######## post_ctrl ########
post_ctrl/congestion_map.png
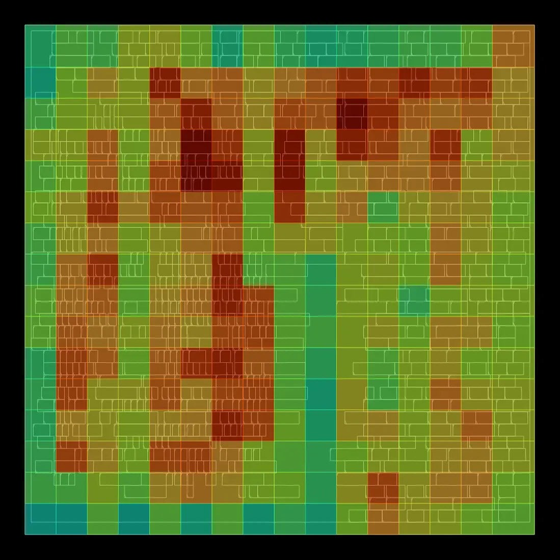
`src/rtl/post_pkg.sv`:
```
// rtl/post_pkg.sv - post_ctrl state encoding and parameter-word field offsets
package post_pkg;

    typedef enum logic [2:0] {
        ST_IDLE     = 3'd0,
        ST_WAIT_MAC = 3'd1,
        ST_FETCH    = 3'd2,
        ST_LOAD     = 3'd3,
        ST_STREAM   = 3'd4,
        ST_DONE     = 3'd5
    } state_e;

    localparam int K_LSB    = 0;
    localparam int B_LSB    = 16;
    localparam int BIAS_LSB = 32;
    localparam int FIELD_W  = 16;

endpackage

```
`src/rtl/wrap_cnt.sv`:
```
// rtl/wrap_cnt.sv - enable-driven counter that returns to zero after reaching max
module wrap_cnt #(
    parameter int W = 4
) (
    input  logic         clk,
    input  logic         rst,
    input  logic         clr,
    input  logic         en,
    input  logic [W-1:0] max,
    output logic [W-1:0] count,
    output logic         wrap
);

    logic [W-1:0] count_q, count_d;

    // wrap is only meaningful in a cycle where the counter advances
    assign wrap  = en && (count_q == max);
    assign count = count_q;

    always_comb begin
        count_d = count_q;
        if (clr) begin
            count_d = '0;
        end else if (en) begin
            count_d = wrap ? '0 : count_q + W'(1);
        end
    end

    always_ff @(posedge clk or negedge rst) begin
        if (!rst) begin
            count_q <= '0;
        end else begin
            count_q <= count_d;
        end
    end

endmodule

```
`src/rtl/post_ctrl.sv`:
```
// rtl/post_ctrl.sv - sequences per-channel parameter fetch and row beats for each MAC tile
module post_ctrl
    import post_pkg::*;
#(
    parameter int POX       = 3,
    parameter int POY       = 3,
    parameter int CHANNEL_N = 2,
    parameter int ADDR_W    = 8
) (
    input  logic                         clk,
    input  logic                         rst,
    input  logic                         start,
    input  logic [15:0]                  num_tiles,
    input  logic [ADDR_W-1:0]            ch_base,
    input  logic                         mac_output_valid,
    output logic                         param_rd,
    output logic [ADDR_W-1:0]            param_addr,
    input  logic [POX*16+31:0]           param_rdata,
    output logic [15:0]                  K,
    output logic [15:0]                  B,
    output logic [POX*16-1:0]            bias,
    output logic [$clog2(CHANNEL_N)-1:0] mux_sel,
    output logic [$clog2(POY)-1:0]       row_sel,
    output logic                         beat_valid,
    input  logic                         out_ready,
    output logic                         busy,
    output logic                         done,
    output logic                         overrun
);

    localparam int MUX_W = $clog2(CHANNEL_N);
    localparam int ROW_W = $clog2(POY);
    localparam logic [MUX_W-1:0] CH_MAX  = MUX_W'(CHANNEL_N - 1);
    localparam logic [ROW_W-1:0] ROW_MAX = ROW_W'(POY - 1);

    state_e              state_q, state_d;
    logic [ADDR_W-1:0]   ch_base_q, ch_base_d;
    logic [15:0]         last_tile_q, last_tile_d;
    logic                overrun_q, overrun_d;
    logic [15:0]         k_q, k_d, b_q, b_d;
    logic [POX*16-1:0]   bias_q, bias_d;

    logic                start_acc, accept;
    logic                row_wrap, ch_en, ch_wrap, tile_en, tile_wrap;
    logic [15:0]         tile_idx_unused;

    assign start_acc = (state_q == ST_IDLE) && start;
    assign accept    = (state_q == ST_STREAM) && out_ready;
    assign ch_en     = accept && row_wrap;
    assign tile_en   = ch_en && ch_wrap;

    wrap_cnt #(.W(ROW_W)) u_row_cnt (
        .clk   (clk),
        .rst   (rst),
        .clr   (start_acc),
        .en    (accept),
        .max   (ROW_MAX),
        .count (row_sel),
        .wrap  (row_wrap)
    );

    wrap_cnt #(.W(MUX_W)) u_ch_cnt (
        .clk   (clk),
        .rst   (rst),
        .clr   (start_acc),
        .en    (ch_en),
        .max   (CH_MAX),
        .count (mux_sel),
        .wrap  (ch_wrap)
    );

    wrap_cnt #(.W(16)) u_tile_cnt (
        .clk   (clk),
        .rst   (rst),
        .clr   (start_acc),
        .en    (tile_en),
        .max   (last_tile_q),
        .count (tile_idx_unused),
        .wrap  (tile_wrap)
    );

    always_comb begin
        state_d     = state_q;
        ch_base_d   = ch_base_q;
        last_tile_d = last_tile_q;
        overrun_d   = overrun_q;
        k_d         = k_q;
        b_d         = b_q;
        bias_d      = bias_q;

        if (start_acc) begin
            ch_base_d   = ch_base;
            last_tile_d = (num_tiles == 16'd0) ? 16'd0 : num_tiles - 16'd1;
            overrun_d   = 1'b0;
        end
        // a tile announced while not waiting for one is dropped and flagged
        if (mac_output_valid && (state_q != ST_WAIT_MAC)) begin
            overrun_d = 1'b1;
        end

        case (state_q)
            ST_IDLE:     if (start) state_d = ST_WAIT_MAC;
            ST_WAIT_MAC: if (mac_output_valid) state_d = ST_FETCH;
            ST_FETCH:    state_d = ST_LOAD;
            ST_LOAD: begin
                k_d     = param_rdata[K_LSB +: FIELD_W];
                b_d     = param_rdata[B_LSB +: FIELD_W];
                bias_d  = param_rdata[BIAS_LSB +: POX*16];
                state_d = ST_STREAM;
            end
            ST_STREAM: begin
                if (ch_en) begin
                    if (!ch_wrap) begin
                        state_d = ST_FETCH;
                    end else if (tile_wrap) begin
                        state_d = ST_DONE;
                    end else begin
                        state_d = ST_WAIT_MAC;
                    end
                end
            end
            ST_DONE:     state_d = ST_IDLE;
            default:     state_d = ST_IDLE;
        endcase
    end

    always_ff @(posedge clk or negedge rst) begin
        if (!rst) begin
            state_q     <= ST_IDLE;
            ch_base_q   <= '0;
            last_tile_q <= '0;
            overrun_q   <= 1'b0;
            k_q         <= '0;
            b_q         <= '0;
            bias_q      <= '0;
        end else begin
            state_q     <= state_d;
            ch_base_q   <= ch_base_d;
            last_tile_q <= last_tile_d;
            overrun_q   <= overrun_d;
            k_q         <= k_d;
            b_q         <= b_d;
            bias_q      <= bias_d;
        end
    end

    assign param_rd   = (state_q == ST_FETCH);
    assign param_addr = param_rd ? ch_base_q + ADDR_W'(mux_sel) : '0;
    assign beat_valid = (state_q == ST_STREAM);
    assign busy       = (state_q != ST_IDLE);
    assign done       = (state_q == ST_DONE);
    assign overrun    = overrun_q;
    assign K          = k_q;
    assign B          = b_q;
    assign bias       = bias_q;

endmodule

```
`config.mk`:
```
export PLATFORM = sky130hd
export DESIGN_NAME = post_ctrl
export DESIGN_NICKNAME = d
export VERILOG_FILES = /design/src/rtl/post_pkg.sv /design/src/rtl/wrap_cnt.sv /design/src/rtl/post_ctrl.sv
export SDC_FILE = /design/constraint.sdc
export NUM_CORES = 1
export LEC_CHECK = 0
export ABC_AREA = 1
export CAP_MARGIN = 20
export CORE_UTILIZATION = 49
export DETAILED_ROUTE_END_ITERATION = 8
export PLACE_DENSITY = 0.88
export SLEW_MARGIN = 20
export SYNTH_ARGS = -nofsm -noshare
export SYNTH_HDL_FRONTEND = slang
export SYNTH_SLANG_ARGS = --single-unit
```
`constraint.sdc`:
```
create_clock -name clk -period 2.7 [get_ports clk]
set_clock_uncertainty 0.15 [all_clocks]
set_input_delay 0.54 -clock clk [delete_from_list [all_inputs] [get_ports clk]]
set_output_delay 0.54 -clock clk [all_outputs]
set_load 0.01 [all_outputs]
```
==> GITHUB_STEP_SUMMARY <==
### Flow metrics

| Metric | Value |
|---|---|
| Register share of total power | `0.345` |
| Outcome | `finished clean` |
| DR vias/cell | `5.19` |
| RSZ-0062 raised after global routing | `yes` |
| Seq Cell Count | `127` |
| Cell type with the largest total area | `dfrtp_1` |
| Top logic family | `simple AND/OR/NAND/NOR gates` |
| Actual slew at the worst max-slew pin | `0.480 ns` |
| Comb/total area | `0.279` |
| Leading cell kind | `registers` |
| Yosys stat cell total | `615` |
| Worst Setup Start Kind | `register` |
| HP Start | `bias[44]$_DFFE_PN0P_` |
| Layout non-clock buf frac | `0.244` |
| Fin cells | `996` |
| Slowest CP cell | `clkdlybuf4s50_1` |
| Reg2Reg Capture Point | `B[1]$_DFFE_PN0P_` |
| Clock power share | `0.245` |
| Crit Path Class | `reg2out` |
| Total gr overflow | `0` |
| Area of the mapped netlist | `6020 sq um` |
| Post-synth seq share | `0.528` |
| DP Area | `8210 sq um` |
| Highest-power group | `combinational logic` |
| Initial antenna violation count | `0` |
| Critical path origin | `state_q[2]$_DFFE_PN0P_` |
| Synthesized Nets | `729` |
| Ys flops | `127` |
| TritonCTS clock tree | `done` |
| Total core area | `12,000 sq um` |
| Postcts setup bufs | `0` |
| Yosys warns | `0` |
| Compound Share, Synth | `0.0372` |
| Yosys adder share | `0.0104` |
| Avg Inst Size Synth | `9.79 sq um` |
| Layout area overhead | `46.8%` |
About post_ctrl/congestion_map.png:
Wirelength per Cell: 15.4 microns
GRT met3 Usage: 0.0611


######## modport_dut ########
`src/rtl/modport_dut.sv`:
```
// APB slave UART: 32-bit register interface in front of an 8N1 transmitter and receiver.
// The bit period comes from BAUD, and loopback routes TX into RX internally.
module modport_dut (
    input  logic        clk,
    input  logic        rst,
    input  logic [31:0] paddr,
    input  logic        psel,
    input  logic        penable,
    input  logic        pwrite,
    input  logic [31:0] pwdata,
    output logic [31:0] prdata,
    output logic        pready,
    output logic        uart_txd,
    input  logic        uart_rxd
);

    typedef enum logic [1:0] {TX_IDLE, TX_START, TX_DATA, TX_STOP} tx_state_t;
    typedef enum logic [1:0] {RX_IDLE, RX_START, RX_DATA, RX_STOP} rx_state_t;

    logic        acc, wr, rd;
    logic [7:0]  addr;
    logic [15:0] baud, period;
    logic [2:0]  ctrl;
    logic [7:0]  rx_data;
    logic        rx_valid, overrun, frame_err;
    logic        unused_bits;

    tx_state_t   tx_state, tx_state_n;
    logic [15:0] tx_cnt, tx_cnt_n;
    logic [7:0]  tx_sh, tx_sh_n;
    logic [2:0]  tx_bit, tx_bit_n;
    logic        tx_line, tx_busy;

    rx_state_t   rx_state, rx_state_n;
    logic [15:0] rx_cnt, rx_cnt_n;
    logic [7:0]  rx_sh, rx_sh_n;
    logic [2:0]  rx_bit, rx_bit_n;
    logic        rx_sync1, rx_sync2, rx_prev, rx_src, rx_fall, rx_done;

    assign acc         = psel & penable;
    assign wr          = acc & pwrite;
    assign rd          = acc & ~pwrite;
    assign addr        = paddr[7:0];
    assign pready      = 1'b1;
    assign unused_bits = ^{paddr[31:8], pwdata[31:16]};

    // Each counter reloads from this at every bit boundary, so BAUD writes apply from the next bit.
    assign period   = (baud < 16'd4) ? 16'd4 : baud;
    assign tx_busy  = (tx_state != TX_IDLE);
    assign uart_txd = ctrl[2] | tx_line;
    assign rx_src   = ctrl[2] ? tx_line : rx_sync2;
    assign rx_fall  = rx_prev & ~rx_src;
    assign rx_done  = (rx_state == RX_STOP) && (rx_cnt == '0);

    always_comb begin
        prdata = '0;
        if (rd) begin
            case (addr)
                8'h04:   prdata[7:0]  = rx_data;
                8'h08:   prdata[3:0]  = {frame_err, overrun, rx_valid, tx_busy};
                8'h0C:   prdata[15:0] = baud;
                8'h10:   prdata[2:0]  = ctrl;
                default: prdata       = '0;
            endcase
        end
    end

    always_comb begin
        case (tx_state)
            TX_START: tx_line = 1'b0;
            TX_DATA:  tx_line = tx_sh[0];
            default:  tx_line = 1'b1;
        endcase
    end

    always_comb begin
        tx_state_n = tx_state;
        tx_cnt_n   = tx_cnt;
        tx_sh_n    = tx_sh;
        tx_bit_n   = tx_bit;
        case (tx_state)
            TX_IDLE: begin
                if (wr && addr == 8'h00 && ctrl[0]) begin
                    tx_state_n = TX_START;
                    tx_cnt_n   = period - 16'd1;
                    tx_sh_n    = pwdata[7:0];
                end
            end
            TX_START: begin
                if (tx_cnt == '0) begin
                    tx_state_n = TX_DATA;
                    tx_cnt_n   = period - 16'd1;
                    tx_bit_n   = '0;
                end else begin
                    tx_cnt_n = tx_cnt - 16'd1;
                end
            end
            TX_DATA: begin
                if (tx_cnt == '0) begin
                    tx_cnt_n = period - 16'd1;
                    tx_sh_n  = {1'b0, tx_sh[7:1]};
                    if (tx_bit == 3'd7) tx_state_n = TX_STOP;
                    else                tx_bit_n   = tx_bit + 3'd1;
                end else begin
                    tx_cnt_n = tx_cnt - 16'd1;
                end
            end
            default: begin
                if (tx_cnt == '0) tx_state_n = TX_IDLE;
                else              tx_cnt_n   = tx_cnt - 16'd1;
            end
        endcase
    end

    always_comb begin
        rx_state_n = rx_state;
        rx_cnt_n   = rx_cnt;
        rx_sh_n    = rx_sh;
        rx_bit_n   = rx_bit;
        case (rx_state)
            RX_IDLE: begin
                if (ctrl[1] && rx_fall) begin
                    rx_state_n = RX_START;
                    rx_cnt_n   = (period >> 1) - 16'd1;
                end
            end
            RX_START: begin
                if (rx_cnt == '0) begin
                    rx_state_n = rx_src ? RX_IDLE : RX_DATA;
                    rx_cnt_n   = period - 16'd1;
                    rx_bit_n   = '0;
                end else begin
                    rx_cnt_n = rx_cnt - 16'd1;
                end
            end
            RX_DATA: begin
                if (rx_cnt == '0) begin
                    rx_cnt_n = period - 16'd1;
                    rx_sh_n  = {rx_src, rx_sh[7:1]};
                    if (rx_bit == 3'd7) rx_state_n = RX_STOP;
                    else                rx_bit_n   = rx_bit + 3'd1;
                end else begin
                    rx_cnt_n = rx_cnt - 16'd1;
                end
            end
            default: begin
                if (rx_cnt == '0) rx_state_n = RX_IDLE;
                else              rx_cnt_n   = rx_cnt - 16'd1;
            end
        endcase
    end

    always_ff @(posedge clk) begin
        if (rst) begin
            tx_state <= TX_IDLE;
            tx_cnt   <= '0;
            tx_sh    <= '0;
            tx_bit   <= '0;
            rx_state <= RX_IDLE;
            rx_cnt   <= '0;
            rx_sh    <= '0;
            rx_bit   <= '0;
            rx_sync1 <= 1'b1;
            rx_sync2 <= 1'b1;
            rx_prev  <= 1'b1;
        end else begin
            tx_state <= tx_state_n;
            tx_cnt   <= tx_cnt_n;
            tx_sh    <= tx_sh_n;
            tx_bit   <= tx_bit_n;
            rx_state <= rx_state_n;
            rx_cnt   <= rx_cnt_n;
            rx_sh    <= rx_sh_n;
            rx_bit   <= rx_bit_n;
            rx_sync1 <= uart_rxd;
            rx_sync2 <= rx_sync1;
            rx_prev  <= rx_src;
        end
    end

    always_ff @(posedge clk) begin
        if (rst) begin
            baud      <= 16'd16;
            ctrl      <= 3'b011;
            rx_data   <= '0;
            rx_valid  <= 1'b0;
            overrun   <= 1'b0;
            frame_err <= 1'b0;
        end else begin
            if (wr && addr == 8'h0C) baud <= pwdata[15:0];
            if (wr && addr == 8'h10) ctrl <= pwdata[2:0];
            if (wr && addr == 8'h08) begin
                if (pwdata[2]) overrun   <= 1'b0;
                if (pwdata[3]) frame_err <= 1'b0;
            end
            if (rd && addr == 8'h04) rx_valid <= 1'b0;
            // A completion on the same edge as an RXDATA read keeps rx_valid and is not an overrun.
            if (rx_done) begin
                rx_data  <= rx_sh;
                rx_valid <= 1'b1;
                if (!rx_src) frame_err <= 1'b1;
                if (rx_valid && !(rd && addr == 8'h04)) overrun <= 1'b1;
            end
        end
    end

endmodule

```
`config.mk`:
```
export PLATFORM = sky130hd
export DESIGN_NAME = modport_dut
export DESIGN_NICKNAME = d
export VERILOG_FILES = /design/src/rtl/modport_dut.sv
export SDC_FILE = /design/constraint.sdc
export NUM_CORES = 1
export LEC_CHECK = 0
export CORE_ASPECT_RATIO = 1.4
export CORE_MARGIN = 2
export CORE_UTILIZATION = 54
export DETAILED_ROUTE_END_ITERATION = 8
export GPL_TIMING_DRIVEN = 0
export HOLD_SLACK_MARGIN = 0.15
export PLACE_DENSITY_LB_ADDON = 0.12
export SYNTH_ARGS = -nofsm -noshare
export SYNTH_HDL_FRONTEND = slang
export SYNTH_SLANG_ARGS = --single-unit
```
`constraint.sdc`:
```
create_clock -name clk -period 4.1 [get_ports clk]
set_input_delay 0.615 -clock clk [delete_from_list [all_inputs] [get_ports clk]]
set_output_delay 0.615 -clock clk [all_outputs]
set_load 0.05 [all_outputs]
```
modport_dut/congestion_map.png
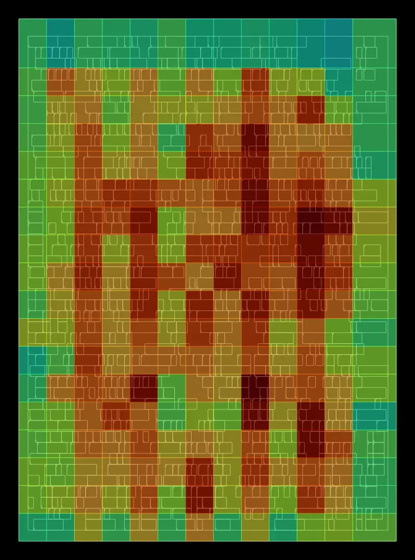
Top Usage Layer GRT: met2
met2 Use GR: 0.543
GRT met3 Usage: 0.0506
Post-Route Utilization: 0.645
Global Route Usage Sum: 0.331

modport_dut/ff_map.png
The bar under the picture is 20 microns long. Other sequential cells in the stronger gray, the rest of the logic in the fainter gray.
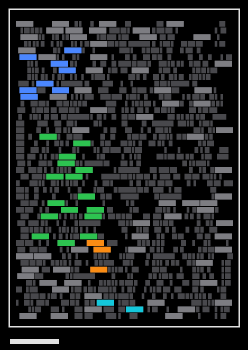
`baud` -> green  # flops 16
`rx_data` -> blue  # flops 8, where upper left
`tx_bit` -> orange  # flops 3
`tx_state` -> cyan  # flops 2
not colored = 62

==> GITHUB_STEP_SUMMARY <==
### Flow metrics

| Metric | Value |
|---|---|
| Outcome | `finished clean` |
| Total CTS buffers | `9` |
| Floorplan Utilization | `0.556` |
| I/O pin total | `104` |
| Inverter count | `21` |
| Slowest stage delay, CP | `0.83 ns` |
| DP Area | `6750 sq um` |
| Post-route minimum period | `3.99 ns` |
| Sink Count | `91` |
| Postcts setup bufs | `0` |
| Total core area | `10,900 sq um` |
| Worst Setup Start Kind | `primary input` |
| Top Layout Cells | `nand2_1, dfxtp_1, a21oi_1` |
| Top Layer Used | `met4` |
| Compound Share, Synth | `0.250` |
| Comb/total area | `0.555` |
| Routed wl met3 | `1360 microns` |
| Sw Share | `0.436` |
| Worst-skew pair later-pin latency | `0.36 ns` |
| Stages on worst setup path | `7` |
| EDFF count, synth | `0` |
| Setup Skew | `0.0101 ns` |
| Synthesis area per yosys | `6070 sq um` |
| Area of the mapped netlist | `6070 sq um` |
| Int Pwr | `1.93 mW` |
| Max Clock Freq | `250 MHz` |
| Seq power | `1.04 mW` |
| Worst slew margin | `0.388` |
modport_dut/clock_wires.png
The bar under the picture is 20 microns long.
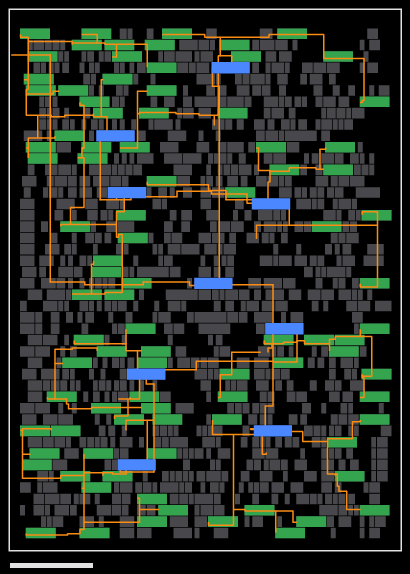
flip-flops -> green  # count 91
clock wires -> orange  # length 1,300 microns
clock-net drivers -> blue  # count 9
flops lie = all over the die
routed clock nets = 10


######## weight_fetch_ctrl ########
weight_fetch_ctrl/gates.png
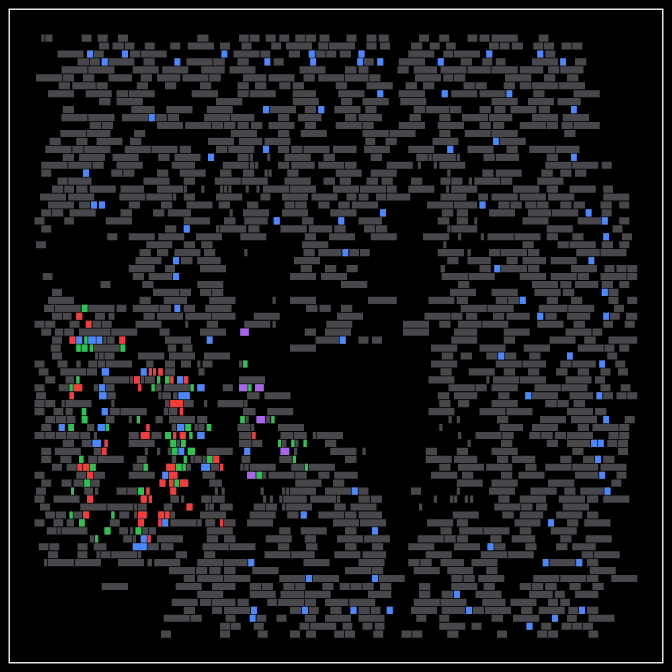
weight_fetch_ctrl/class_map.png
The bar under the picture is 50 microns long.
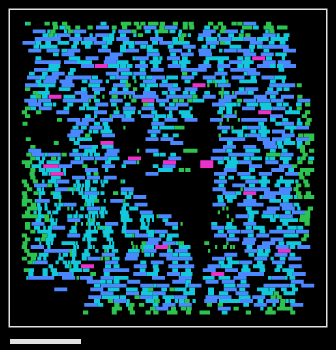
[config.mk]
export PLATFORM = sky130hd
export DESIGN_NAME = weight_fetch_ctrl
export DESIGN_NICKNAME = d
export VERILOG_FILES = /design/src/rtl/weight_fetch_ctrl.sv
export SDC_FILE = /design/constraint.sdc
export NUM_CORES = 1
export LEC_CHECK = 0
export CAP_MARGIN = 20
export CORE_MARGIN = 8
export CORE_UTILIZATION = 40
export CTS_CLUSTER_DIAMETER = 150
export CTS_CLUSTER_SIZE = 30
export DETAILED_ROUTE_END_ITERATION = 10
export GPL_TIMING_DRIVEN = 0
export SLEW_MARGIN = 20
export SYNTH_ARGS = -nofsm -noshare
export SYNTH_HDL_FRONTEND = slang
export SYNTH_SLANG_ARGS = --single-unit
[constraint.sdc]
create_clock -name clk -period 23.7 [get_ports clk]
set_input_delay 2.37 -clock clk [delete_from_list [all_inputs] [get_ports clk]]
set_output_delay 2.37 -clock clk [all_outputs]
set_load 0.005 [all_outputs]
[src/rtl/weight_fetch_ctrl.sv]
// weight_fetch_ctrl: streams a contiguous run of 80-bit weight words from
// the weight SRAM into a small output FIFO drained over valid/ready.
//
// Ports:
//   clk, rst                 clock, async active-high reset
//   start                    command strobe (sampled in IDLE only)
//   base_addr, num_words     run parameters, latched on accepted start
//   busy, done               run in progress / one-cycle completion pulse
//   sram_csb, sram_wsb       SRAM chip select / write enable (active-low)
//   sram_raddr, sram_rdata   SRAM read address / data (1-cycle latency)
//   w_valid, w_ready         output handshake
//   w_data, w_last           FIFO head word / last-word-of-run flag
module weight_fetch_ctrl #(
    parameter int ADDR_W     = 15,
    parameter int DATA_W     = 80,
    parameter int LEN_W      = 15,
    parameter int FIFO_DEPTH = 4
) (
    input  logic              clk,
    input  logic              rst,
    input  logic              start,
    input  logic [ADDR_W-1:0] base_addr,
    input  logic [LEN_W-1:0]  num_words,
    output logic              busy,
    output logic              done,
    output logic              sram_csb,
    output logic              sram_wsb,
    output logic [ADDR_W-1:0] sram_raddr,
    input  logic [DATA_W-1:0] sram_rdata,
    output logic              w_valid,
    input  logic              w_ready,
    output logic [DATA_W-1:0] w_data,
    output logic              w_last
);

    localparam int PTR_W = $clog2(FIFO_DEPTH);
    localparam int CNT_W = PTR_W + 1;
    localparam logic [CNT_W:0] DEPTH_C = (CNT_W+1)'(FIFO_DEPTH);

    typedef enum logic [1:0] {
        S_IDLE,
        S_FETCH,
        S_DRAIN,
        S_FIN
    } state_e;

    state_e            state_q, state_d;
    logic [ADDR_W-1:0] addr_q, addr_d;
    logic [LEN_W-1:0]  rem_q, rem_d;
    logic              inflight_q;
    logic              last_inf_q;

    logic [DATA_W:0]   mem_q [FIFO_DEPTH];
    logic [PTR_W-1:0]  wptr_q, rptr_q;
    logic [CNT_W-1:0]  cnt_q;

    logic [CNT_W:0]    occ;
    logic              issue;
    logic              push;
    logic              pop;

    // Credit rule: words buffered plus the word in flight never exceed
    // the FIFO depth, so the returning read always finds a free slot.
    assign occ   = {1'b0, cnt_q} + (CNT_W+1)'(inflight_q);
    assign issue = (state_q == S_FETCH) && (rem_q != '0)
                   && (occ < DEPTH_C);
    assign push  = inflight_q;
    assign pop   = w_valid && w_ready;

    assign sram_csb   = ~issue;
    assign sram_wsb   = 1'b1;
    assign sram_raddr = addr_q;

    assign w_valid = (cnt_q != '0);
    assign w_data  = w_valid ? mem_q[rptr_q][DATA_W-1:0] : '0;
    assign w_last  = w_valid ? mem_q[rptr_q][DATA_W] : 1'b0;

    always_comb begin
        state_d = state_q;
        addr_d  = addr_q;
        rem_d   = rem_q;
        busy    = 1'b0;
        done    = 1'b0;
        unique case (state_q)
            S_IDLE: begin
                busy = start;
                if (start) begin
                    addr_d  = base_addr;
                    rem_d   = num_words;
                    state_d = (num_words == '0) ? S_FIN : S_FETCH;
                end
            end
            S_FETCH: begin
                busy = 1'b1;
                if (issue) begin
                    addr_d = addr_q + ADDR_W'(1);
                    rem_d  = rem_q - LEN_W'(1);
                    if (rem_q == LEN_W'(1)) state_d = S_DRAIN;
                end
            end
            S_DRAIN: begin
                busy = 1'b1;
                // Finish in the cycle after the final handshake.
                if (!inflight_q && ((cnt_q == '0) ||
                    ((cnt_q == CNT_W'(1)) && pop)))
                    state_d = S_FIN;
            end
            S_FIN: begin
                done    = 1'b1;
                state_d = S_IDLE;
            end
            default: state_d = S_IDLE;
        endcase
    end

    always_ff @(posedge clk or posedge rst) begin
        if (rst) begin
            state_q    <= S_IDLE;
            addr_q     <= '0;
            rem_q      <= '0;
            inflight_q <= 1'b0;
            last_inf_q <= 1'b0;
        end else begin
            state_q    <= state_d;
            addr_q     <= addr_d;
            rem_q      <= rem_d;
            inflight_q <= issue;
            last_inf_q <= issue && (rem_q == LEN_W'(1));
        end
    end

    always_ff @(posedge clk or posedge rst) begin
        if (rst) begin
            for (int i = 0; i < FIFO_DEPTH; i++) mem_q[i] <= '0;
            wptr_q <= '0;
            rptr_q <= '0;
            cnt_q  <= '0;
        end else begin
            if (push) begin
                mem_q[wptr_q] <= {last_inf_q, sram_rdata};
                wptr_q        <= wptr_q + PTR_W'(1);
            end
            if (pop) rptr_q <= rptr_q + PTR_W'(1);
            if (push && !pop)
                cnt_q <= cnt_q + CNT_W'(1);
            else if (pop && !push)
                cnt_q <= cnt_q - CNT_W'(1);
        end
    end

endmodule
==> GITHUB_STEP_SUMMARY <==
### Flow metrics

| Metric | Value |
|---|---|
| Critical path origin | `rptr_q[0]$_DFFE_PP0P_` |
| Initial antenna violation count | `3` |
| Cell type with the largest total area | `dfrtp_1` |
| Slowest stage delay, CP | `0.76 ns` |
| TritonCTS clock tree | `done` |
| Multi-In Gates | `713` |
| Postcts setup bufs | `0` |
| # resized after CTS | `0` |
| Top delay family on crit path | `buffers and inverters` |
| Final instance area | `20,500 sq um` |
| Avg Inst Size Synth | `14.5 sq um` |
| Setup TNS Final | `0 ns` |
| Post-synth seq share | `0.532` |
| Die y size | `223 microns` |
| Reg2Reg Capture Point | `rem_q[2]$_DFFE_PP0P_` |
| ClkCell Share | `0.0222` |
| Xor/xnor share | `0.00306` |
| Placed cell count | `1,943` |
| Met1 Use GR | `0.233` |
| Comb pwr share | `0.513` |
| Wirelength per Cell | `21.8 microns` |
| HPWL after detailed placement | `29,100 microns` |
| DP Area | `20,100 sq um` |
| Total core area | `42,700 sq um` |
| Row cnt | `76` |
| Tcrit/Tclk final | `0.257` |
| Outcome | `finished clean` |
| Highest-count logic cell in the final layout | `dfrtp_1` |
Notes on weight_fetch_ctrl/gates.png above:
and/or cells -> blue  # cells 104, most used and2_1, where all over the die
xor and xnor cells -> purple  # cells 6
nor cells -> red  # cells 46
nand cells -> green  # cells 52, most used nand2_1

Notes on weight_fetch_ctrl/class_map.png above:
remaining logic cells -> cyan  # cells 737, share of their area 39%
clock drivers and dummy loads -> magenta  # cells 18, share of their area 2.3%
registers -> blue  # cells 365, share of their area 46%
remaining buffers and delay cells -> green  # cells 295, share of their area 13%


######## exe_muldiv ########
exe_muldiv/clock_wires.png
The bar under the picture is 50 microns long.
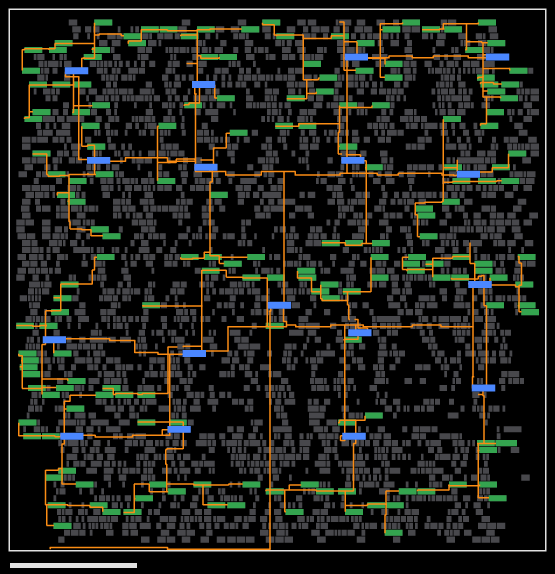
exe_muldiv/class_map.png
The bar under the picture is 50 microns long.
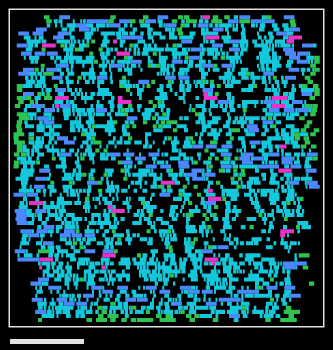
### config.mk
export PLATFORM = sky130hd
export DESIGN_NAME = exe_muldiv
export DESIGN_NICKNAME = d
export VERILOG_FILES = /design/src/rtl/exe_muldiv.sv
export SDC_FILE = /design/constraint.sdc
export NUM_CORES = 1
export LEC_CHECK = 0
export CAP_MARGIN = 25
export CORE_AREA = 2 2 209 211
export DETAILED_ROUTE_END_ITERATION = 6
export DIE_AREA = 0 0 211 213
export REMOVE_ABC_BUFFERS = 1
export SYNTH_ARGS = -nofsm -noshare
export SYNTH_HDL_FRONTEND = slang
export SYNTH_SLANG_ARGS = --single-unit
### constraint.sdc
create_clock -name clk -period 5.8 [get_ports clk]
set_input_delay 0.58 -clock clk [delete_from_list [all_inputs] [get_ports clk]]
set_output_delay 0.58 -clock clk [all_outputs]
set_load 0.01 [all_outputs]
### src/rtl/exe_muldiv.sv
// Multi-cycle RV32M multiply/divide unit.
// Multiplication uses unsigned shift-add, one step per cycle. Division uses
// restoring shift-subtract, one quotient bit per cycle. Signs are stripped on
// entry and re-applied on the final step. Divide-by-zero and signed overflow
// bypass the iteration and finish in the cycle after acceptance.
module exe_muldiv #(
   parameter int XLEN  = 32,
   parameter int CNT_W = $clog2(XLEN) + 1
) (
   input  logic            clk,
   input  logic            rst,
   input  logic            start_i,
   input  logic [2:0]      funct3_i,
   input  logic [XLEN-1:0] op1_i,
   input  logic [XLEN-1:0] op2_i,
   input  logic [4:0]      reg_wr_addr_i,
   input  logic            flush_i,
   output logic            hold_o,
   output logic            valid_o,
   output logic [XLEN-1:0] result_o,
   output logic            reg_wr_en_o,
   output logic [4:0]      reg_wr_addr_o
);

   typedef enum logic [1:0] {IDLE, CALC, DONE} state_t;

   localparam logic [XLEN-1:0] MIN_NEG  = {1'b1, {(XLEN-1){1'b0}}};
   localparam logic [XLEN-1:0] ALL_ONES = {XLEN{1'b1}};
   localparam logic [CNT_W-1:0] LAST_CNT = CNT_W'(XLEN - 1);

   state_t             state_reg, state_next;
   logic [2:0]         funct3_reg;
   logic [4:0]         addr_reg;
   logic [XLEN-1:0]    mag1_reg;     // multiplicand, or dividend shifting out MSB-first
   logic [XLEN-1:0]    mag2_reg;     // multiplier shifting out LSB-first, or divisor
   logic [XLEN-1:0]    result_reg;
   logic               sign_reg;
   logic [CNT_W-1:0]   cnt_reg;
   logic [2*XLEN-1:0]  acc_reg;      // product, or {partial remainder, quotient}

   // ---------------- request decode ----------------
   logic            is_div_in, s1_en, s2_en, s1, s2, sign_in;
   logic            div_zero, overflow, special, accept;
   logic [XLEN-1:0] abs1, abs2, special_result;

   assign is_div_in = funct3_i[2];
   // Signed rs1: MULH, MULHSU, DIV, REM. Signed rs2: MULH, DIV, REM.
   assign s1_en = (funct3_i == 3'b001) | (funct3_i == 3'b010) |
                  (funct3_i == 3'b100) | (funct3_i == 3'b110);
   assign s2_en = (funct3_i == 3'b001) | (funct3_i == 3'b100) | (funct3_i == 3'b110);
   assign s1 = s1_en & op1_i[XLEN-1];
   assign s2 = s2_en & op2_i[XLEN-1];
   assign abs1 = s1 ? (~op1_i + 1'b1) : op1_i;
   assign abs2 = s2 ? (~op2_i + 1'b1) : op2_i;
   // Remainder takes the dividend's sign; everything else is s1^s2.
   assign sign_in = (is_div_in & funct3_i[1]) ? s1 : (s1 ^ s2);

   assign div_zero = is_div_in & (op2_i == '0);
   assign overflow = is_div_in & ~funct3_i[0] & (op1_i == MIN_NEG) & (op2_i == ALL_ONES);
   assign special  = div_zero | overflow;
   // Remainder ops: dividend on /0, zero on overflow. Quotient ops: all ones on /0, dividend on overflow.
   assign special_result = funct3_i[1] ? (div_zero ? op1_i : '0)
                                       : (div_zero ? ALL_ONES : op1_i);

   assign accept = (state_reg == IDLE) & start_i & ~flush_i;

   // ---------------- iteration step ----------------
   logic [XLEN:0]     mul_sum, div_shift, div_diff;
   logic              div_q, last_step;
   logic [XLEN-1:0]   div_rem;
   logic [2*XLEN-1:0] mul_acc, div_acc, step_acc, prod_fix;
   logic [XLEN-1:0]   quot_raw, rem_raw, quot_fix, rem_fix, final_result;

   assign mul_sum   = {1'b0, acc_reg[2*XLEN-1:XLEN]} + (mag2_reg[0] ? {1'b0, mag1_reg} : '0);
   assign mul_acc   = {mul_sum, acc_reg[XLEN-1:1]};
   assign div_shift = {acc_reg[2*XLEN-1:XLEN], mag1_reg[XLEN-1]};
   assign div_diff  = div_shift - {1'b0, mag2_reg};
   assign div_q     = ~div_diff[XLEN];
   assign div_rem   = div_q ? div_diff[XLEN-1:0] : div_shift[XLEN-1:0];
   assign div_acc   = {div_rem, acc_reg[XLEN-2:0], div_q};
   assign step_acc  = funct3_reg[2] ? div_acc : mul_acc;
   assign last_step = (cnt_reg == LAST_CNT);

   assign quot_raw = step_acc[XLEN-1:0];
   assign rem_raw  = step_acc[2*XLEN-1:XLEN];
   assign prod_fix = (sign_reg && step_acc != '0) ? (~step_acc + 1'b1) : step_acc;
   assign quot_fix = (sign_reg && quot_raw != '0) ? (~quot_raw + 1'b1) : quot_raw;
   assign rem_fix  = (sign_reg && rem_raw  != '0) ? (~rem_raw  + 1'b1) : rem_raw;

   // Pick the signed-corrected result for the latched operation.
   always_comb begin
      final_result = '0;
      case (funct3_reg)
         3'b000:                final_result = prod_fix[XLEN-1:0];
         3'b001, 3'b010, 3'b011: final_result = prod_fix[2*XLEN-1:XLEN];
         3'b100, 3'b101:        final_result = quot_fix;
         default:               final_result = rem_fix;
      endcase
   end

   // ---------------- control FSM ----------------
   // State register.
   always_ff @(posedge clk) begin
      if (rst) state_reg <= IDLE;
      else     state_reg <= state_next;
   end

   // Next state: flush always returns to IDLE; specials skip CALC.
   always_comb begin
      state_next = state_reg;
      if (flush_i) begin
         state_next = IDLE;
      end else begin
         case (state_reg)
            IDLE:    if (start_i) state_next = special ? DONE : CALC;
            CALC:    if (last_step) state_next = DONE;
            DONE:    state_next = IDLE;
            default: state_next = IDLE;
         endcase
      end
   end

   // Operand capture on accept, one arithmetic step per CALC cycle.
   always_ff @(posedge clk) begin
      if (rst) begin
         funct3_reg <= '0;
         addr_reg   <= '0;
         mag1_reg   <= '0;
         mag2_reg   <= '0;
         result_reg <= '0;
         sign_reg   <= 1'b0;
         cnt_reg    <= '0;
         acc_reg    <= '0;
      end else if (flush_i) begin
         cnt_reg <= '0;
         acc_reg <= '0;
      end else if (accept) begin
         funct3_reg <= funct3_i;
         addr_reg   <= reg_wr_addr_i;
         mag1_reg   <= abs1;
         mag2_reg   <= abs2;
         sign_reg   <= sign_in;
         cnt_reg    <= '0;
         acc_reg    <= '0;
         if (special) result_reg <= special_result;
      end else if (state_reg == CALC) begin
         acc_reg <= step_acc;
         cnt_reg <= cnt_reg + 1'b1;
         if (funct3_reg[2]) mag1_reg <= {mag1_reg[XLEN-2:0], 1'b0};
         else               mag2_reg <= {1'b0, mag2_reg[XLEN-1:1]};
         if (last_step) result_reg <= final_result;
      end
   end

   // ---------------- outputs ----------------
   assign hold_o        = accept | (state_reg == CALC);
   assign valid_o       = (state_reg == DONE) & ~flush_i;
   assign reg_wr_en_o   = valid_o;
   assign result_o      = valid_o ? result_reg : '0;
   assign reg_wr_addr_o = valid_o ? addr_reg : '0;

endmodule

==> GITHUB_STEP_SUMMARY <==
### Flow metrics

| Metric | Value |
|---|---|
| Gpl congestion | `1.02` |
| Input/output buffers | `115` |
| Hold_ws | `0.343 ns` |
| Hold_buf cts | `0` |
| Total CTS buffers | `17` |
| Seq Cell Count | `177` |
| Top Layer Used | `met4` |
| Outcome | `finished clean` |
| Largest net degree at the start of global routing | `174` |
| EDFF count, synth | `0` |
| Wirelength per Cell | `23.4 microns` |
| Highest-count logic cell in the final layout | `nor2_1` |
| Gate Area | `13,700 sq um` |
| # resized after CTS | `0` |
| Xor/xnor share | `0.0895` |
| Global Route Usage Sum | `0.339` |
| Cell type with the largest total area | `dfxtp_1` |
| Initial antenna violation count | `0` |
| Layout area overhead | `16.6%` |
| Layout non-clock buf frac | `0.112` |
| Slowest stage delay, CP | `0.56 ns` |
| Hold Fails Final Rpt | `0` |
| Fraction of registers with async set/reset | `0` |
| Crit path DAT | `6.03 ns` |
About exe_muldiv/clock_wires.png:
clock wires -> orange  # length 3,070 microns
flip-flops -> green  # count 177
clock-net drivers -> blue  # count 17
routed clock nets = 18
flops lie = all over the die
clock network power: 1.20 mW
worst-skew pair later-pin latency: 0.51 ns
clock power share: 0.302
Setup Skew: 0.0139 ns

About exe_muldiv/class_map.png:
remaining logic cells -> cyan  # cells 2,250, share of their area 68%
remaining buffers and delay cells -> green  # cells 270, share of their area 12%
clock drivers and dummy loads -> magenta  # cells 31, share of their area 2.8%
registers -> blue  # cells 177, share of their area 17%
final instance area: 21,100 sq um
total core area: 42,700 sq um
flop share of the area: 0.168
row cnt: 76
Post-Route Utilization: 0.494


######## microsequencer ########
microsequencer/ff_map.png
The bar under the picture is 20 microns long. Other sequential cells in the stronger gray, the rest of the logic in the fainter gray.
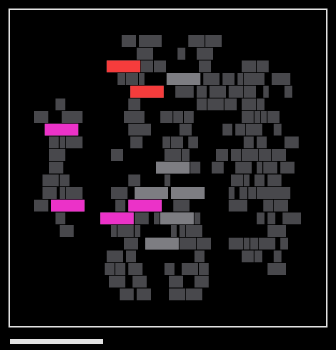
microsequencer/class_map.png
The bar under the picture is 20 microns long.
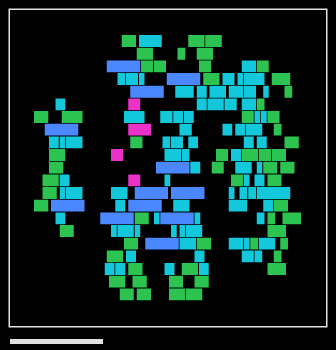
### config.mk
export PLATFORM = sky130hd
export DESIGN_NAME = microsequencer
export DESIGN_NICKNAME = d
export VERILOG_FILES = /design/src/rtl/microsequencer.sv
export SDC_FILE = /design/constraint.sdc
export NUM_CORES = 1
export LEC_CHECK = 0
export CORE_MARGIN = 5
export CORE_UTILIZATION = 25
export DETAILED_ROUTE_END_ITERATION = 8
export SYNTH_ARGS = -nofsm -noshare
export SYNTH_HDL_FRONTEND = slang
export SYNTH_SLANG_ARGS = --single-unit
export TNS_END_PERCENT = 5
### constraint.sdc
create_clock -name clk -period 3.5 [get_ports clk]
set_clock_uncertainty 0.15 [all_clocks]
set_input_delay 1.05 -clock clk [delete_from_list [all_inputs] [get_ports clk]]
set_output_delay 1.05 -clock clk [all_outputs]
set_load 0.02 [all_outputs]
### src/rtl/microsequencer.sv
// Two-phase microsequencer: decodes one program byte per FETCH and drives datapath strobes in EXEC.
// Optional SINGLE_STEP_EN adds a step input so that HALT can run exactly one instruction.
module microsequencer (
  input  logic        clk,
  input  logic        reset,
`ifdef SINGLE_STEP_EN
  input  logic        step,
`endif
  input  logic        run,
  input  logic [7:0]  prog_byte,
  input  logic        alu_cout,
  input  logic        alu_eq,
  output logic        pc_inc,
  output logic        pc_load,
  output logic [11:0] mem_addr,
  output logic [3:0]  opcode,
  output logic [3:0]  operand,
  output logic        acc_we,
  output logic [2:0]  alu_op,
  output logic [1:0]  bus_sel,
  output logic        ram_cs,
  output logic        ram_we,
  output logic        io_in_en,
  output logic        io_out_en,
  output logic        flag_c,
  output logic        flag_z,
  output logic        phase,
  output logic        halted
);

  typedef enum logic [1:0] {StFetch, StExec, StHalt} state_e;

  localparam logic [2:0] AluPassB = 3'd0;
  localparam logic [2:0] AluAdd   = 3'd1;
  localparam logic [2:0] AluSub   = 3'd2;
  localparam logic [2:0] AluNor   = 3'd3;
  localparam logic [2:0] AluPassA = 3'd4;

  localparam logic [1:0] BusRam = 2'd1;
  localparam logic [1:0] BusIn  = 2'd2;
  localparam logic [1:0] BusAlu = 2'd3;

  state_e     state_q, state_d;
  logic [3:0] opcode_q, opcode_d;
  logic [3:0] operand_q, operand_d;
  logic       flag_c_q, flag_c_d;
  logic       flag_z_q, flag_z_d;
  logic       fetch_go;
  logic       flag_upd;
  logic       two_byte;
  logic       taken;

`ifdef SINGLE_STEP_EN
  // Set while a single-stepped instruction is in flight so FETCH ignores run.
  logic step_q, step_d;
  assign fetch_go = run | step_q;
`else
  assign fetch_go = run;
`endif

  assign flag_upd = opcode_q inside {4'h2, 4'h3, 4'hA, 4'hB, 4'hE, 4'hF};
  assign two_byte = opcode_q inside {4'h0, 4'h1, 4'h3, 4'h6, 4'h7, 4'h8, 4'h9, 4'hB, 4'hC,
                                     4'hF};

  always_comb begin
    taken = 1'b0;
    case (opcode_q)
      4'h0:    taken = flag_c_q;
      4'h1:    taken = ~flag_c_q;
      4'h8:    taken = flag_z_q;
      4'h9:    taken = ~flag_z_q;
      4'hC:    taken = 1'b1;
      default: taken = 1'b0;
    endcase
  end

  always_comb begin
    state_d   = state_q;
    opcode_d  = opcode_q;
    operand_d = operand_q;
    flag_c_d  = flag_c_q;
    flag_z_d  = flag_z_q;
`ifdef SINGLE_STEP_EN
    step_d    = step_q;
`endif
    case (state_q)
      StFetch: begin
        if (fetch_go) begin
          opcode_d  = prog_byte[7:4];
          operand_d = prog_byte[3:0];
          state_d   = StExec;
        end else begin
          state_d = StHalt;
        end
      end
      StExec: begin
        if (flag_upd) begin
          flag_c_d = alu_cout;
          flag_z_d = alu_eq;
        end
        state_d = StFetch;
`ifdef SINGLE_STEP_EN
        if (step_q) state_d = StHalt;
        step_d = 1'b0;
`endif
      end
      StHalt: begin
        if (run) state_d = StFetch;
`ifdef SINGLE_STEP_EN
        else if (step) begin
          state_d = StFetch;
          step_d  = 1'b1;
        end
`endif
      end
      default: state_d = StFetch;
    endcase
  end

  always_ff @(posedge clk) begin
    if (reset) begin
      state_q   <= StFetch;
      opcode_q  <= 4'h0;
      operand_q <= 4'h0;
      flag_c_q  <= 1'b0;
      flag_z_q  <= 1'b0;
`ifdef SINGLE_STEP_EN
      step_q    <= 1'b0;
`endif
    end else begin
      state_q   <= state_d;
      opcode_q  <= opcode_d;
      operand_q <= operand_d;
      flag_c_q  <= flag_c_d;
      flag_z_q  <= flag_z_d;
`ifdef SINGLE_STEP_EN
      step_q    <= step_d;
`endif
    end
  end

  // Outputs are decoded from registered state; reset blanks everything in the same cycle.
  always_comb begin
    pc_inc    = 1'b0;
    pc_load   = 1'b0;
    mem_addr  = 12'h000;
    opcode    = 4'h0;
    operand   = 4'h0;
    acc_we    = 1'b0;
    alu_op    = AluPassB;
    bus_sel   = 2'd0;
    ram_cs    = 1'b0;
    ram_we    = 1'b0;
    io_in_en  = 1'b0;
    io_out_en = 1'b0;
    flag_c    = 1'b0;
    flag_z    = 1'b0;
    phase     = 1'b0;
    halted    = 1'b0;
    if (!reset) begin
      mem_addr = {operand_q, prog_byte};
      opcode   = opcode_q;
      operand  = operand_q;
      flag_c   = flag_c_q;
      flag_z   = flag_z_q;
      case (state_q)
        StFetch: pc_inc = fetch_go;
        StHalt:  halted = 1'b1;
        StExec: begin
          phase   = 1'b1;
          pc_load = taken;
          pc_inc  = two_byte & ~taken;
          case (opcode_q)
            4'h2: alu_op = AluSub;
            4'h3: begin bus_sel = BusRam; ram_cs = 1'b1; alu_op = AluSub; end
            4'h4: acc_we = 1'b1;
            4'h5: begin bus_sel = BusIn; io_in_en = 1'b1; acc_we = 1'b1; end
            4'h6: begin bus_sel = BusRam; ram_cs = 1'b1; acc_we = 1'b1; end
            4'h7: begin bus_sel = BusAlu; alu_op = AluPassA; ram_cs = 1'b1; ram_we = 1'b1; end
            4'hA: begin alu_op = AluAdd; acc_we = 1'b1; end
            4'hB: begin bus_sel = BusRam; ram_cs = 1'b1; alu_op = AluAdd; acc_we = 1'b1; end
            4'hD: begin bus_sel = BusAlu; alu_op = AluPassA; io_out_en = 1'b1; end
            4'hE: begin alu_op = AluNor; acc_we = 1'b1; end
            4'hF: begin bus_sel = BusRam; ram_cs = 1'b1; alu_op = AluNor; acc_we = 1'b1; end
            default: ;
          endcase
        end
        default: ;
      endcase
    end
  end

endmodule

==> GITHUB_STEP_SUMMARY <==
### Flow metrics

| Metric | Value |
|---|---|
| Outcome | `finished clean` |
| Multi-In Gates | `75` |
| Wirelength per Cell | `12.7 microns` |
| Layout non-clock buf frac | `0.356` |
| Worst slew margin | `0.672` |
| Hold Fails Final Rpt | `0` |
| Largest net degree at the start of global routing | `20` |
| Max Clock Freq | `292 MHz` |
| Die ar. | `4610 sq um` |
| CTS clk-pin slew, worst paths | `0.07 ns` |
| Die y size | `67.9 microns` |
| Top Registers | `opcode_q x4, operand_q x4, state_q x2` |
| Top cells by count | `nor2b_1, dfxtp_1, nor2_1, mux2i_1, clkbuf_1` |
| Met2 Use GR | `0.210` |
| Post-synth seq share | `0.287` |
| Synthesis area per yosys | `837 sq um` |
| Final setup fails | `0` |
| Tcrit/Tclk final | `0.978` |
| Critical path peak fanout | `2` |
| Crit end category | `output pin` |
| Crit path DAT | `2.22 ns` |
| Worst-path cell chain | `clkdlybuf4s50_1 > or4b_4 > o211ai_2 > buf_6` |
| Pre-CTS setup slack | `-0.737 ns` |
| Total CTS buffers | `3` |
| Gate Area | `541 sq um` |
| Slowest CP cell | `or4b_4` |
| Reg2Reg Setup Slack | `1.94 ns` |
| Net Switching | `109 uW` |
About microsequencer/ff_map.png:
`state_q` -> red  # flops 2
`operand_q` -> magenta  # flops 4
not colored = 6
flop share of the area: 0.173
Flop area: 240 sq um

About microsequencer/class_map.png:
clock drivers and dummy loads -> magenta  # cells 4, share of their area 2.7%
registers -> blue  # cells 12, share of their area 18%
remaining logic cells -> cyan  # cells 80, share of their area 42%
remaining buffers and delay cells -> green  # cells 58, share of their area 37%


######## quadrature_decoder_flat ########
quadrature_decoder_flat/clock_wires.png
The bar under the picture is 20 microns long.
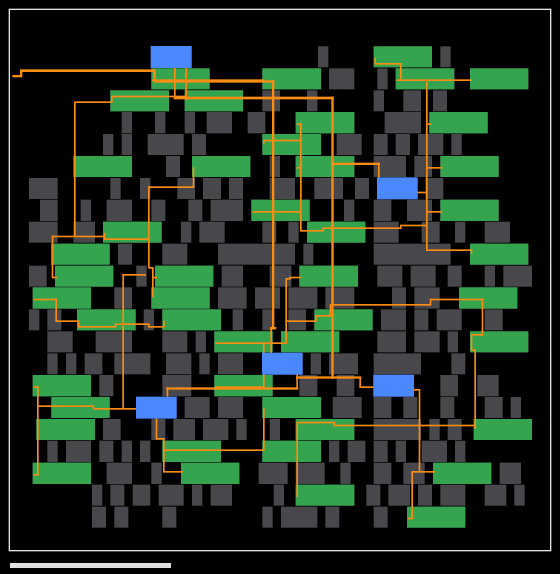
quadrature_decoder_flat/gates.png
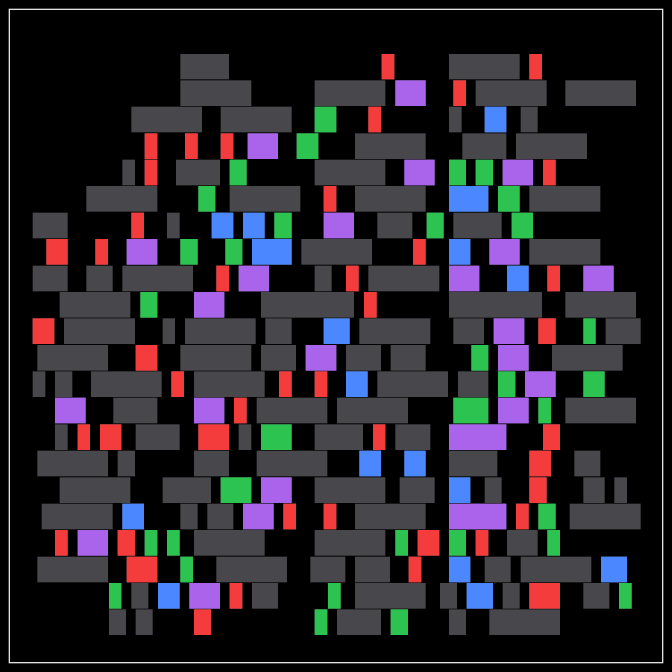
--- src/rtl/quadrature_decoder_if.sv ---
`default_nettype none
// ============================================================================
// Module      : quadrature_decoder_if
// Description : Encoder inputs, control and status bundle of the quadrature decoder.
// Revision    : 1.0
// ============================================================================
interface quadrature_decoder_if #(
  parameter int EW = 8
);
  logic          enc_a;
  logic          enc_b;
  logic          en;
  logic          clr_err;
  logic [1:0]    control;
  logic          err;
  logic [EW-1:0] err_count;
  logic          ready;

  modport master (
    output enc_a, enc_b, en, clr_err,
    input  control, err, err_count, ready
  );

  modport slave (
    input  enc_a, enc_b, en, clr_err,
    output control, err, err_count, ready
  );
endinterface
`default_nettype wire

--- src/rtl/quadrature_decoder.sv ---
`default_nettype none
// ============================================================================
// Module      : quadrature_decoder
// Description : Synchronised, debounced quadrature decoder emitting INC/DEC steps.
// Revision    : 1.0
// ============================================================================
module quadrature_decoder #(
  parameter int DB_CYCLES = 4,
  parameter int EW        = 8
) (
  input  logic               clk,
  input  logic               rst,
  quadrature_decoder_if.slave bus
);

  localparam logic [0:0]    c_ST_INIT    = 1'b0;
  localparam logic [0:0]    c_ST_TRACK   = 1'b1;
  localparam logic [7:0]    c_DB_LAST    = 8'(DB_CYCLES - 1);
  localparam logic [8:0]    c_INIT_LAST  = 9'(DB_CYCLES + 1);
  localparam logic [EW-1:0] c_ERR_MAX    = '1;
  localparam logic [1:0]    c_CTRL_HOLD  = 2'b00;
  localparam logic [1:0]    c_CTRL_INC   = 2'b01;
  localparam logic [1:0]    c_CTRL_DEC   = 2'b10;

  logic [0:0]    r_state;
  logic [8:0]    r_init_cnt;
  logic          r_ready;
  logic [1:0]    r_prev;
  logic [1:0]    r_control;
  logic          r_err;
  logic [EW-1:0] r_err_count;

  logic          w_init;
  logic [1:0]    w_enc;
  logic [1:0]    w_s2;
  logic [1:0]    w_filt;
  logic [1:0]    w_step;
  logic          w_illegal;

  assign w_init = (r_state == c_ST_INIT);
  assign w_enc  = {bus.enc_a, bus.enc_b};

  // Bit 1 is channel A, bit 0 is channel B; each channel is synchronised and
  // debounced on its own so both may settle in the same cycle.
  for (genvar gi = 0; gi < 2; gi++) begin : g_chan
    logic       r_s1;
    logic       r_s2;
    logic       r_filt;
    logic [7:0] r_cnt;

    always_ff @(posedge clk) begin
      if (rst) begin
        r_s1   <= 1'b0;
        r_s2   <= 1'b0;
        r_filt <= 1'b0;
        r_cnt  <= '0;
      end else begin
        r_s1 <= w_enc[gi];
        r_s2 <= r_s1;
        if (w_init) begin
          r_filt <= r_s2;
          r_cnt  <= '0;
        end else if (r_s2 == r_filt) begin
          r_cnt <= '0;
        end else if (r_cnt == c_DB_LAST) begin
          r_filt <= r_s2;
          r_cnt  <= '0;
        end else begin
          r_cnt <= r_cnt + 8'd1;
        end
      end
    end

    assign w_s2[gi]   = r_s2;
    assign w_filt[gi] = r_filt;
  end

  always_ff @(posedge clk) begin
    if (rst) begin
      r_state    <= c_ST_INIT;
      r_init_cnt <= '0;
      r_ready    <= 1'b0;
    end else begin
      case (r_state)
        c_ST_INIT: begin
          if (r_init_cnt == c_INIT_LAST) begin
            r_state <= c_ST_TRACK;
            r_ready <= 1'b1;
          end else begin
            r_init_cnt <= r_init_cnt + 9'd1;
          end
        end
        default: begin
          r_state <= c_ST_TRACK;
          r_ready <= 1'b1;
        end
      endcase
    end
  end

  // During INIT prev follows the raw synchronised level so TRACK starts with cur == prev.
  always_ff @(posedge clk) begin
    if (rst) begin
      r_prev <= 2'b00;
    end else if (w_init) begin
      r_prev <= w_s2;
    end else begin
      r_prev <= w_filt;
    end
  end

  always_comb begin
    w_step    = c_CTRL_HOLD;
    w_illegal = 1'b0;
    if (!w_init) begin
      case ({r_prev, w_filt})
        4'b00_01, 4'b01_11, 4'b11_10, 4'b10_00: w_step    = c_CTRL_INC;
        4'b00_10, 4'b10_11, 4'b11_01, 4'b01_00: w_step    = c_CTRL_DEC;
        4'b00_11, 4'b11_00, 4'b01_10, 4'b10_01: w_illegal = 1'b1;
        default:                                w_step    = c_CTRL_HOLD;
      endcase
    end
  end

  always_ff @(posedge clk) begin
    if (rst) begin
      r_control   <= c_CTRL_HOLD;
      r_err       <= 1'b0;
      r_err_count <= '0;
    end else begin
      r_control <= bus.en ? w_step : c_CTRL_HOLD;
      r_err     <= bus.en & w_illegal;
      if (bus.clr_err) begin
        r_err_count <= '0;
      end else if (w_illegal && (r_err_count != c_ERR_MAX)) begin
        r_err_count <= r_err_count + EW'(1);
      end
    end
  end

  assign bus.control   = r_control;
  assign bus.err       = r_err;
  assign bus.err_count = r_err_count;
  assign bus.ready     = r_ready;

endmodule
`default_nettype wire
--- src/flat_wrapper.sv ---
// flat-port wrapper written by rule: the top's interface ports become plain ports
module quadrature_decoder_flat 
#(
  parameter int DB_CYCLES = 4,
  parameter int EW        = 8
)
  (clk, rst, bus_enc_a, bus_enc_b, bus_en, bus_clr_err, bus_control, bus_err, bus_err_count, bus_ready);
  quadrature_decoder_if #(.EW(EW)) bus_i ();
  input  logic clk;
  input  logic rst;
  input wire logic [$bits(bus_i.enc_a)-1:0] bus_enc_a;
  input wire logic [$bits(bus_i.enc_b)-1:0] bus_enc_b;
  input wire logic [$bits(bus_i.en)-1:0] bus_en;
  input wire logic [$bits(bus_i.clr_err)-1:0] bus_clr_err;
  output wire logic [$bits(bus_i.control)-1:0] bus_control;
  output wire logic [$bits(bus_i.err)-1:0] bus_err;
  output wire logic [$bits(bus_i.err_count)-1:0] bus_err_count;
  output wire logic [$bits(bus_i.ready)-1:0] bus_ready;
  assign bus_i.enc_a = bus_enc_a;
  assign bus_i.enc_b = bus_enc_b;
  assign bus_i.en = bus_en;
  assign bus_i.clr_err = bus_clr_err;
  assign bus_control = bus_i.control;
  assign bus_err = bus_i.err;
  assign bus_err_count = bus_i.err_count;
  assign bus_ready = bus_i.ready;
  quadrature_decoder #(.DB_CYCLES(DB_CYCLES), .EW(EW)) u_core (.clk(clk), .rst(rst), .bus(bus_i));
endmodule
--- config.mk ---
export PLATFORM = sky130hd
export DESIGN_NAME = quadrature_decoder_flat
export DESIGN_NICKNAME = d
export VERILOG_FILES = /design/src/rtl/quadrature_decoder_if.sv /design/src/rtl/quadrature_decoder.sv /design/src/flat_wrapper.sv
export SDC_FILE = /design/constraint.sdc
export NUM_CORES = 1
export LEC_CHECK = 0
export CELL_PAD_IN_SITES_DETAIL_PLACEMENT = 1
export CELL_PAD_IN_SITES_GLOBAL_PLACEMENT = 1
export CORE_MARGIN = 2
export CORE_UTILIZATION = 51
export DETAILED_ROUTE_END_ITERATION = 7
export DONT_BUFFER_PORTS = 1
export HOLD_SLACK_MARGIN = 0.02
export PLACE_DENSITY = 0.93
export SLEW_MARGIN = 20
export SYNTH_ARGS = -nofsm -noshare
export SYNTH_HDL_FRONTEND = slang
export SYNTH_SLANG_ARGS = --single-unit
--- constraint.sdc ---
create_clock -name clk -period 2.63 [get_ports clk]
set_clock_uncertainty 0.2 [all_clocks]
set_input_delay 0.263 -clock clk [delete_from_list [all_inputs] [get_ports clk]]
set_output_delay 0.263 -clock clk [all_outputs]
set_load 0.03 [all_outputs]
==> GITHUB_STEP_SUMMARY <==
### Flow metrics

| Metric | Value |
|---|---|
| I/O pin total | `18` |
| Synthesized Nets | `223` |
| Gate Area | `1050 sq um` |
| Post-Route Utilization | `0.582` |
| Outcome | `finished clean` |
| Lkg Pwr | `0.763 nW` |
| Max Clock Freq | `481 MHz` |
| Worst-path cell chain | `dlygate4sd3_1 > or2_2 > or4_1 > nand2_1` |
| Layout cells sized above 1 | `0.0594` |
| Peak supply drop | `399 uV` |
| Final nets | `230` |
| Routed Antenna Nets | `0` |
| TritonCTS clock tree | `done` |
| Setup TNS Final | `0 ns` |
| 1st-iter DRT viols | `105` |
| Wirelength per Cell | `16.2 microns` |
| RSZ-0062 raised after global routing | `no` |
| R2R Path Start | `u_core.r_init_cnt[0]$_SDFFE_PP0P_` |
| Routed wl met3 | `118 microns` |
| Worst Setup Start Kind | `primary input` |
| Final instance area | `2180 sq um` |
| Floorplan Utilization | `0.541` |
| Slowest stage delay, CP | `0.82 ns` |
| Max reg flops | `16` |
| Compound Share, Synth | `0.103` |
| Row cnt | `22` |
| Placed cell count | `255` |
| # DRC | `0` |
| Crit path DAT | `2.13 ns` |
| Flop share of the area | `0.423` |
| Stages on worst setup path | `4` |
| CTS clk-pin slew, worst paths | `0.09 ns` |
| GRT met3 Usage | `0.0608` |
| Net Switching | `291 uW` |
| First-pass GRT wire length | `7200 microns` |
| First-pass iteration count of the detailed router | `4` |
Notes on quadrature_decoder_flat/clock_wires.png above:
flip-flops -> green  # count 46
clock-net drivers -> blue  # count 5
clock wires -> orange  # length 581 microns
flops lie = all over the die
routed clock nets = 6
clock power share: 0.334
clock network power: 408 uW
worst-skew pair later-pin latency: 0.30 ns

Notes on quadrature_decoder_flat/gates.png above:
and/or cells -> blue  # cells 17, most used and3_1
xor and xnor cells -> purple  # cells 24, most used xor2_1
nor cells -> red  # cells 44, most used nor2_1, where all over the die
nand cells -> green  # cells 33, most used nand3_1
highest-count logic cell in the final layout: dfxtp_1
Comb/total area: 0.481
fin cells: 267


######## mem_access_stage ########
$ cat src/rtl/mem_access_stage.sv
// ---------------------------------------------------------------------------
// mem_access_stage
//
// Purpose:
//   MEM pipeline stage sitting directly after EX. Non-memory instructions
//   pass through to WB in one cycle. LDB/LDW/STB/STW are issued to the data
//   memory over a req/ack handshake with variable latency; while an access
//   is outstanding the stage holds the front-end via O_MEMStallSignal.
//   An access that sees no ack for TIMEOUT_CYCLES cycles is abandoned.
//   All state updates happen on the falling edge of I_CLOCK.
//
// Configuration macro:
//   MEM_ALIGN_CHECK_EN - when defined, LDW/STW with addr[0]=1 are never
//                        issued; O_MemError pulses and the instruction
//                        retires as a bubble. When undefined, addr[0] is
//                        silently cleared for word accesses.
//
// Ports:
//   I_CLOCK, I_RESET_N     clock (negedge active), async active-low reset
//   I_LOCK                 pipeline run/lock
//   I_EX_Valid .. I_MDRValue
//                          registered EX outputs (opcode, PC, IR, dest,
//                          ALU value, write enables, CC, MAR, MDR)
//   O_DMemReq/WE/Addr/WData/ByteEn, I_DMemAck, I_DMemRData
//                          data-memory handshake (word address, lane enables)
//   O_LOCK .. O_CCValue    registered WB-stage inputs
//   O_MEMStallSignal       combinational, high while an access is pending
//   O_MemError             one-cycle pulse on timeout or misaligned access
// ---------------------------------------------------------------------------
module mem_access_stage #(
  parameter int          ADDR_WIDTH     = 16,
  parameter int          DATA_WIDTH     = 16,
  parameter int          TIMEOUT_CYCLES = 64,
  // Opcode values shared with the rest of the pipeline's decoder.
  parameter logic [7:0]  OP_LDB         = 8'h02,
  parameter logic [7:0]  OP_STB         = 8'h03,
  parameter logic [7:0]  OP_LDW         = 8'h06,
  parameter logic [7:0]  OP_STW         = 8'h07
) (
  input  logic                  I_CLOCK,
  input  logic                  I_RESET_N,
  input  logic                  I_LOCK,
  input  logic                  I_EX_Valid,
  input  logic [7:0]            I_Opcode,
  input  logic [15:0]           I_PC,
  input  logic [31:0]           I_IR,
  input  logic [3:0]            I_DestRegIdx,
  input  logic [DATA_WIDTH-1:0] I_DestValue,
  input  logic                  I_RegWEn,
  input  logic                  I_CCWEn,
  input  logic [2:0]            I_CCValue,
  input  logic [ADDR_WIDTH-1:0] I_MARValue,
  input  logic [DATA_WIDTH-1:0] I_MDRValue,
  output logic                  O_DMemReq,
  output logic                  O_DMemWE,
  output logic [ADDR_WIDTH-1:0] O_DMemAddr,
  output logic [DATA_WIDTH-1:0] O_DMemWData,
  output logic [1:0]            O_DMemByteEn,
  input  logic                  I_DMemAck,
  input  logic [DATA_WIDTH-1:0] I_DMemRData,
  output logic                  O_LOCK,
  output logic                  O_MEM_Valid,
  output logic [15:0]           O_PC,
  output logic [31:0]           O_IR,
  output logic [3:0]            O_DestRegIdx,
  output logic [DATA_WIDTH-1:0] O_DestValue,
  output logic                  O_RegWEn,
  output logic                  O_CCWEn,
  output logic [2:0]            O_CCValue,
  output logic                  O_MEMStallSignal,
  output logic                  O_MemError
);

  localparam int               CNT_W   = $clog2(TIMEOUT_CYCLES) + 1;
  localparam logic [CNT_W-1:0] TO_LAST = CNT_W'(TIMEOUT_CYCLES - 1);

  typedef enum logic {
    ST_IDLE   = 1'b0,
    ST_ACCESS = 1'b1
  } state_t;

  state_t           r_state, w_state_next;
  logic [CNT_W-1:0] r_tmo_cnt, w_tmo_cnt_next;

  // Opcode decode
  logic w_is_ldb, w_is_ldw, w_is_stb, w_is_stw;
  logic w_is_load, w_is_store, w_is_mem, w_is_word;
  logic w_misaligned;

  // One-hot-ish control events for the datapath, produced by the FSM
  logic w_launch, w_complete, w_timeout, w_align_err, w_pass;

  // Registered outputs
  logic                  r_dmem_req, r_dmem_we;
  logic [ADDR_WIDTH-1:0] r_dmem_addr;
  logic [DATA_WIDTH-1:0] r_dmem_wdata;
  logic [1:0]            r_dmem_byte_en;
  logic                  r_lock, r_mem_valid;
  logic [15:0]           r_pc;
  logic [31:0]           r_ir;
  logic [3:0]            r_dest_idx;
  logic [DATA_WIDTH-1:0] r_dest_value;
  logic                  r_reg_wen, r_cc_wen;
  logic [2:0]            r_cc_value;
  logic                  r_mem_error;

  // Instruction fields captured at issue; EX moves on while we wait
  logic                  r_pend_load, r_pend_byte, r_pend_lane;
  logic [15:0]           r_pend_pc;
  logic [31:0]           r_pend_ir;
  logic [3:0]            r_pend_dest_idx;
  logic [DATA_WIDTH-1:0] r_pend_dest_value;
  logic [2:0]            r_pend_cc_value;

  // Load result formatting
  logic [7:0]            w_load_byte;
  logic [DATA_WIDTH-1:0] w_load_value;
  logic [2:0]            w_load_cc;

  assign w_is_ldb   = (I_Opcode == OP_LDB);
  assign w_is_ldw   = (I_Opcode == OP_LDW);
  assign w_is_stb   = (I_Opcode == OP_STB);
  assign w_is_stw   = (I_Opcode == OP_STW);
  assign w_is_load  = w_is_ldb | w_is_ldw;
  assign w_is_store = w_is_stb | w_is_stw;
  assign w_is_mem   = w_is_load | w_is_store;
  assign w_is_word  = w_is_ldw | w_is_stw;

`ifdef MEM_ALIGN_CHECK_EN
  assign w_misaligned = w_is_word & I_MARValue[0];
`else
  assign w_misaligned = 1'b0;
`endif

  // Byte loads pick the lane from the original address bit 0 and sign-extend.
  assign w_load_byte  = r_pend_lane ? I_DMemRData[15:8] : I_DMemRData[7:0];
  assign w_load_value = r_pend_byte ? {{(DATA_WIDTH-8){w_load_byte[7]}}, w_load_byte}
                                    : I_DMemRData;
  assign w_load_cc    = w_load_value[DATA_WIDTH-1]     ? 3'b100 :
                        (w_load_value == '0)           ? 3'b010 : 3'b001;

  // State register and timeout counter.
  always_ff @(negedge I_CLOCK or negedge I_RESET_N) begin
    if (!I_RESET_N) begin
      r_state   <= ST_IDLE;
      r_tmo_cnt <= '0;
    end else begin
      r_state   <= w_state_next;
      r_tmo_cnt <= w_tmo_cnt_next;
    end
  end

  // Next-state logic. In ACCESS every input except the ack is ignored;
  // an ack on the same edge as the timeout wins because it is tested first.
  always_comb begin
    w_state_next   = r_state;
    w_tmo_cnt_next = r_tmo_cnt;
    w_launch       = 1'b0;
    w_complete     = 1'b0;
    w_timeout      = 1'b0;
    w_align_err    = 1'b0;
    w_pass         = 1'b0;
    case (r_state)
      ST_IDLE: begin
        if (I_LOCK && I_EX_Valid && w_is_mem) begin
          if (w_misaligned) begin
            w_align_err = 1'b1;
          end else begin
            w_launch       = 1'b1;
            w_state_next   = ST_ACCESS;
            w_tmo_cnt_next = '0;
          end
        end else if (I_LOCK) begin
          w_pass = 1'b1;
        end
      end
      ST_ACCESS: begin
        if (I_DMemAck) begin
          w_complete     = 1'b1;
          w_state_next   = ST_IDLE;
          w_tmo_cnt_next = '0;
        end else if (r_tmo_cnt == TO_LAST) begin
          w_timeout      = 1'b1;
          w_state_next   = ST_IDLE;
          w_tmo_cnt_next = '0;
        end else begin
          w_tmo_cnt_next = r_tmo_cnt + CNT_W'(1);
        end
      end
      default: begin
        w_state_next   = ST_IDLE;
        w_tmo_cnt_next = '0;
      end
    endcase
  end

  // Datapath: WB outputs default to a bubble each edge and are only
  // asserted by a pass-through or a completed access. With I_LOCK low a
  // completing access still finishes the handshake but retires as a bubble.
  always_ff @(negedge I_CLOCK or negedge I_RESET_N) begin
    if (!I_RESET_N) begin
      r_dmem_req        <= 1'b0;
      r_dmem_we         <= 1'b0;
      r_dmem_addr       <= '0;
      r_dmem_wdata      <= '0;
      r_dmem_byte_en    <= 2'b00;
      r_lock            <= 1'b0;
      r_mem_valid       <= 1'b0;
      r_pc              <= '0;
      r_ir              <= '0;
      r_dest_idx        <= '0;
      r_dest_value      <= '0;
      r_reg_wen         <= 1'b0;
      r_cc_wen          <= 1'b0;
      r_cc_value        <= 3'b000;
      r_mem_error       <= 1'b0;
      r_pend_load       <= 1'b0;
      r_pend_byte       <= 1'b0;
      r_pend_lane       <= 1'b0;
      r_pend_pc         <= '0;
      r_pend_ir         <= '0;
      r_pend_dest_idx   <= '0;
      r_pend_dest_value <= '0;
      r_pend_cc_value   <= 3'b000;
    end else begin
      r_lock      <= I_LOCK;
      r_mem_error <= w_timeout | w_align_err;
      r_mem_valid <= 1'b0;
      r_reg_wen   <= 1'b0;
      r_cc_wen    <= 1'b0;

      if (w_pass) begin
        r_mem_valid  <= I_EX_Valid;
        r_reg_wen    <= I_RegWEn & I_EX_Valid;
        r_cc_wen     <= I_CCWEn & I_EX_Valid;
        r_pc         <= I_PC;
        r_ir         <= I_IR;
        r_dest_idx   <= I_DestRegIdx;
        r_dest_value <= I_DestValue;
        r_cc_value   <= I_CCValue;
      end

      if (w_align_err) begin
        r_pc         <= I_PC;
        r_ir         <= I_IR;
        r_dest_idx   <= I_DestRegIdx;
        r_dest_value <= I_DestValue;
        r_cc_value   <= I_CCValue;
      end

      // Memory always sees a word address; lane selection rides on ByteEn.
      if (w_launch) begin
        r_dmem_req        <= 1'b1;
        r_dmem_we         <= w_is_store;
        r_dmem_addr       <= {I_MARValue[ADDR_WIDTH-1:1], 1'b0};
        if (w_is_stb) begin
          r_dmem_wdata <= DATA_WIDTH'({I_MDRValue[7:0], I_MDRValue[7:0]});
        end else if (w_is_stw) begin
          r_dmem_wdata <= I_MDRValue;
        end else begin
          r_dmem_wdata <= '0;
        end
        if (w_is_word) begin
          r_dmem_byte_en <= 2'b11;
        end else begin
          r_dmem_byte_en <= I_MARValue[0] ? 2'b10 : 2'b01;
        end
        r_pend_load       <= w_is_load;
        r_pend_byte       <= w_is_ldb;
        r_pend_lane       <= I_MARValue[0];
        r_pend_pc         <= I_PC;
        r_pend_ir         <= I_IR;
        r_pend_dest_idx   <= I_DestRegIdx;
        r_pend_dest_value <= I_DestValue;
        r_pend_cc_value   <= I_CCValue;
      end

      if (w_complete) begin
        r_dmem_req     <= 1'b0;
        r_dmem_we      <= 1'b0;
        r_dmem_addr    <= '0;
        r_dmem_wdata   <= '0;
        r_dmem_byte_en <= 2'b00;
        r_pc           <= r_pend_pc;
        r_ir           <= r_pend_ir;
        r_dest_idx     <= r_pend_dest_idx;
        r_dest_value   <= r_pend_load ? w_load_value : r_pend_dest_value;
        r_cc_value     <= r_pend_load ? w_load_cc : r_pend_cc_value;
        if (I_LOCK) begin
          r_mem_valid <= 1'b1;
          r_reg_wen   <= r_pend_load;
          r_cc_wen    <= r_pend_load;
        end
      end

      if (w_timeout) begin
        r_dmem_req     <= 1'b0;
        r_dmem_we      <= 1'b0;
        r_dmem_addr    <= '0;
        r_dmem_wdata   <= '0;
        r_dmem_byte_en <= 2'b00;
        r_pc           <= r_pend_pc;
        r_ir           <= r_pend_ir;
        r_dest_idx     <= r_pend_dest_idx;
      end
    end
  end

  assign O_DMemReq        = r_dmem_req;
  assign O_DMemWE         = r_dmem_we;
  assign O_DMemAddr       = r_dmem_addr;
  assign O_DMemWData      = r_dmem_wdata;
  assign O_DMemByteEn     = r_dmem_byte_en;
  assign O_LOCK           = r_lock;
  assign O_MEM_Valid      = r_mem_valid;
  assign O_PC             = r_pc;
  assign O_IR             = r_ir;
  assign O_DestRegIdx     = r_dest_idx;
  assign O_DestValue      = r_dest_value;
  assign O_RegWEn         = r_reg_wen;
  assign O_CCWEn          = r_cc_wen;
  assign O_CCValue        = r_cc_value;
  assign O_MemError       = r_mem_error;
  assign O_MEMStallSignal = (r_state == ST_ACCESS);

endmodule
$ cat config.mk
export PLATFORM = sky130hd
export DESIGN_NAME = mem_access_stage
export DESIGN_NICKNAME = d
export VERILOG_FILES = /design/src/rtl/mem_access_stage.sv
export SDC_FILE = /design/constraint.sdc
export NUM_CORES = 1
export LEC_CHECK = 0
export CAP_MARGIN = 10
export CORE_MARGIN = 2
export CORE_UTILIZATION = 39
export DETAILED_ROUTE_END_ITERATION = 10
export PLACE_DENSITY = 0.76
export SLEW_MARGIN = 40
export SYNTH_ARGS = -nofsm -noshare
export SYNTH_HDL_FRONTEND = slang
export SYNTH_SLANG_ARGS = --single-unit
export TNS_END_PERCENT = 1
$ cat constraint.sdc
create_clock -name I_CLOCK -period 1.9 [get_ports I_CLOCK]
set_input_delay 0.19 -clock I_CLOCK [delete_from_list [all_inputs] [get_ports I_CLOCK]]
set_output_delay 0.19 -clock I_CLOCK [all_outputs]
set_load 0.005 [all_outputs]
==> GITHUB_STEP_SUMMARY <==
### Flow metrics

| Metric | Value |
|---|---|
| Outcome | `finished, violations left` |
| Failing checks | `setup timing` |
| Total power | `9.58 mW` |
| DR vias/cell | `5.25` |
| Crit end category | `register` |
| Highest-count logic cell in the final layout | `nand2_1` |
| Final setup fails | `303` |
| Layout fillers | `1,834` |
| Multi-In Gates | `593` |
| PnR worst setup slack | `-0.585 ns` |
| Slowest stage delay, CP | `0.55 ns` |
| Hold_ws | `0.407 ns` |
| Final nets | `1,292` |
| Yosys warns | `0` |
| Reg2Reg Setup Slack | `-0.05 ns` |
| Setup TNS Final | `-103.43 ns` |
| Antenna diodes | `1` |
| Log Warnings | `29` |
| Post-synth seq share | `0.582` |
| GRT met3 Usage | `0.0588` |
| WHS Path Cells | `2` |
| Slowest CP cell | `or4_4` |
| CTS clk-pin slew, worst paths | `0.05 ns` |
| Avg Inst Size Synth | `9.74 sq um` |
| Leading cell kind | `registers` |
| Top Layer Used | `met4` |
| # DRC | `0` |
| Top cells by count | `nand2_1, dfrtn_1, nor2_1, a21oi_1, o22ai_1` |
| Max-slew violation count | `0` |
| Sw Share | `0.270` |
| Vias in the first global route | `7,549` |
mem_access_stage/class_map.png
The bar under the picture is 50 microns long.
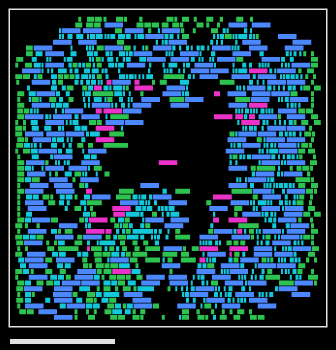
registers -> blue  # cells 193, share of their area 41%
remaining buffers and delay cells -> green  # cells 348, share of their area 26%
remaining logic cells -> cyan  # cells 597, share of their area 28%
clock drivers and dummy loads -> magenta  # cells 32, share of their area 4.7%

mem_access_stage/gates.png
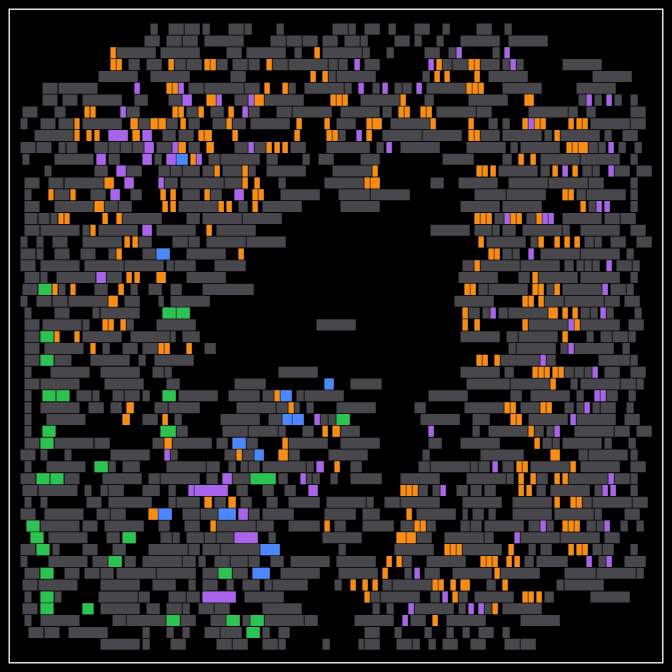
non-inverting ao/oa cells -> green  # cells 30, most used a22o_1
nor cells -> purple  # cells 86, most used nor2_1, where all over the die
nand cells -> orange  # cells 259, most used nand2_1, where all over the die
and/or cells -> blue  # cells 12, most used or4_1


######## decoder_n_seq ########
decoder_n_seq/class_map.png
The bar under the picture is 10 microns long.
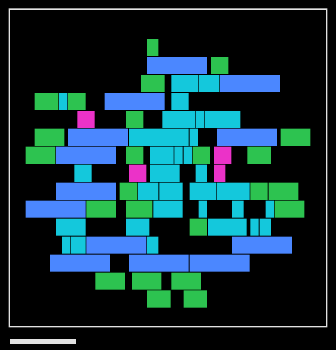
decoder_n_seq/clock_wires.png
The bar under the picture is 10 microns long.
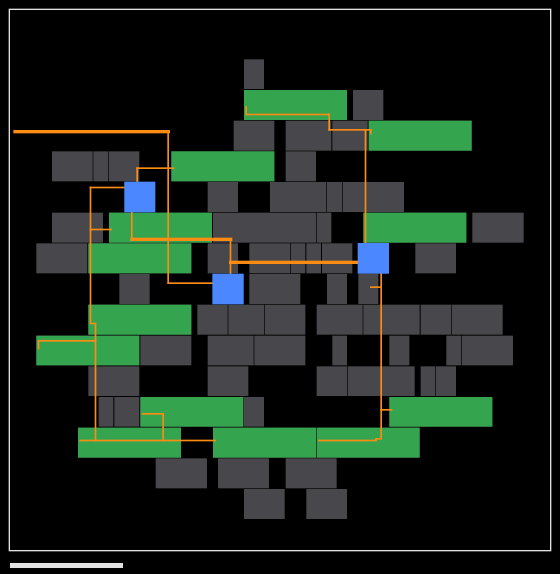
==> src/rtl/decoder_n_seq.sv <==
// N-to-2**N one-hot decoder with registered output: handshake load mode and timed auto-scan mode.
// Optional parity check on loaded codes is enabled with `define DECODE_PARITY_EN.
module decoder_n_seq #(
    parameter int unsigned N     = 2,
    parameter int unsigned DWELL = 4
) (
    input  logic                clk,
    input  logic                rst,
    input  logic [N-1:0]        code_in,
    input  logic                in_valid,
    output logic                in_ready,
    input  logic                scan_en,
    input  logic                enable,
    output logic [(2**N)-1:0]   code_out,
    output logic                out_valid,
    output logic [N-1:0]        cur_code,
    output logic                scan_wrap
`ifdef DECODE_PARITY_EN
    ,
    input  logic                parity_in,
    output logic                parity_err
`endif
);

    localparam int unsigned W  = 2 ** N;
    localparam int unsigned DW = $clog2(DWELL) + 1;

    typedef enum logic [1:0] {S_IDLE, S_HOLD, S_SCAN} state_t;

    state_t          state, nxt_state;
    logic [DW-1:0]   dwell, nxt_dwell;
    logic [N-1:0]    nxt_code;
    logic            nxt_wrap;
    logic            parity_ok;
    logic            handshake;
    logic            transfer;
    logic            live;

    assign in_ready  = !scan_en;
    assign handshake = in_valid & in_ready;

`ifdef DECODE_PARITY_EN
    assign parity_ok = ~^{code_in, parity_in};
`else
    assign parity_ok = 1'b1;
`endif

    assign transfer = handshake & parity_ok;

    // Next-state selection; scan_en outranks any load request.
    always_comb begin
        nxt_state = state;
        nxt_code  = cur_code;
        nxt_dwell = dwell;
        nxt_wrap  = 1'b0;
        if (scan_en) begin
            if (state != S_SCAN) begin
                nxt_state = S_SCAN;
                nxt_code  = '0;
                nxt_dwell = '0;
            end else if (dwell == DW'(DWELL - 1)) begin
                nxt_dwell = '0;
                nxt_code  = cur_code + N'(1);
                nxt_wrap  = (cur_code == N'(W - 1));
            end else begin
                nxt_dwell = dwell + DW'(1);
            end
        end else if (transfer) begin
            nxt_state = S_HOLD;
            nxt_code  = code_in;
            nxt_dwell = '0;
        end else if (state == S_SCAN) begin
            nxt_state = S_HOLD;
            nxt_dwell = '0;
        end
    end

    // Outputs track the state being entered so code_out is valid with 1-cycle latency.
    assign live = enable && (nxt_state != S_IDLE);

    always_ff @(posedge clk or posedge rst) begin
        if (rst) begin
            state     <= S_IDLE;
            dwell     <= '0;
            cur_code  <= '0;
            code_out  <= '0;
            out_valid <= 1'b0;
            scan_wrap <= 1'b0;
        end else begin
            state     <= nxt_state;
            dwell     <= nxt_dwell;
            cur_code  <= nxt_code;
            scan_wrap <= nxt_wrap;
            code_out  <= live ? (W'(1) << nxt_code) : '0;
            out_valid <= live;
        end
    end

`ifdef DECODE_PARITY_EN
    always_ff @(posedge clk or posedge rst) begin
        if (rst) begin
            parity_err <= 1'b0;
        end else begin
            parity_err <= handshake & ~parity_ok;
        end
    end
`endif

endmodule

==> config.mk <==
export PLATFORM = sky130hd
export DESIGN_NAME = decoder_n_seq
export DESIGN_NICKNAME = d
export VERILOG_FILES = /design/src/rtl/decoder_n_seq.sv
export SDC_FILE = /design/constraint.sdc
export NUM_CORES = 1
export LEC_CHECK = 0
export CORE_MARGIN = 2
export CORE_UTILIZATION = 30
export CTS_CLUSTER_DIAMETER = 50
export DETAILED_ROUTE_END_ITERATION = 7
export SKIP_CTS_REPAIR_TIMING = 1
export SLEW_MARGIN = 20
export SYNTH_ARGS = -nofsm -noshare
export SYNTH_HDL_FRONTEND = slang
export SYNTH_SLANG_ARGS = --single-unit
==> constraint.sdc <==
create_clock -name clk -period 1.4 [get_ports clk]
set_clock_uncertainty 0.2 [all_clocks]
set_input_delay 0.35 -clock clk [delete_from_list [all_inputs] [get_ports clk]]
set_output_delay 0.35 -clock clk [all_outputs]
set_load 0.005 [all_outputs]
==> GITHUB_STEP_SUMMARY <==
### Flow metrics

| Metric | Value |
|---|---|
| WL final | `1020 microns` |
| Type of the most critical hold path | `in2async` |
| PnR worst setup slack | `-0.225 ns` |
| Critical path peak fanout | `5` |
| Comb group | `145 uW` |
| Critical path origin | `dwell[1]$_DFFE_PP0P_` |
| Actual slew at the worst max-slew pin | `0.322 ns` |
| Outcome | `finished, violations left` |
| HPWL after detailed placement | `745 microns` |
| Clock power share | `0.290` |
| Layout fillers | `169` |
| Yosys stat cell total | `45` |
| Die Wd | `47.9 microns` |
| Total CTS buffers | `3` |
| Total core area | `1760 sq um` |
| Final setup fails | `10` |
| Final nets | `82` |
| Die ar. | `2290 sq um` |
| Max Clock Freq | `615 MHz` |
| Int Pwr | `586 uW` |
| Row cnt | `15` |
| EDFF count, synth | `0` |
| CTS clk-pin slew, worst paths | `0.08 ns` |
| Ys flops | `13` |
| Peak supply drop | `460 uV` |
| Worst Setup Start Kind | `register` |
| Initial antenna violation count | `0` |
| Top Layer Used | `met3` |
| Routed Antenna Nets | `0` |
| Crit path DAT | `1.58 ns` |
| Cell type with the largest total area | `dfrtp_1` |
| Fraction of registers with async set/reset | `1.00` |
| Inverter count | `3` |
| Lkg Pwr | `0.529 nW` |
| Failing checks | `setup timing` |
| Xor/xnor share | `0.0152` |
| Met1 WL | `421 microns` |
| Avg Inst Size Synth | `12.8 sq um` |
| Slowest CP cell | `dfrtp_1` |
| Met2 Use GR | `0.149` |
| 1st-iter DRT viols | `0` |
| First-pass iteration count of the detailed router | `1` |
About decoder_n_seq/class_map.png:
registers -> blue  # cells 13, share of their area 38%
remaining logic cells -> cyan  # cells 31, share of their area 31%
clock drivers and dummy loads -> magenta  # cells 4, share of their area 3.2%
remaining buffers and delay cells -> green  # cells 24, share of their area 28%

About decoder_n_seq/clock_wires.png:
flip-flops -> green  # count 13
clock wires -> orange  # length 163 microns
clock-net drivers -> blue  # count 3
routed clock nets = 4


######## oe_mean_judge ########
## config.mk

```make
export PLATFORM = sky130hd
export DESIGN_NAME = oe_mean_judge
export DESIGN_NICKNAME = d
export VERILOG_FILES = /design/src/rtl/oe_mean_judge.sv
export SDC_FILE = /design/constraint.sdc
export NUM_CORES = 1
export LEC_CHECK = 0
export ABC_AREA = 0
export CAP_MARGIN = 20
export CORE_MARGIN = 2
export CORE_UTILIZATION = 40
export DETAILED_ROUTE_END_ITERATION = 10
export HOLD_SLACK_MARGIN = 0.06
export PLACE_DENSITY = 0.7
export SLEW_MARGIN = 20
export SYNTH_ARGS = -nofsm -noshare
export SYNTH_HDL_FRONTEND = slang
export SYNTH_SLANG_ARGS = --single-unit
```

## constraint.sdc

```tcl
create_clock -name clk -period 3.9 [get_ports clk]
set_clock_uncertainty 0.2 [all_clocks]
set_input_delay 0.78 -clock clk [delete_from_list [all_inputs] [get_ports clk]]
set_output_delay 0.78 -clock clk [all_outputs]
set_load 0.02 [all_outputs]
```

## src/rtl/oe_mean_judge.sv

```systemverilog
// ----------------------------------------------------------------------------
// oe_mean_judge
//   Turns the 90-pixel neighbour sum of a 91-pixel window into a window mean
//   and flags over-exposed centre pixels. A pixel is flagged when its centre is
//   at least OE_ABS and exceeds the mean by at least oe_th. Latency is 6 cycles
//   from sum90_en to out_vld, at one result per cycle.
//
//   Optional feature (macro OE_CNT_EN): a per-frame count of flagged pixels,
//   published on oe_cnt with a one-cycle cnt_done pulse at the end of each
//   frame. When the macro is undefined, oe_cnt and cnt_done are tied to 0.
//
// Ports
//   clk, rst_n    clock (rising edge), asynchronous active-low reset
//   sum90_en      window valid, aligned with center_in
//   center_in     window centre pixel
//   sum90         neighbour sum, arrives 4 cycles after its sum90_en
//   oe_th         contrast threshold (quasi-static)
//   frame_start   pulse with the first valid window of a frame
//   frame_end     pulse with the last valid window of a frame
//   out_vld       result valid
//   mean_out      window mean (holds its value while out_vld is 0)
//   center_out    centre pixel aligned with mean_out (holds likewise)
//   oe_flag       over-exposure flag, 0 whenever out_vld is 0
//   oe_cnt        flagged-pixel count of the last completed frame
//   cnt_done      one-cycle pulse when oe_cnt updates
// ----------------------------------------------------------------------------
module oe_mean_judge #(
   parameter int unsigned DW_PART = 9,
   parameter int unsigned OE_ABS  = 448,
   parameter int unsigned CNT_W   = 22
) (
   input  logic                 clk,
   input  logic                 rst_n,
   input  logic                 sum90_en,
   input  logic [DW_PART-1:0]   center_in,
   input  logic [DW_PART+6:0]   sum90,
   input  logic [DW_PART-1:0]   oe_th,
   input  logic                 frame_start,
   input  logic                 frame_end,
   output logic                 out_vld,
   output logic [DW_PART-1:0]   mean_out,
   output logic [DW_PART-1:0]   center_out,
   output logic                 oe_flag,
   output logic [CNT_W-1:0]     oe_cnt,
   output logic                 cnt_done
);

   localparam int unsigned SW    = DW_PART + 7;   // sum90 width
   localparam int unsigned PW    = DW_PART + 17;  // product width
   localparam int unsigned MW    = DW_PART + 1;   // compare width, no wrap
   localparam int unsigned DLY   = 4;             // delay to meet sum90
   localparam int unsigned SHIFT = 16;
   // 729/65536 ~= 1/90; exact for every multiple of 90 up to 90*(2^DW_PART-1)
   localparam int unsigned RECIP = 729;

   // Delay line: valid and centre wait for the external summer
   logic [DLY-1:0]              r_en_d;
   logic [DLY-1:0][DW_PART-1:0] r_ctr_d;

   always_ff @(posedge clk or negedge rst_n) begin
      if (!rst_n) begin
         r_en_d  <= '0;
         r_ctr_d <= '0;
      end else begin
         r_en_d  <= {r_en_d[DLY-2:0], sum90_en};
         r_ctr_d <= {r_ctr_d[DLY-2:0], center_in};
      end
   end

   // Stage 1: reciprocal multiply
   logic [PW-1:0]      r_s1_prod;
   logic [DW_PART-1:0] r_s1_ctr;
   logic               r_s1_vld;

   always_ff @(posedge clk or negedge rst_n) begin
      if (!rst_n) begin
         r_s1_prod <= '0;
         r_s1_ctr  <= '0;
         r_s1_vld  <= 1'b0;
      end else begin
         r_s1_prod <= PW'(sum90) * PW'(RECIP);
         r_s1_ctr  <= r_ctr_d[DLY-1];
         r_s1_vld  <= r_en_d[DLY-1];
      end
   end

   // Mean and over-exposure decision from stage-1 values
   logic [DW_PART-1:0] w_mean;
   logic [MW-1:0]      w_mean_th;
   logic               w_flag;

   always_comb begin
      w_mean    = DW_PART'(r_s1_prod >> SHIFT);
      w_mean_th = MW'(w_mean) + MW'(oe_th);
      w_flag    = r_s1_vld
                  && (MW'(r_s1_ctr) >= MW'(OE_ABS))
                  && (MW'(r_s1_ctr) >= w_mean_th);
   end

   // Stage 2: registered results; data outputs only move on a valid window
   always_ff @(posedge clk or negedge rst_n) begin
      if (!rst_n) begin
         out_vld    <= 1'b0;
         oe_flag    <= 1'b0;
         mean_out   <= '0;
         center_out <= '0;
      end else begin
         out_vld <= r_s1_vld;
         oe_flag <= w_flag;
         if (r_s1_vld) begin
            mean_out   <= w_mean;
            center_out <= r_s1_ctr;
         end
      end
   end

`ifdef OE_CNT_EN
   // Frame markers follow the same path as sum90_en
   logic [DLY-1:0] r_fs_d;
   logic [DLY-1:0] r_fe_d;
   logic           r_s1_fs;
   logic           r_s1_fe;

   always_ff @(posedge clk or negedge rst_n) begin
      if (!rst_n) begin
         r_fs_d  <= '0;
         r_fe_d  <= '0;
         r_s1_fs <= 1'b0;
         r_s1_fe <= 1'b0;
      end else begin
         r_fs_d  <= {r_fs_d[DLY-2:0], frame_start};
         r_fe_d  <= {r_fe_d[DLY-2:0], frame_end};
         r_s1_fs <= r_fs_d[DLY-1];
         r_s1_fe <= r_fe_d[DLY-1];
      end
   end

   // Running count; a frame start restarts it at this pixel's own flag
   logic [CNT_W-1:0] r_cnt;
   logic [CNT_W-1:0] w_cnt_nxt;
   logic [CNT_W-1:0] r_oe_cnt;
   logic             r_cnt_done;

   always_comb begin
      w_cnt_nxt = r_cnt;
      if (r_s1_fs) begin
         w_cnt_nxt = CNT_W'(w_flag);
      end else if (w_flag && (r_cnt != '1)) begin
         w_cnt_nxt = r_cnt + CNT_W'(1);
      end
   end

   // Frame end publishes the count including the final pixel
   always_ff @(posedge clk or negedge rst_n) begin
      if (!rst_n) begin
         r_cnt      <= '0;
         r_oe_cnt   <= '0;
         r_cnt_done <= 1'b0;
      end else begin
         r_cnt      <= w_cnt_nxt;
         r_cnt_done <= r_s1_fe;
         if (r_s1_fe) begin
            r_oe_cnt <= w_cnt_nxt;
         end
      end
   end

   assign oe_cnt   = r_oe_cnt;
   assign cnt_done = r_cnt_done;
`else
   // Frame markers are only meaningful to the counter
   logic w_unused_frame;
   assign w_unused_frame = frame_start ^ frame_end;

   assign oe_cnt   = '0;
   assign cnt_done = 1'b0;
`endif

endmodule
```

oe_mean_judge/clock_wires.png
The bar under the picture is 20 microns long.
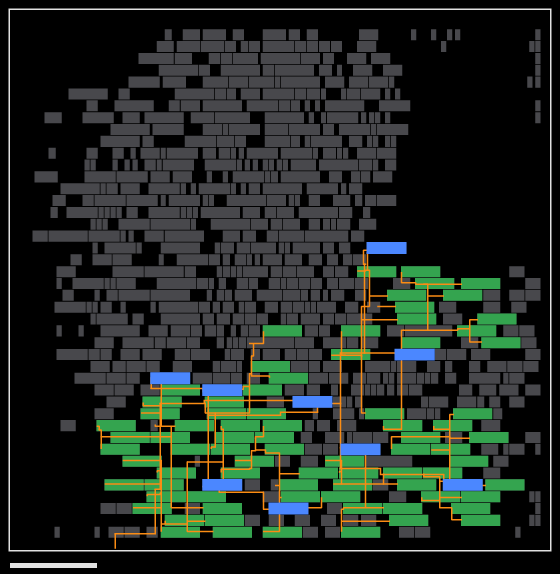
flip-flops -> green  # count 79
clock-net drivers -> blue  # count 9
clock wires -> orange  # length 882 microns
routed clock nets = 10
clock network power: 929 uW
clock power share: 0.129
worst-skew pair later-pin latency: 0.33 ns

==> GITHUB_STEP_SUMMARY <==
### Flow metrics

| Metric | Value |
|---|---|
| PnR worst setup slack | `-0.593 ns` |
| Hold Fails Final Rpt | `0` |
| Routed Antenna Nets | `0` |
| # resized after CTS | `84` |
| WHS Path Cells | `0` |
| Inverter count | `88` |
| Largest net degree at the start of global routing | `80` |
| Top cells by area | `dfrtp_1, ha_1, fa_1` |
| Top Layout Cells | `dfrtp_1, inv_1, buf_4` |
| Failing checks | `setup timing` |
| HP Start | `r_ctr_d[0]$_DFF_PN0_` |
| DR vias/cell | `4.80` |
| Final instance area | `8100 sq um` |
| R2R Path Start | `r_s1_prod[16]$_DFF_PN0_` |
| Reg2Reg Capture Point | `oe_flag$_DFF_PN0_` |
| Met1 WL | `5510 microns` |
| Slowest stage delay, CP | `0.49 ns` |
| Final setup fails | `9` |
| Log Warnings | `34` |
| Top Usage Layer GRT | `met2` |
| Outcome | `finished, violations left` |
| Postcts setup bufs | `8` |
| Max cap viols | `0` |
| GRT met3 Usage | `0.0279` |
| Yosys adder share | `0.363` |
| Total CTS buffers | `9` |
| Met2 Use GR | `0.293` |
| Gate Area | `4010 sq um` |

######## t_counter_ctrl ########
==> src/rtl/t_counter_ctrl.sv <==
// Up/down modulo-(MAX+1) counter built from a bank of toggle flip-flops.
// An FSM sequences start/pause/clear commands and one-shot termination.
//
// state | meaning
// IDLE  | after reset or clear; count held, no stepping
// RUN   | qualified ticks step the count
// HOLD  | paused; count held until the next pause
// DONE  | one-shot run finished at a wrap; count held
module t_counter_ctrl #(
    parameter int WIDTH = 4,
    parameter int MAX   = 9
) (
    input  logic             clk,
    input  logic             r,
    input  logic             tick,
    input  logic             start,
    input  logic             pause,
    input  logic             clear,
    input  logic             up_dn,
    input  logic             oneshot,
    output logic [WIDTH-1:0] t_vec,
    output logic [WIDTH-1:0] q,
    output logic             busy,
    output logic             done,
    output logic             wrap
);

    typedef enum logic [1:0] {
        S_IDLE = 2'd0,
        S_RUN  = 2'd1,
        S_HOLD = 2'd2,
        S_DONE = 2'd3
    } state_t;

    localparam logic [WIDTH-1:0] MAX_V = WIDTH'(MAX);

    state_t state, state_nxt;
    logic   step_ok;
    logic   wrap_evt;
    logic   carry;

    // Any command in the same cycle takes the tick's place.
    assign step_ok = (state == S_RUN) && tick && !clear && !start && !pause;

    always_comb begin
        t_vec    = '0;
        carry    = 1'b1;
        wrap_evt = 1'b0;
        if (step_ok) begin
            if (up_dn) begin
                if (q == MAX_V) begin
                    t_vec    = q;
                    wrap_evt = 1'b1;
                end else begin
                    for (int i = 0; i < WIDTH; i++) begin
                        t_vec[i] = carry;
                        carry    = carry & q[i];
                    end
                end
            end else begin
                if (q == '0) begin
                    t_vec    = MAX_V;
                    wrap_evt = 1'b1;
                end else begin
                    for (int i = 0; i < WIDTH; i++) begin
                        t_vec[i] = carry;
                        carry    = carry & ~q[i];
                    end
                end
            end
        end
    end

    always_comb begin
        state_nxt = state;
        if (clear) begin
            state_nxt = S_IDLE;
        end else if (start && (state == S_IDLE || state == S_DONE)) begin
            state_nxt = S_RUN;
        end else if (pause && state == S_RUN) begin
            state_nxt = S_HOLD;
        end else if (pause && state == S_HOLD) begin
            state_nxt = S_RUN;
        end else if (wrap_evt && oneshot) begin
            state_nxt = S_DONE;
        end
    end

    always_ff @(posedge clk or negedge r) begin
        if (!r) begin
            state <= S_IDLE;
            q     <= '0;
            wrap  <= 1'b0;
        end else begin
            state <= state_nxt;
            q     <= clear ? '0 : (q ^ t_vec);
            wrap  <= wrap_evt;
        end
    end

    assign busy = (state == S_RUN) || (state == S_HOLD);
    assign done = (state == S_DONE);

endmodule

==> config.mk <==
export PLATFORM = sky130hd
export DESIGN_NAME = t_counter_ctrl
export DESIGN_NICKNAME = d
export VERILOG_FILES = /design/src/rtl/t_counter_ctrl.sv
export SDC_FILE = /design/constraint.sdc
export NUM_CORES = 1
export LEC_CHECK = 0
export CAP_MARGIN = 20
export CORE_AREA = 4 4 41 43
export CTS_CLUSTER_SIZE = 16
export DETAILED_ROUTE_END_ITERATION = 10
export DIE_AREA = 0 0 45 47
export MAX_ROUTING_LAYER = met4
export PLACE_DENSITY = 0.7
export SKIP_LAST_GASP = 1
export SYNTH_ARGS = -nofsm -noshare
export SYNTH_HDL_FRONTEND = slang
export SYNTH_SLANG_ARGS = --single-unit
==> constraint.sdc <==
create_clock -name clk -period 1.8 [get_ports clk]
set_input_delay 0.18 -clock clk [delete_from_list [all_inputs] [get_ports clk]]
set_output_delay 0.18 -clock clk [all_outputs]
set_load 0.02 [all_outputs]
t_counter_ctrl/class_map.png
The bar under the picture is 10 microns long.
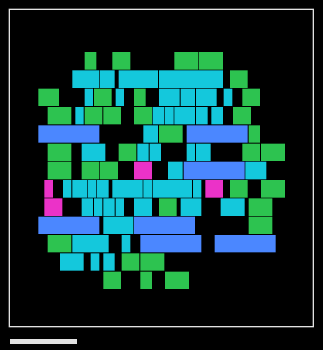
registers -> blue  # cells 7, share of their area 22%
clock drivers and dummy loads -> magenta  # cells 4, share of their area 3.3%
remaining buffers and delay cells -> green  # cells 34, share of their area 35%
remaining logic cells -> cyan  # cells 45, share of their area 40%

==> GITHUB_STEP_SUMMARY <==
### Flow metrics

| Metric | Value |
|---|---|
| Outcome | `finished clean` |
| Layout area overhead | `76.9%` |
| Fraction of registers with async set/reset | `1.00` |
| Yosys adder share | `0.0804` |
| Dominant cell area share | `0.375` |
| PnR worst setup slack | `0.0439 ns` |
| Ys flops | `7` |
| Power Dens Cells | `667 nW/um^2` |
| N_taps | `15` |
| Critical Path RT | `1.62 ns` |
| Comb pwr share | `0.409` |
| CP Buf/Inv Count | `2` |
| Top delay family on crit path | `buffers and inverters` |
| Pre-CTS setup slack | `-0.386 ns` |
| Sink Count | `7` |
| Net Switching | `186 uW` |
| Total gr overflow | `0` |
| RSZ-0062 raised after global routing | `yes` |
| Compound Share, Synth | `0.185` |

######## mem_port_sequencer ########
File: src/rtl/mem_port_sequencer.sv
`default_nettype none
// ============================================================================
// Module   : mem_port_sequencer
// Purpose  : Shares one single-ported unified memory between instruction
//            fetch and the load/store path. Data requests win over fetch
//            because they belong to the older instruction in flight. Each
//            access runs IDLE -> DATA/FETCH -> RESP -> IDLE, and the pipeline
//            is stalled until the selected access completes.
// Ports    : clk, reset              clock, asynchronous active-high reset
//            if_req/if_addr          fetch request (held until if_gnt)
//            if_gnt/if_rdata         fetch completion pulse / instruction
//            d_read/d_write/d_addr/  load/store request (held until d_done)
//            d_wdata
//            d_done/d_rdata          data completion pulse / load data
//            mem_en/mem_we/mem_addr/ memory port (latched for the whole
//            mem_wdata               mem_en window)
//            mem_rdata/mem_ack       memory response
//            stall                   freeze PC and pipeline
//            err                     sticky timeout flag
// Options  : MEMSEQ_TIMEOUT_EN -- when defined, an access that waits TIMEOUT
//            mem_en cycles without mem_ack is aborted, returns zero read data
//            and sets err. When undefined, the sequencer waits indefinitely
//            and err is tied low.
// Revision : 1.0 - initial release
// ============================================================================
module mem_port_sequencer #(
    parameter int ADDR_W  = 32,
    parameter int DATA_W  = 32,
    parameter int TIMEOUT = 15
) (
    input  logic              clk,
    input  logic              reset,
    input  logic              if_req,
    input  logic [ADDR_W-1:0] if_addr,
    output logic              if_gnt,
    output logic [DATA_W-1:0] if_rdata,
    input  logic              d_read,
    input  logic              d_write,
    input  logic [ADDR_W-1:0] d_addr,
    input  logic [DATA_W-1:0] d_wdata,
    output logic              d_done,
    output logic [DATA_W-1:0] d_rdata,
    output logic              mem_en,
    output logic              mem_we,
    output logic [ADDR_W-1:0] mem_addr,
    output logic [DATA_W-1:0] mem_wdata,
    input  logic [DATA_W-1:0] mem_rdata,
    input  logic              mem_ack,
    output logic              stall,
    output logic              err
);

    typedef enum logic [1:0] {
        IDLE  = 2'd0,
        DATA  = 2'd1,
        FETCH = 2'd2,
        RESP  = 2'd3
    } state_t;

    state_t r_state;
    logic   r_load;      // current data access is a pure load
    logic   r_err;
    logic   w_timeout;   // abort this cycle instead of waiting further
    logic   w_finish;    // access ends this cycle (ack or abort)
    logic [DATA_W-1:0] w_fill;

    generate
        if (TIMEOUT < 1 || TIMEOUT > 255) begin : g_bad_timeout
            $error("mem_port_sequencer: TIMEOUT must be in 1..255");
        end
    endgenerate

`ifdef MEMSEQ_TIMEOUT_EN
    localparam logic [7:0] c_wait_last = 8'(TIMEOUT - 1);

    logic [7:0] r_wait;  // mem_en cycles already spent without ack

    always_ff @(posedge clk or posedge reset) begin
        if (reset) begin
            r_wait <= '0;
        end else if (r_state == DATA || r_state == FETCH) begin
            if (!mem_ack) begin
                r_wait <= r_wait + 8'd1;
            end
        end else begin
            r_wait <= '0;
        end
    end

    // An ack arriving in the final allowed cycle takes precedence.
    assign w_timeout = ~mem_ack & (r_wait == c_wait_last);

    always_ff @(posedge clk or posedge reset) begin
        if (reset) begin
            r_err <= 1'b0;
        end else if ((r_state == DATA || r_state == FETCH) && w_timeout) begin
            r_err <= 1'b1;
        end
    end
`else
    assign w_timeout = 1'b0;
    assign r_err     = 1'b0;
`endif

    assign err      = r_err;
    assign w_finish = mem_ack | w_timeout;
    // Aborted accesses return zero rather than whatever is on the bus.
    assign w_fill   = mem_ack ? mem_rdata : '0;

    always_ff @(posedge clk or posedge reset) begin
        if (reset) begin
            r_state   <= IDLE;
            r_load    <= 1'b0;
            mem_en    <= 1'b0;
            mem_we    <= 1'b0;
            mem_addr  <= '0;
            mem_wdata <= '0;
            if_gnt    <= 1'b0;
            if_rdata  <= '0;
            d_done    <= 1'b0;
            d_rdata   <= '0;
        end else begin
            if_gnt <= 1'b0;
            d_done <= 1'b0;
            case (r_state)
                IDLE: begin
                    if (d_read || d_write) begin
                        // Read+write together is serviced as a store.
                        mem_addr  <= d_addr;
                        mem_wdata <= d_wdata;
                        mem_we    <= d_write;
                        r_load    <= ~d_write;
                        mem_en    <= 1'b1;
                        r_state   <= DATA;
                    end else if (if_req) begin
                        mem_addr <= if_addr;
                        mem_we   <= 1'b0;
                        mem_en   <= 1'b1;
                        r_state  <= FETCH;
                    end
                end
                DATA: begin
                    if (w_finish) begin
                        mem_en  <= 1'b0;
                        mem_we  <= 1'b0;
                        d_done  <= 1'b1;
                        r_state <= RESP;
                        if (r_load) begin
                            d_rdata <= w_fill;
                        end
                    end
                end
                FETCH: begin
                    if (w_finish) begin
                        mem_en   <= 1'b0;
                        if_gnt   <= 1'b1;
                        if_rdata <= w_fill;
                        r_state  <= RESP;
                    end
                end
                RESP: begin
                    // One-cycle gap so a still-held request is not served twice.
                    r_state <= IDLE;
                end
                default: begin
                    r_state <= IDLE;
                end
            endcase
        end
    end

    assign stall = (d_read | d_write | if_req) & ~(d_done | if_gnt);

endmodule
`default_nettype wire

File: config.mk
export PLATFORM = sky130hd
export DESIGN_NAME = mem_port_sequencer
export DESIGN_NICKNAME = d
export VERILOG_FILES = /design/src/rtl/mem_port_sequencer.sv
export SDC_FILE = /design/constraint.sdc
export NUM_CORES = 1
export LEC_CHECK = 0
export CAP_MARGIN = 10
export CORE_MARGIN = 2
export CORE_UTILIZATION = 37
export CTS_CLUSTER_SIZE = 14
export DETAILED_ROUTE_END_ITERATION = 10
export MAX_ROUTING_LAYER = met4
export PLACE_DENSITY = 0.85
export SYNTH_ARGS = -nofsm -noshare
export SYNTH_HDL_FRONTEND = slang
export SYNTH_SLANG_ARGS = --single-unit
File: constraint.sdc
create_clock -name clk -period 3.85 [get_ports clk]
set_input_delay 0.385 -clock clk [delete_from_list [all_inputs] [get_ports clk]]
set_output_delay 0.385 -clock clk [all_outputs]
set_load 0.02 [all_outputs]
mem_port_sequencer/gates.png
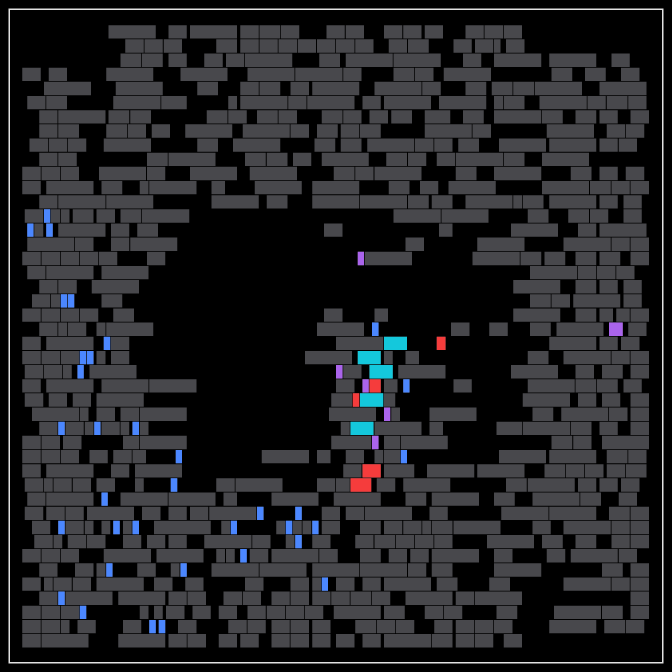
nand cells -> blue  # cells 35, most used nand2_1
nor cells -> red  # cells 5, where center
fa/ha/maj cells -> cyan  # cells 5, most used ha_1, where center
inv cells -> purple  # cells 6, most used inv_1, where center
Comb/total area: 0.218
fin cells: 849
highest-count logic cell in the final layout: clkdlybuf4s50_1

==> GITHUB_STEP_SUMMARY <==
### Flow metrics

| Metric | Value |
|---|---|
| Outcome | `finished clean` |
| Lkg Pwr | `3.75 nW` |
| Seq Cell Count | `135` |
| DR vias/cell | `4.73` |
| # DRC | `0` |
| WL final | `13,700 microns` |
| Layout fillers | `1,097` |
| Layout cells sized above 1 | `0.168` |
| Compound Share, Synth | `0.0432` |
| Die Wd | `125 microns` |
| Synthesized Nets | `521` |
| Final instance area | `8840 sq um` |
| Ys flops | `135` |
| HP Start | `mem_addr[10]$_DFFE_PP0P_` |
| DP Area | `8270 sq um` |
| Multi-In Gates | `220` |
| R2r worst-path depth | `6` |
| Yosys warns | `0` |
| Layout non-clock buf frac | `0.306` |
| N_taps | `184` |
| Die ar. | `15,700 sq um` |

######## sr_cmd_conditioner ########
[config.mk]
export PLATFORM = sky130hd
export DESIGN_NAME = sr_cmd_conditioner
export DESIGN_NICKNAME = d
export VERILOG_FILES = /design/src/rtl/sr_cmd_conditioner.sv
export SDC_FILE = /design/constraint.sdc
export NUM_CORES = 1
export LEC_CHECK = 0
export ABC_AREA = 1
export CORE_MARGIN = 3
export CORE_UTILIZATION = 50
export CTS_CLUSTER_DIAMETER = 80
export CTS_CLUSTER_SIZE = 30
export DETAILED_ROUTE_END_ITERATION = 10
export GPL_TIMING_DRIVEN = 0
export PLACE_DENSITY_LB_ADDON = 0.05
export SETUP_SLACK_MARGIN = 0.05
export SYNTH_ARGS = -nofsm -noshare
export SYNTH_HDL_FRONTEND = slang
export SYNTH_SLANG_ARGS = --single-unit
export TNS_END_PERCENT = 10
[constraint.sdc]
create_clock -name clk -period 1.35 [get_ports clk]
set_input_delay 0.27 -clock clk [delete_from_list [all_inputs] [get_ports clk]]
set_output_delay 0.27 -clock clk [all_outputs]
set_load 0.02 [all_outputs]
[src/rtl/sr_cmd_conditioner.sv]
// rtl/sr_cmd_conditioner.sv - debounced, arbitrated set/clear pulse generator for an SR latch
module sr_cmd_conditioner #(
    parameter int DB_CYCLES    = 4,
    parameter int PULSE_CYCLES = 2,
    parameter int CLR_PRIORITY = 1
) (
    input  logic clk,
    input  logic rst,
    input  logic set_req,
    input  logic clr_req,
    output logic s,
    output logic r,
    output logic busy,
    output logic conflict
);
    localparam int DBW = $clog2(DB_CYCLES + 1);
    localparam int PW  = $clog2(PULSE_CYCLES + 1);

    typedef enum logic [1:0] {IDLE, SET_P, CLR_P, GAP} state_t;

    // bit 0 is the set path, bit 1 the clear path
    logic [1:0]     meta;
    logic [1:0]     sync;
    logic [1:0]     filt;
    logic [1:0]     filt_d;
    logic [1:0]     evt;
    logic [DBW-1:0] db_cnt [2];

    state_t        state;
    state_t        state_n;
    logic [PW-1:0] pcnt;
    logic [PW-1:0] pcnt_n;
    logic          set_pend;
    logic          clr_pend;
    logic          set_pend_n;
    logic          clr_pend_n;
    logic          conflict_n;
    logic          cand_s;
    logic          cand_c;
    logic          pick_set;

    always_ff @(posedge clk) begin
        if (rst) begin
            meta      <= '0;
            sync      <= '0;
            filt      <= '0;
            filt_d    <= '0;
            db_cnt[0] <= '0;
            db_cnt[1] <= '0;
        end else begin
            meta   <= {clr_req, set_req};
            sync   <= meta;
            filt_d <= filt;
            for (int i = 0; i < 2; i++) begin
                if (sync[i] != filt[i]) begin
                    if (db_cnt[i] == DBW'(DB_CYCLES - 1)) begin
                        filt[i]   <= sync[i];
                        db_cnt[i] <= '0;
                    end else begin
                        db_cnt[i] <= db_cnt[i] + 1'b1;
                    end
                end else begin
                    db_cnt[i] <= '0;
                end
            end
        end
    end

    assign evt = filt & ~filt_d;

    always_ff @(posedge clk) begin
        if (rst) begin
            state    <= IDLE;
            pcnt     <= '0;
            set_pend <= 1'b0;
            clr_pend <= 1'b0;
            s        <= 1'b0;
            r        <= 1'b0;
            busy     <= 1'b0;
            conflict <= 1'b0;
        end else begin
            state    <= state_n;
            pcnt     <= pcnt_n;
            set_pend <= set_pend_n;
            clr_pend <= clr_pend_n;
            s        <= (state_n == SET_P);
            r        <= (state_n == CLR_P);
            busy     <= (state_n != IDLE);
            conflict <= conflict_n;
        end
    end

    // GAP arbitrates like IDLE so queued work starts right after the one idle output cycle
    always_comb begin
        state_n    = state;
        pcnt_n     = pcnt;
        set_pend_n = set_pend;
        clr_pend_n = clr_pend;
        conflict_n = 1'b0;
        cand_s     = evt[0] | set_pend;
        cand_c     = evt[1] | clr_pend;
        pick_set   = cand_s & (~cand_c | (CLR_PRIORITY == 0));
        case (state)
            IDLE, GAP: begin
                state_n    = IDLE;
                conflict_n = evt[0] & evt[1];
                if (pick_set) begin
                    state_n    = SET_P;
                    pcnt_n     = PW'(PULSE_CYCLES - 1);
                    set_pend_n = 1'b0;
                    clr_pend_n = cand_c;
                end else if (cand_c) begin
                    state_n    = CLR_P;
                    pcnt_n     = PW'(PULSE_CYCLES - 1);
                    clr_pend_n = 1'b0;
                    set_pend_n = cand_s;
                end
            end
            default: begin
                set_pend_n = set_pend | evt[0];
                clr_pend_n = clr_pend | evt[1];
                if (pcnt == '0) begin
                    state_n = GAP;
                end else begin
                    pcnt_n = pcnt - 1'b1;
                end
            end
        endcase
    end
endmodule

sr_cmd_conditioner/clock_wires.png
The bar under the picture is 10 microns long.
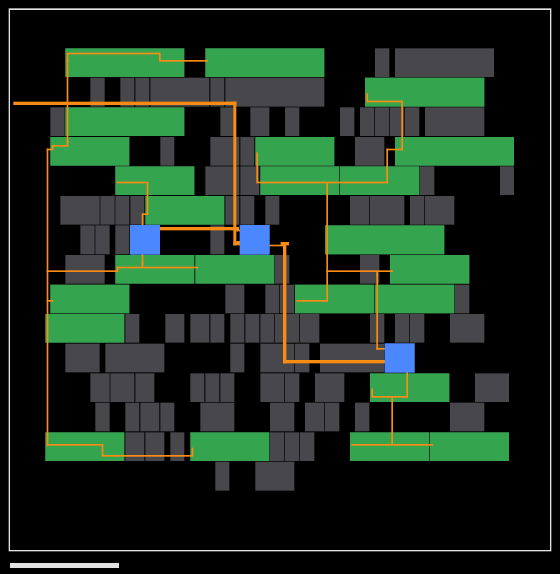
clock-net drivers -> blue  # count 3
flip-flops -> green  # count 24
clock wires -> orange  # length 236 microns
routed clock nets = 4
flops lie = all over the die
worst-skew pair later-pin latency: 0.30 ns
clock power share: 0.206
clock network power: 289 uW

sr_cmd_conditioner/gates.png
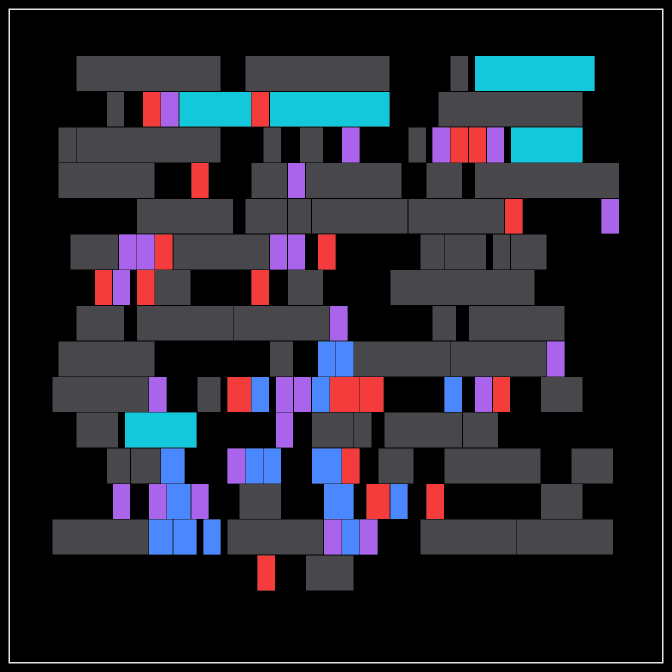
fa/ha/maj cells -> cyan  # cells 5, most used ha_2
nand cells -> blue  # cells 16, most used nand2_1
nor cells -> red  # cells 19, most used nor2_1
inv cells -> purple  # cells 24, most used inv_1
highest-count logic cell in the final layout: inv_1
fin cells: 147
Comb/total area: 0.333

==> GITHUB_STEP_SUMMARY <==
### Flow metrics

| Metric | Value |
|---|---|
| ClkCell Share | `0.0197` |
| Power Dens Cells | `1230 nW/um^2` |
| Final instance area | `1140 sq um` |
| Synthesis area per yosys | `956 sq um` |
| Inverter count | `24` |
| Max-slew violation count | `0` |
| Net Switching | `391 uW` |
| Gpl congestion | `0.746` |
| Met2 WL | `630 microns` |
| Outcome | `finished clean` |
| Post-route minimum period | `1.28 ns` |
| Area of the mapped netlist | `956 sq um` |
| Met1 WL | `678 microns` |
| Top FF cell, synth | `dfxtp_1` |
| HP Start | `meta[0]$_SDFF_PP0_` |
| Top cells by count | `inv_1, dfxtp_1, nor2_1, nand2_1, a21oi_1` |
| 1st-iter DRT viols | `4` |
| WHS Path Cells | `2` |
| Ys flops | `24` |

######## pc_ctrl ########
pc_ctrl/clock_wires.png
The bar under the picture is 20 microns long.
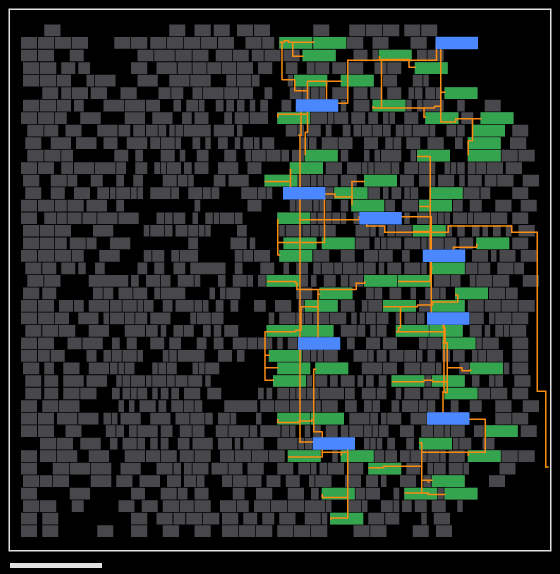
pc_ctrl/gates.png
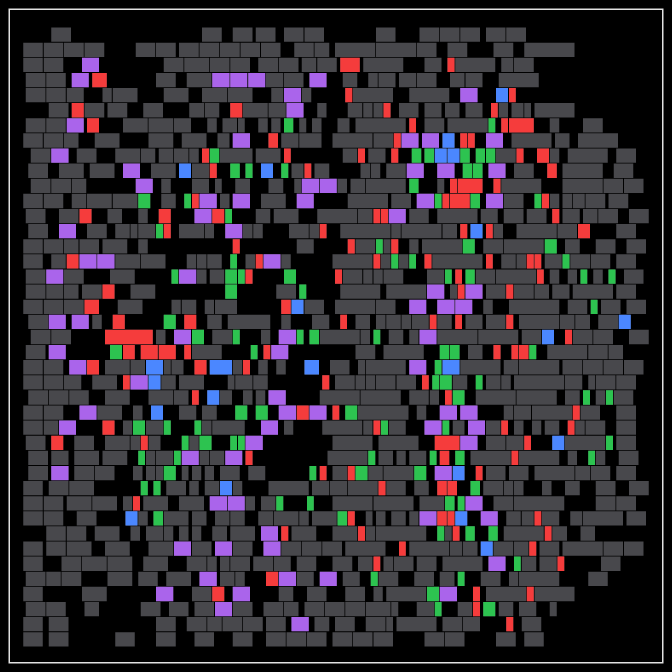
==> config.mk <==
export PLATFORM = sky130hd
export DESIGN_NAME = pc_ctrl
export DESIGN_NICKNAME = d
export VERILOG_FILES = /design/src/rtl/pc_ctrl.sv
export SDC_FILE = /design/constraint.sdc
export NUM_CORES = 1
export LEC_CHECK = 0
export ABC_CLOCK_PERIOD_IN_PS = 7630
export CORE_MARGIN = 2
export CORE_UTILIZATION = 51
export DETAILED_ROUTE_END_ITERATION = 10
export PLACE_DENSITY = 0.87
export SETUP_SLACK_MARGIN = 0.05
export SLEW_MARGIN = 20
export SYNTH_ARGS = -nofsm -noshare
export SYNTH_HDL_FRONTEND = slang
export SYNTH_SLANG_ARGS = --single-unit
==> constraint.sdc <==
create_clock -name clk -period 7.63 [get_ports clk]
set_clock_uncertainty 0.1 [all_clocks]
set_input_delay 1.526 -clock clk [delete_from_list [all_inputs] [get_ports clk]]
set_output_delay 1.526 -clock clk [all_outputs]
set_load 0.02 [all_outputs]
==> src/rtl/pc_ctrl.sv <==
// Purpose : fetch-stage program counter with branch/jump resolution, stall capture and exception/eret entry.
// Latency : redirect takes effect on pc one edge later; a redirect seen under stall lands on the edge stall drops.
// Backpr. : stall holds pc; a taken target during stall is parked in a pending register (latest wins).
//
// Ports:
//   clk, reset           - single clock, synchronous active-high reset
//   stall                - hold the F-stage PC this cycle
//   npc_op               - D-stage control-flow op (0 seq,1 beq,2 bne,3 blez,4 bgtz,5 bltz,6 bgez,7 j,8 jr)
//   pc_d, imm16, imm26   - D-stage PC and branch offset / jump index
//   rs_val, rt_val       - forwarded operands for compares and jr
//   exc_req, eret_req    - exception entry / return; epc is the return target
//   pc, pending          - registered F-stage PC and parked-target flag
//   redirect, adel       - combinational taken flag and PC misalignment flag
module pc_ctrl #(
    parameter int              PC_W       = 32,
    parameter logic [PC_W-1:0] RESET_PC   = PC_W'(32'h0000_3000),
    parameter logic [PC_W-1:0] EXC_VECTOR = PC_W'(32'h0000_4180)
) (
    input  logic            clk,
    input  logic            reset,
    input  logic            stall,
    input  logic [3:0]      npc_op,
    input  logic [PC_W-1:0] pc_d,
    input  logic [15:0]     imm16,
    input  logic [25:0]     imm26,
    input  logic [31:0]     rs_val,
    input  logic [31:0]     rt_val,
    input  logic            exc_req,
    input  logic            eret_req,
    input  logic [PC_W-1:0] epc,
    output logic [PC_W-1:0] pc,
    output logic            redirect,
    output logic            pending,
    output logic            adel
);

    localparam logic [3:0] OP_BEQ  = 4'd1;
    localparam logic [3:0] OP_BNE  = 4'd2;
    localparam logic [3:0] OP_BLEZ = 4'd3;
    localparam logic [3:0] OP_BGTZ = 4'd4;
    localparam logic [3:0] OP_BLTZ = 4'd5;
    localparam logic [3:0] OP_BGEZ = 4'd6;
    localparam logic [3:0] OP_J    = 4'd7;
    localparam logic [3:0] OP_JR   = 4'd8;

    logic [PC_W-1:0] pc_q;
    logic            pending_q;
    logic [PC_W-1:0] tgt_q;

    logic [PC_W-1:0] br_tgt;
    logic [PC_W-1:0] j_tgt;
    logic [PC_W-1:0] jr_tgt;
    logic [PC_W-1:0] redir_tgt;
    logic            taken;
    logic signed [31:0] rs_s;
    logic signed [31:0] rt_s;

    assign rs_s = rs_val;
    assign rt_s = rt_val;

    // Offset is sign-extended to the full PC width so the add wraps modulo 2^PC_W.
    assign br_tgt = pc_d + PC_W'(4) + {{(PC_W-18){imm16[15]}}, imm16, 2'b00};
    assign j_tgt  = {pc_d[PC_W-1:28], imm26, 2'b00};
    assign jr_tgt = PC_W'(rs_val);

    always_comb begin
        taken     = 1'b0;
        redir_tgt = br_tgt;
        case (npc_op)
            OP_BEQ:  taken = (rs_s == rt_s);
            OP_BNE:  taken = (rs_s != rt_s);
            OP_BLEZ: taken = (rs_s <= 32'sd0);
            OP_BGTZ: taken = (rs_s >  32'sd0);
            OP_BLTZ: taken = (rs_s <  32'sd0);
            OP_BGEZ: taken = (rs_s >= 32'sd0);
            OP_J: begin
                taken     = 1'b1;
                redir_tgt = j_tgt;
            end
            OP_JR: begin
                taken     = 1'b1;
                redir_tgt = jr_tgt;
            end
            default: taken = 1'b0;
        endcase
    end

    always_ff @(posedge clk) begin
        if (reset) begin
            pc_q      <= RESET_PC;
            pending_q <= 1'b0;
            tgt_q     <= '0;
        end else if (exc_req) begin
            pc_q      <= EXC_VECTOR;
            pending_q <= 1'b0;
        end else if (eret_req) begin
            pc_q      <= epc;
            pending_q <= 1'b0;
        end else if (stall) begin
            // Park the target; a later redirect in the same stall overwrites it.
            if (taken) begin
                pending_q <= 1'b1;
                tgt_q     <= redir_tgt;
            end
        end else if (pending_q) begin
            // Parked target wins over whatever the D stage shows now.
            pc_q      <= tgt_q;
            pending_q <= 1'b0;
        end else if (taken) begin
            pc_q <= redir_tgt;
        end else begin
            pc_q <= pc_q + PC_W'(4);
        end
    end

    assign pc       = pc_q;
    assign pending  = pending_q;
    assign redirect = taken;
    assign adel     = (pc_q[1:0] != 2'b00);

endmodule

==> GITHUB_STEP_SUMMARY <==
### Flow metrics

| Metric | Value |
|---|---|
| Outcome | `finished clean` |
| Sink Count | `65` |
| Type of the most critical hold path | `reg2reg` |
| MUX area fraction | `0.0573` |
| Seq power | `373 uW` |
| Multi-In Gates | `692` |
| CTS clk-pin slew, worst paths | `0.05 ns` |
| Routed Antenna Nets | `0` |
| Reg2Reg Capture Point | `pc[30]$_SDFFE_PP0P_` |
| Clock network power | `360 uW` |
| Met2 WL | `10,500 microns` |
| Total power | `1.26 mW` |
| Final instance area | `8950 sq um` |
| Met1 Use GR | `0.435` |
| Worst-skew pair later-pin latency | `0.34 ns` |
| Crit end category | `output pin` |
| Flop share of the area | `0.145` |
| Die ar. | `13,800 sq um` |
| R2R Path Start | `pc[3]$_SDFFE_PP0P_` |
| Cell type with the largest total area | `dfxtp_1` |
| GRT met3 Usage | `0.0559` |
| Net Switching | `443 uW` |
| Wirelength per Cell | `19.7 microns` |
| TritonCTS clock tree | `done` |
| Critical path origin | `rs_val[23]` |
| Top logic family | `AND-OR/OR-AND gates` |
| Hold_buf cts | `0` |
| Signal buffers | `220` |
| Max-slew violation count | `0` |
| R2r worst-path depth | `9` |
| Worst slew margin | `0.265` |
| Stages on worst setup path | `8` |
| Pre-CTS setup slack | `1.38 ns` |
| Synthesized Nets | `1,068` |
| Biggest register | `tgt_q` |
| ClkCell Share | `0.0287` |
| Flop area | `1300 sq um` |
| Top cells by area | `dfxtp_1, ha_1, xor2_1` |
| Root buf cell | `clkbuf_16` |
| HP Start | `tgt_q[10]$_SDFFE_PP0P_` |
| Synthesis area per yosys | `6550 sq um` |
| Inverter count | `17` |
About pc_ctrl/clock_wires.png:
clock-net drivers -> blue  # count 9
clock wires -> orange  # length 847 microns
flip-flops -> green  # count 65
routed clock nets = 10

About pc_ctrl/gates.png:
nor cells -> red  # cells 126, most used nor2_1, where all over the die
xor and xnor cells -> purple  # cells 85, most used xor2_1
nand cells -> green  # cells 98, most used nand2_1
and/or cells -> blue  # cells 23, most used and3_1



==> screenshots <==
Gate families picked out.
image #1
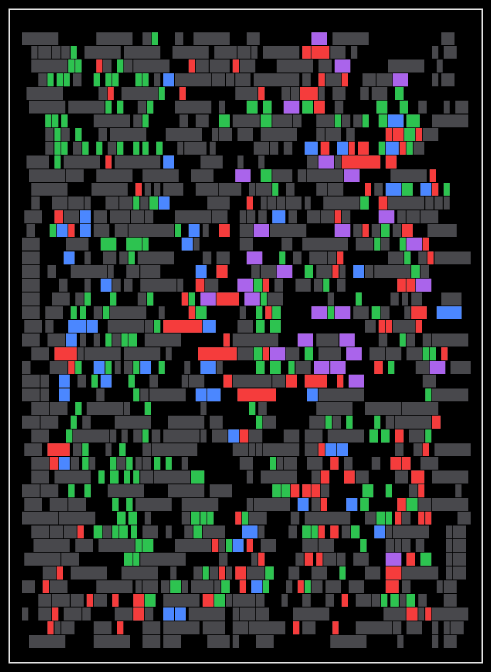
image #2
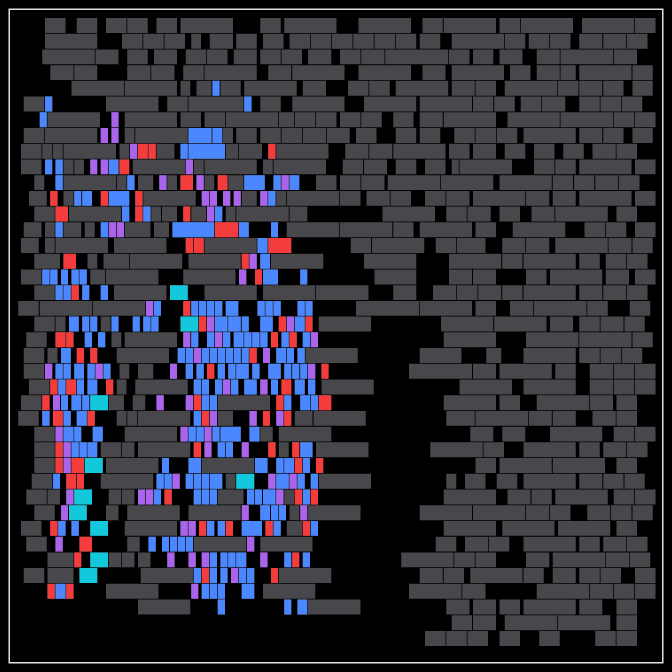
image #3
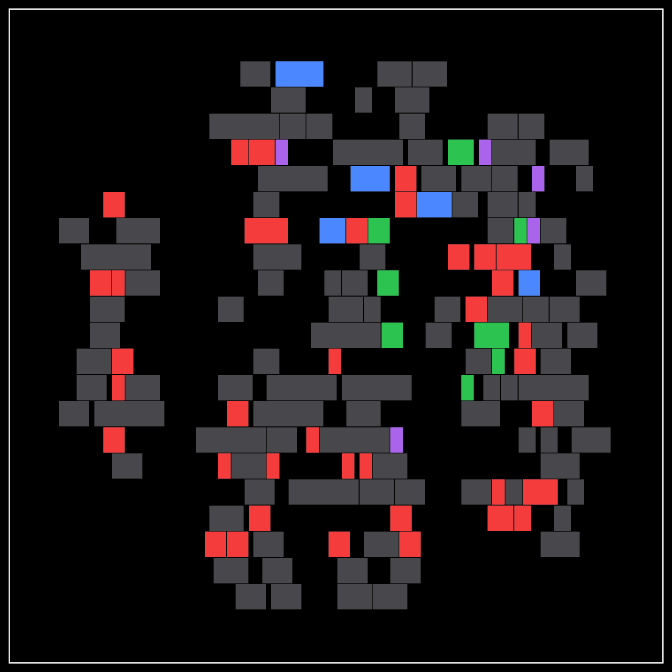
image #4
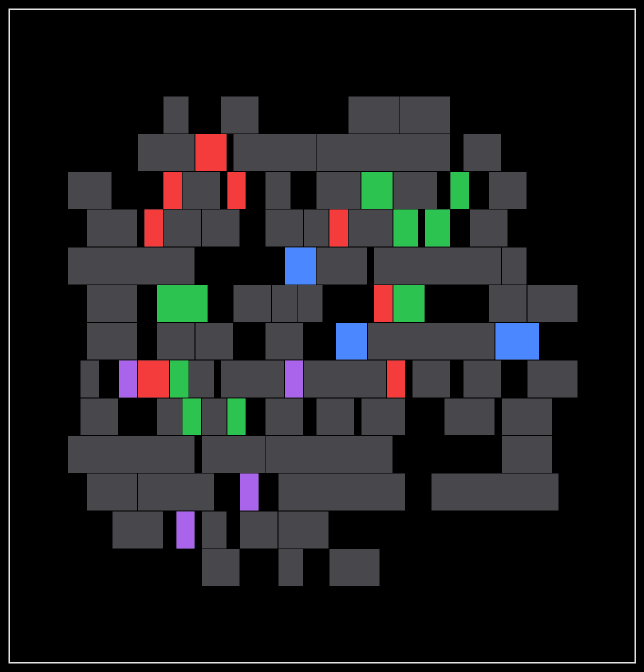
image #5
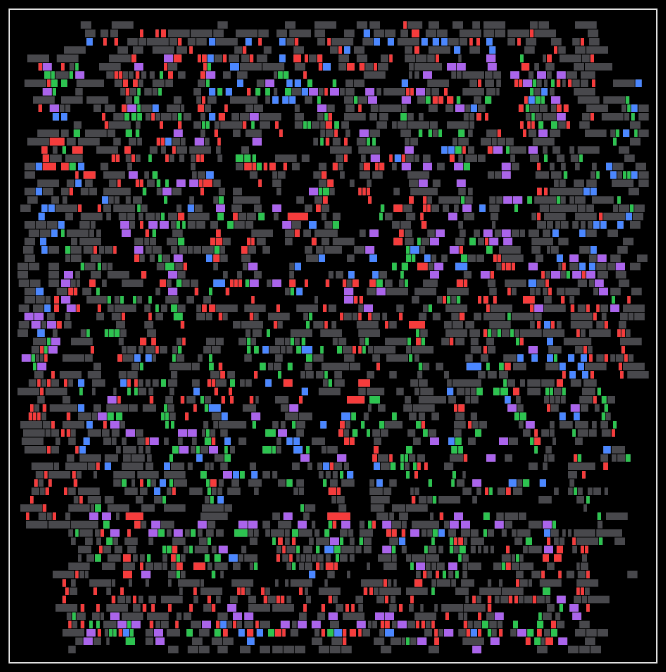
image #6
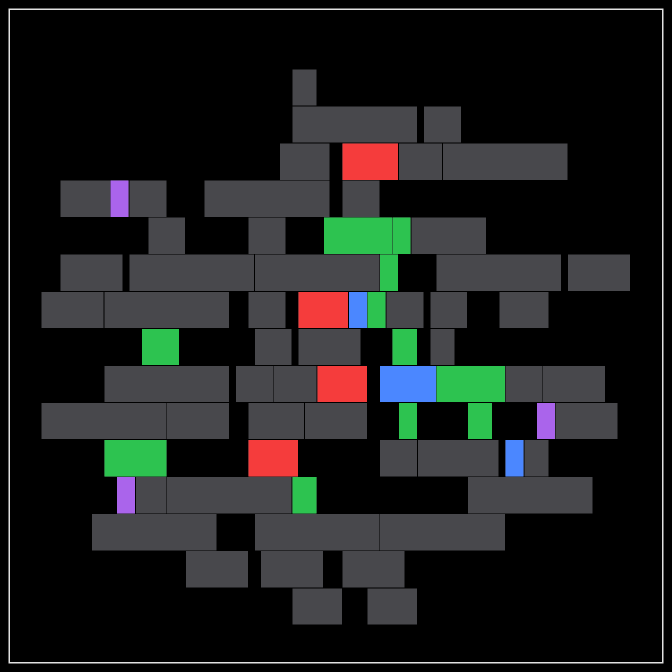
modport_dut -> image #1
decoder_n_seq -> image #6
t_counter_ctrl -> image #4
exe_muldiv -> image #5
microsequencer -> image #3
post_ctrl -> image #2
The one with the most cells is image #5.


## Gallery

Register map, names as in the netlist.
picture 1
The bar under the picture is 50 microns long. Other sequential cells in the stronger gray, the rest of the logic in the fainter gray.
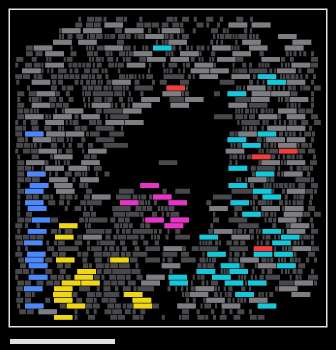
picture 2
The bar under the picture is 10 microns long. Other sequential cells in the stronger gray, the rest of the logic in the fainter gray.
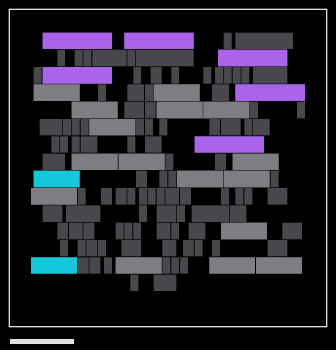
picture 3
The bar under the picture is 10 microns long. Other sequential cells in the stronger gray, the rest of the logic in the fainter gray.
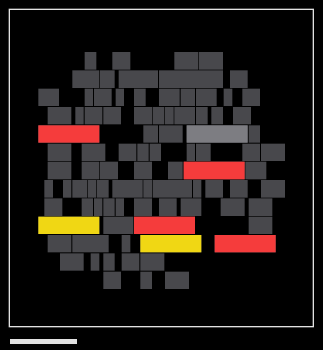
picture 4
The bar under the picture is 20 microns long. Other sequential cells in the stronger gray, the rest of the logic in the fainter gray.
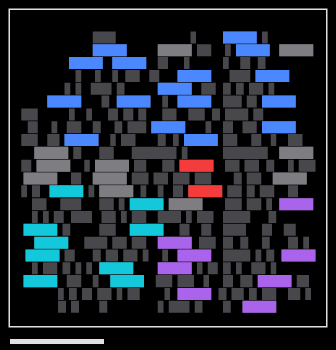
picture 5
The bar under the picture is 50 microns long. Other sequential cells in the stronger gray, the rest of the logic in the fainter gray.
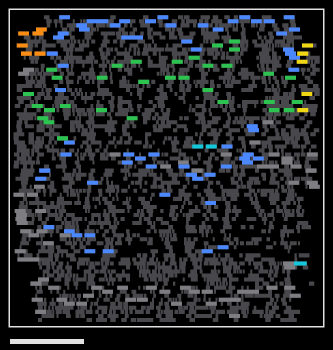
picture 6
The bar under the picture is 50 microns long. Other sequential cells in the stronger gray, the rest of the logic in the fainter gray.
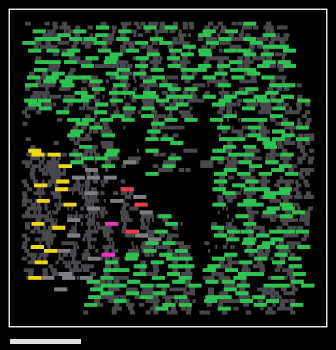
picture 5: exe_muldiv
picture 1: mem_access_stage
picture 3: t_counter_ctrl
picture 6: weight_fetch_ctrl
picture 4: quadrature_decoder_flat
picture 2: sr_cmd_conditioner
- most sequential cells: picture 6
- most cells: picture 5

No activity file was given, so power comes from the tool's default toggle rates.
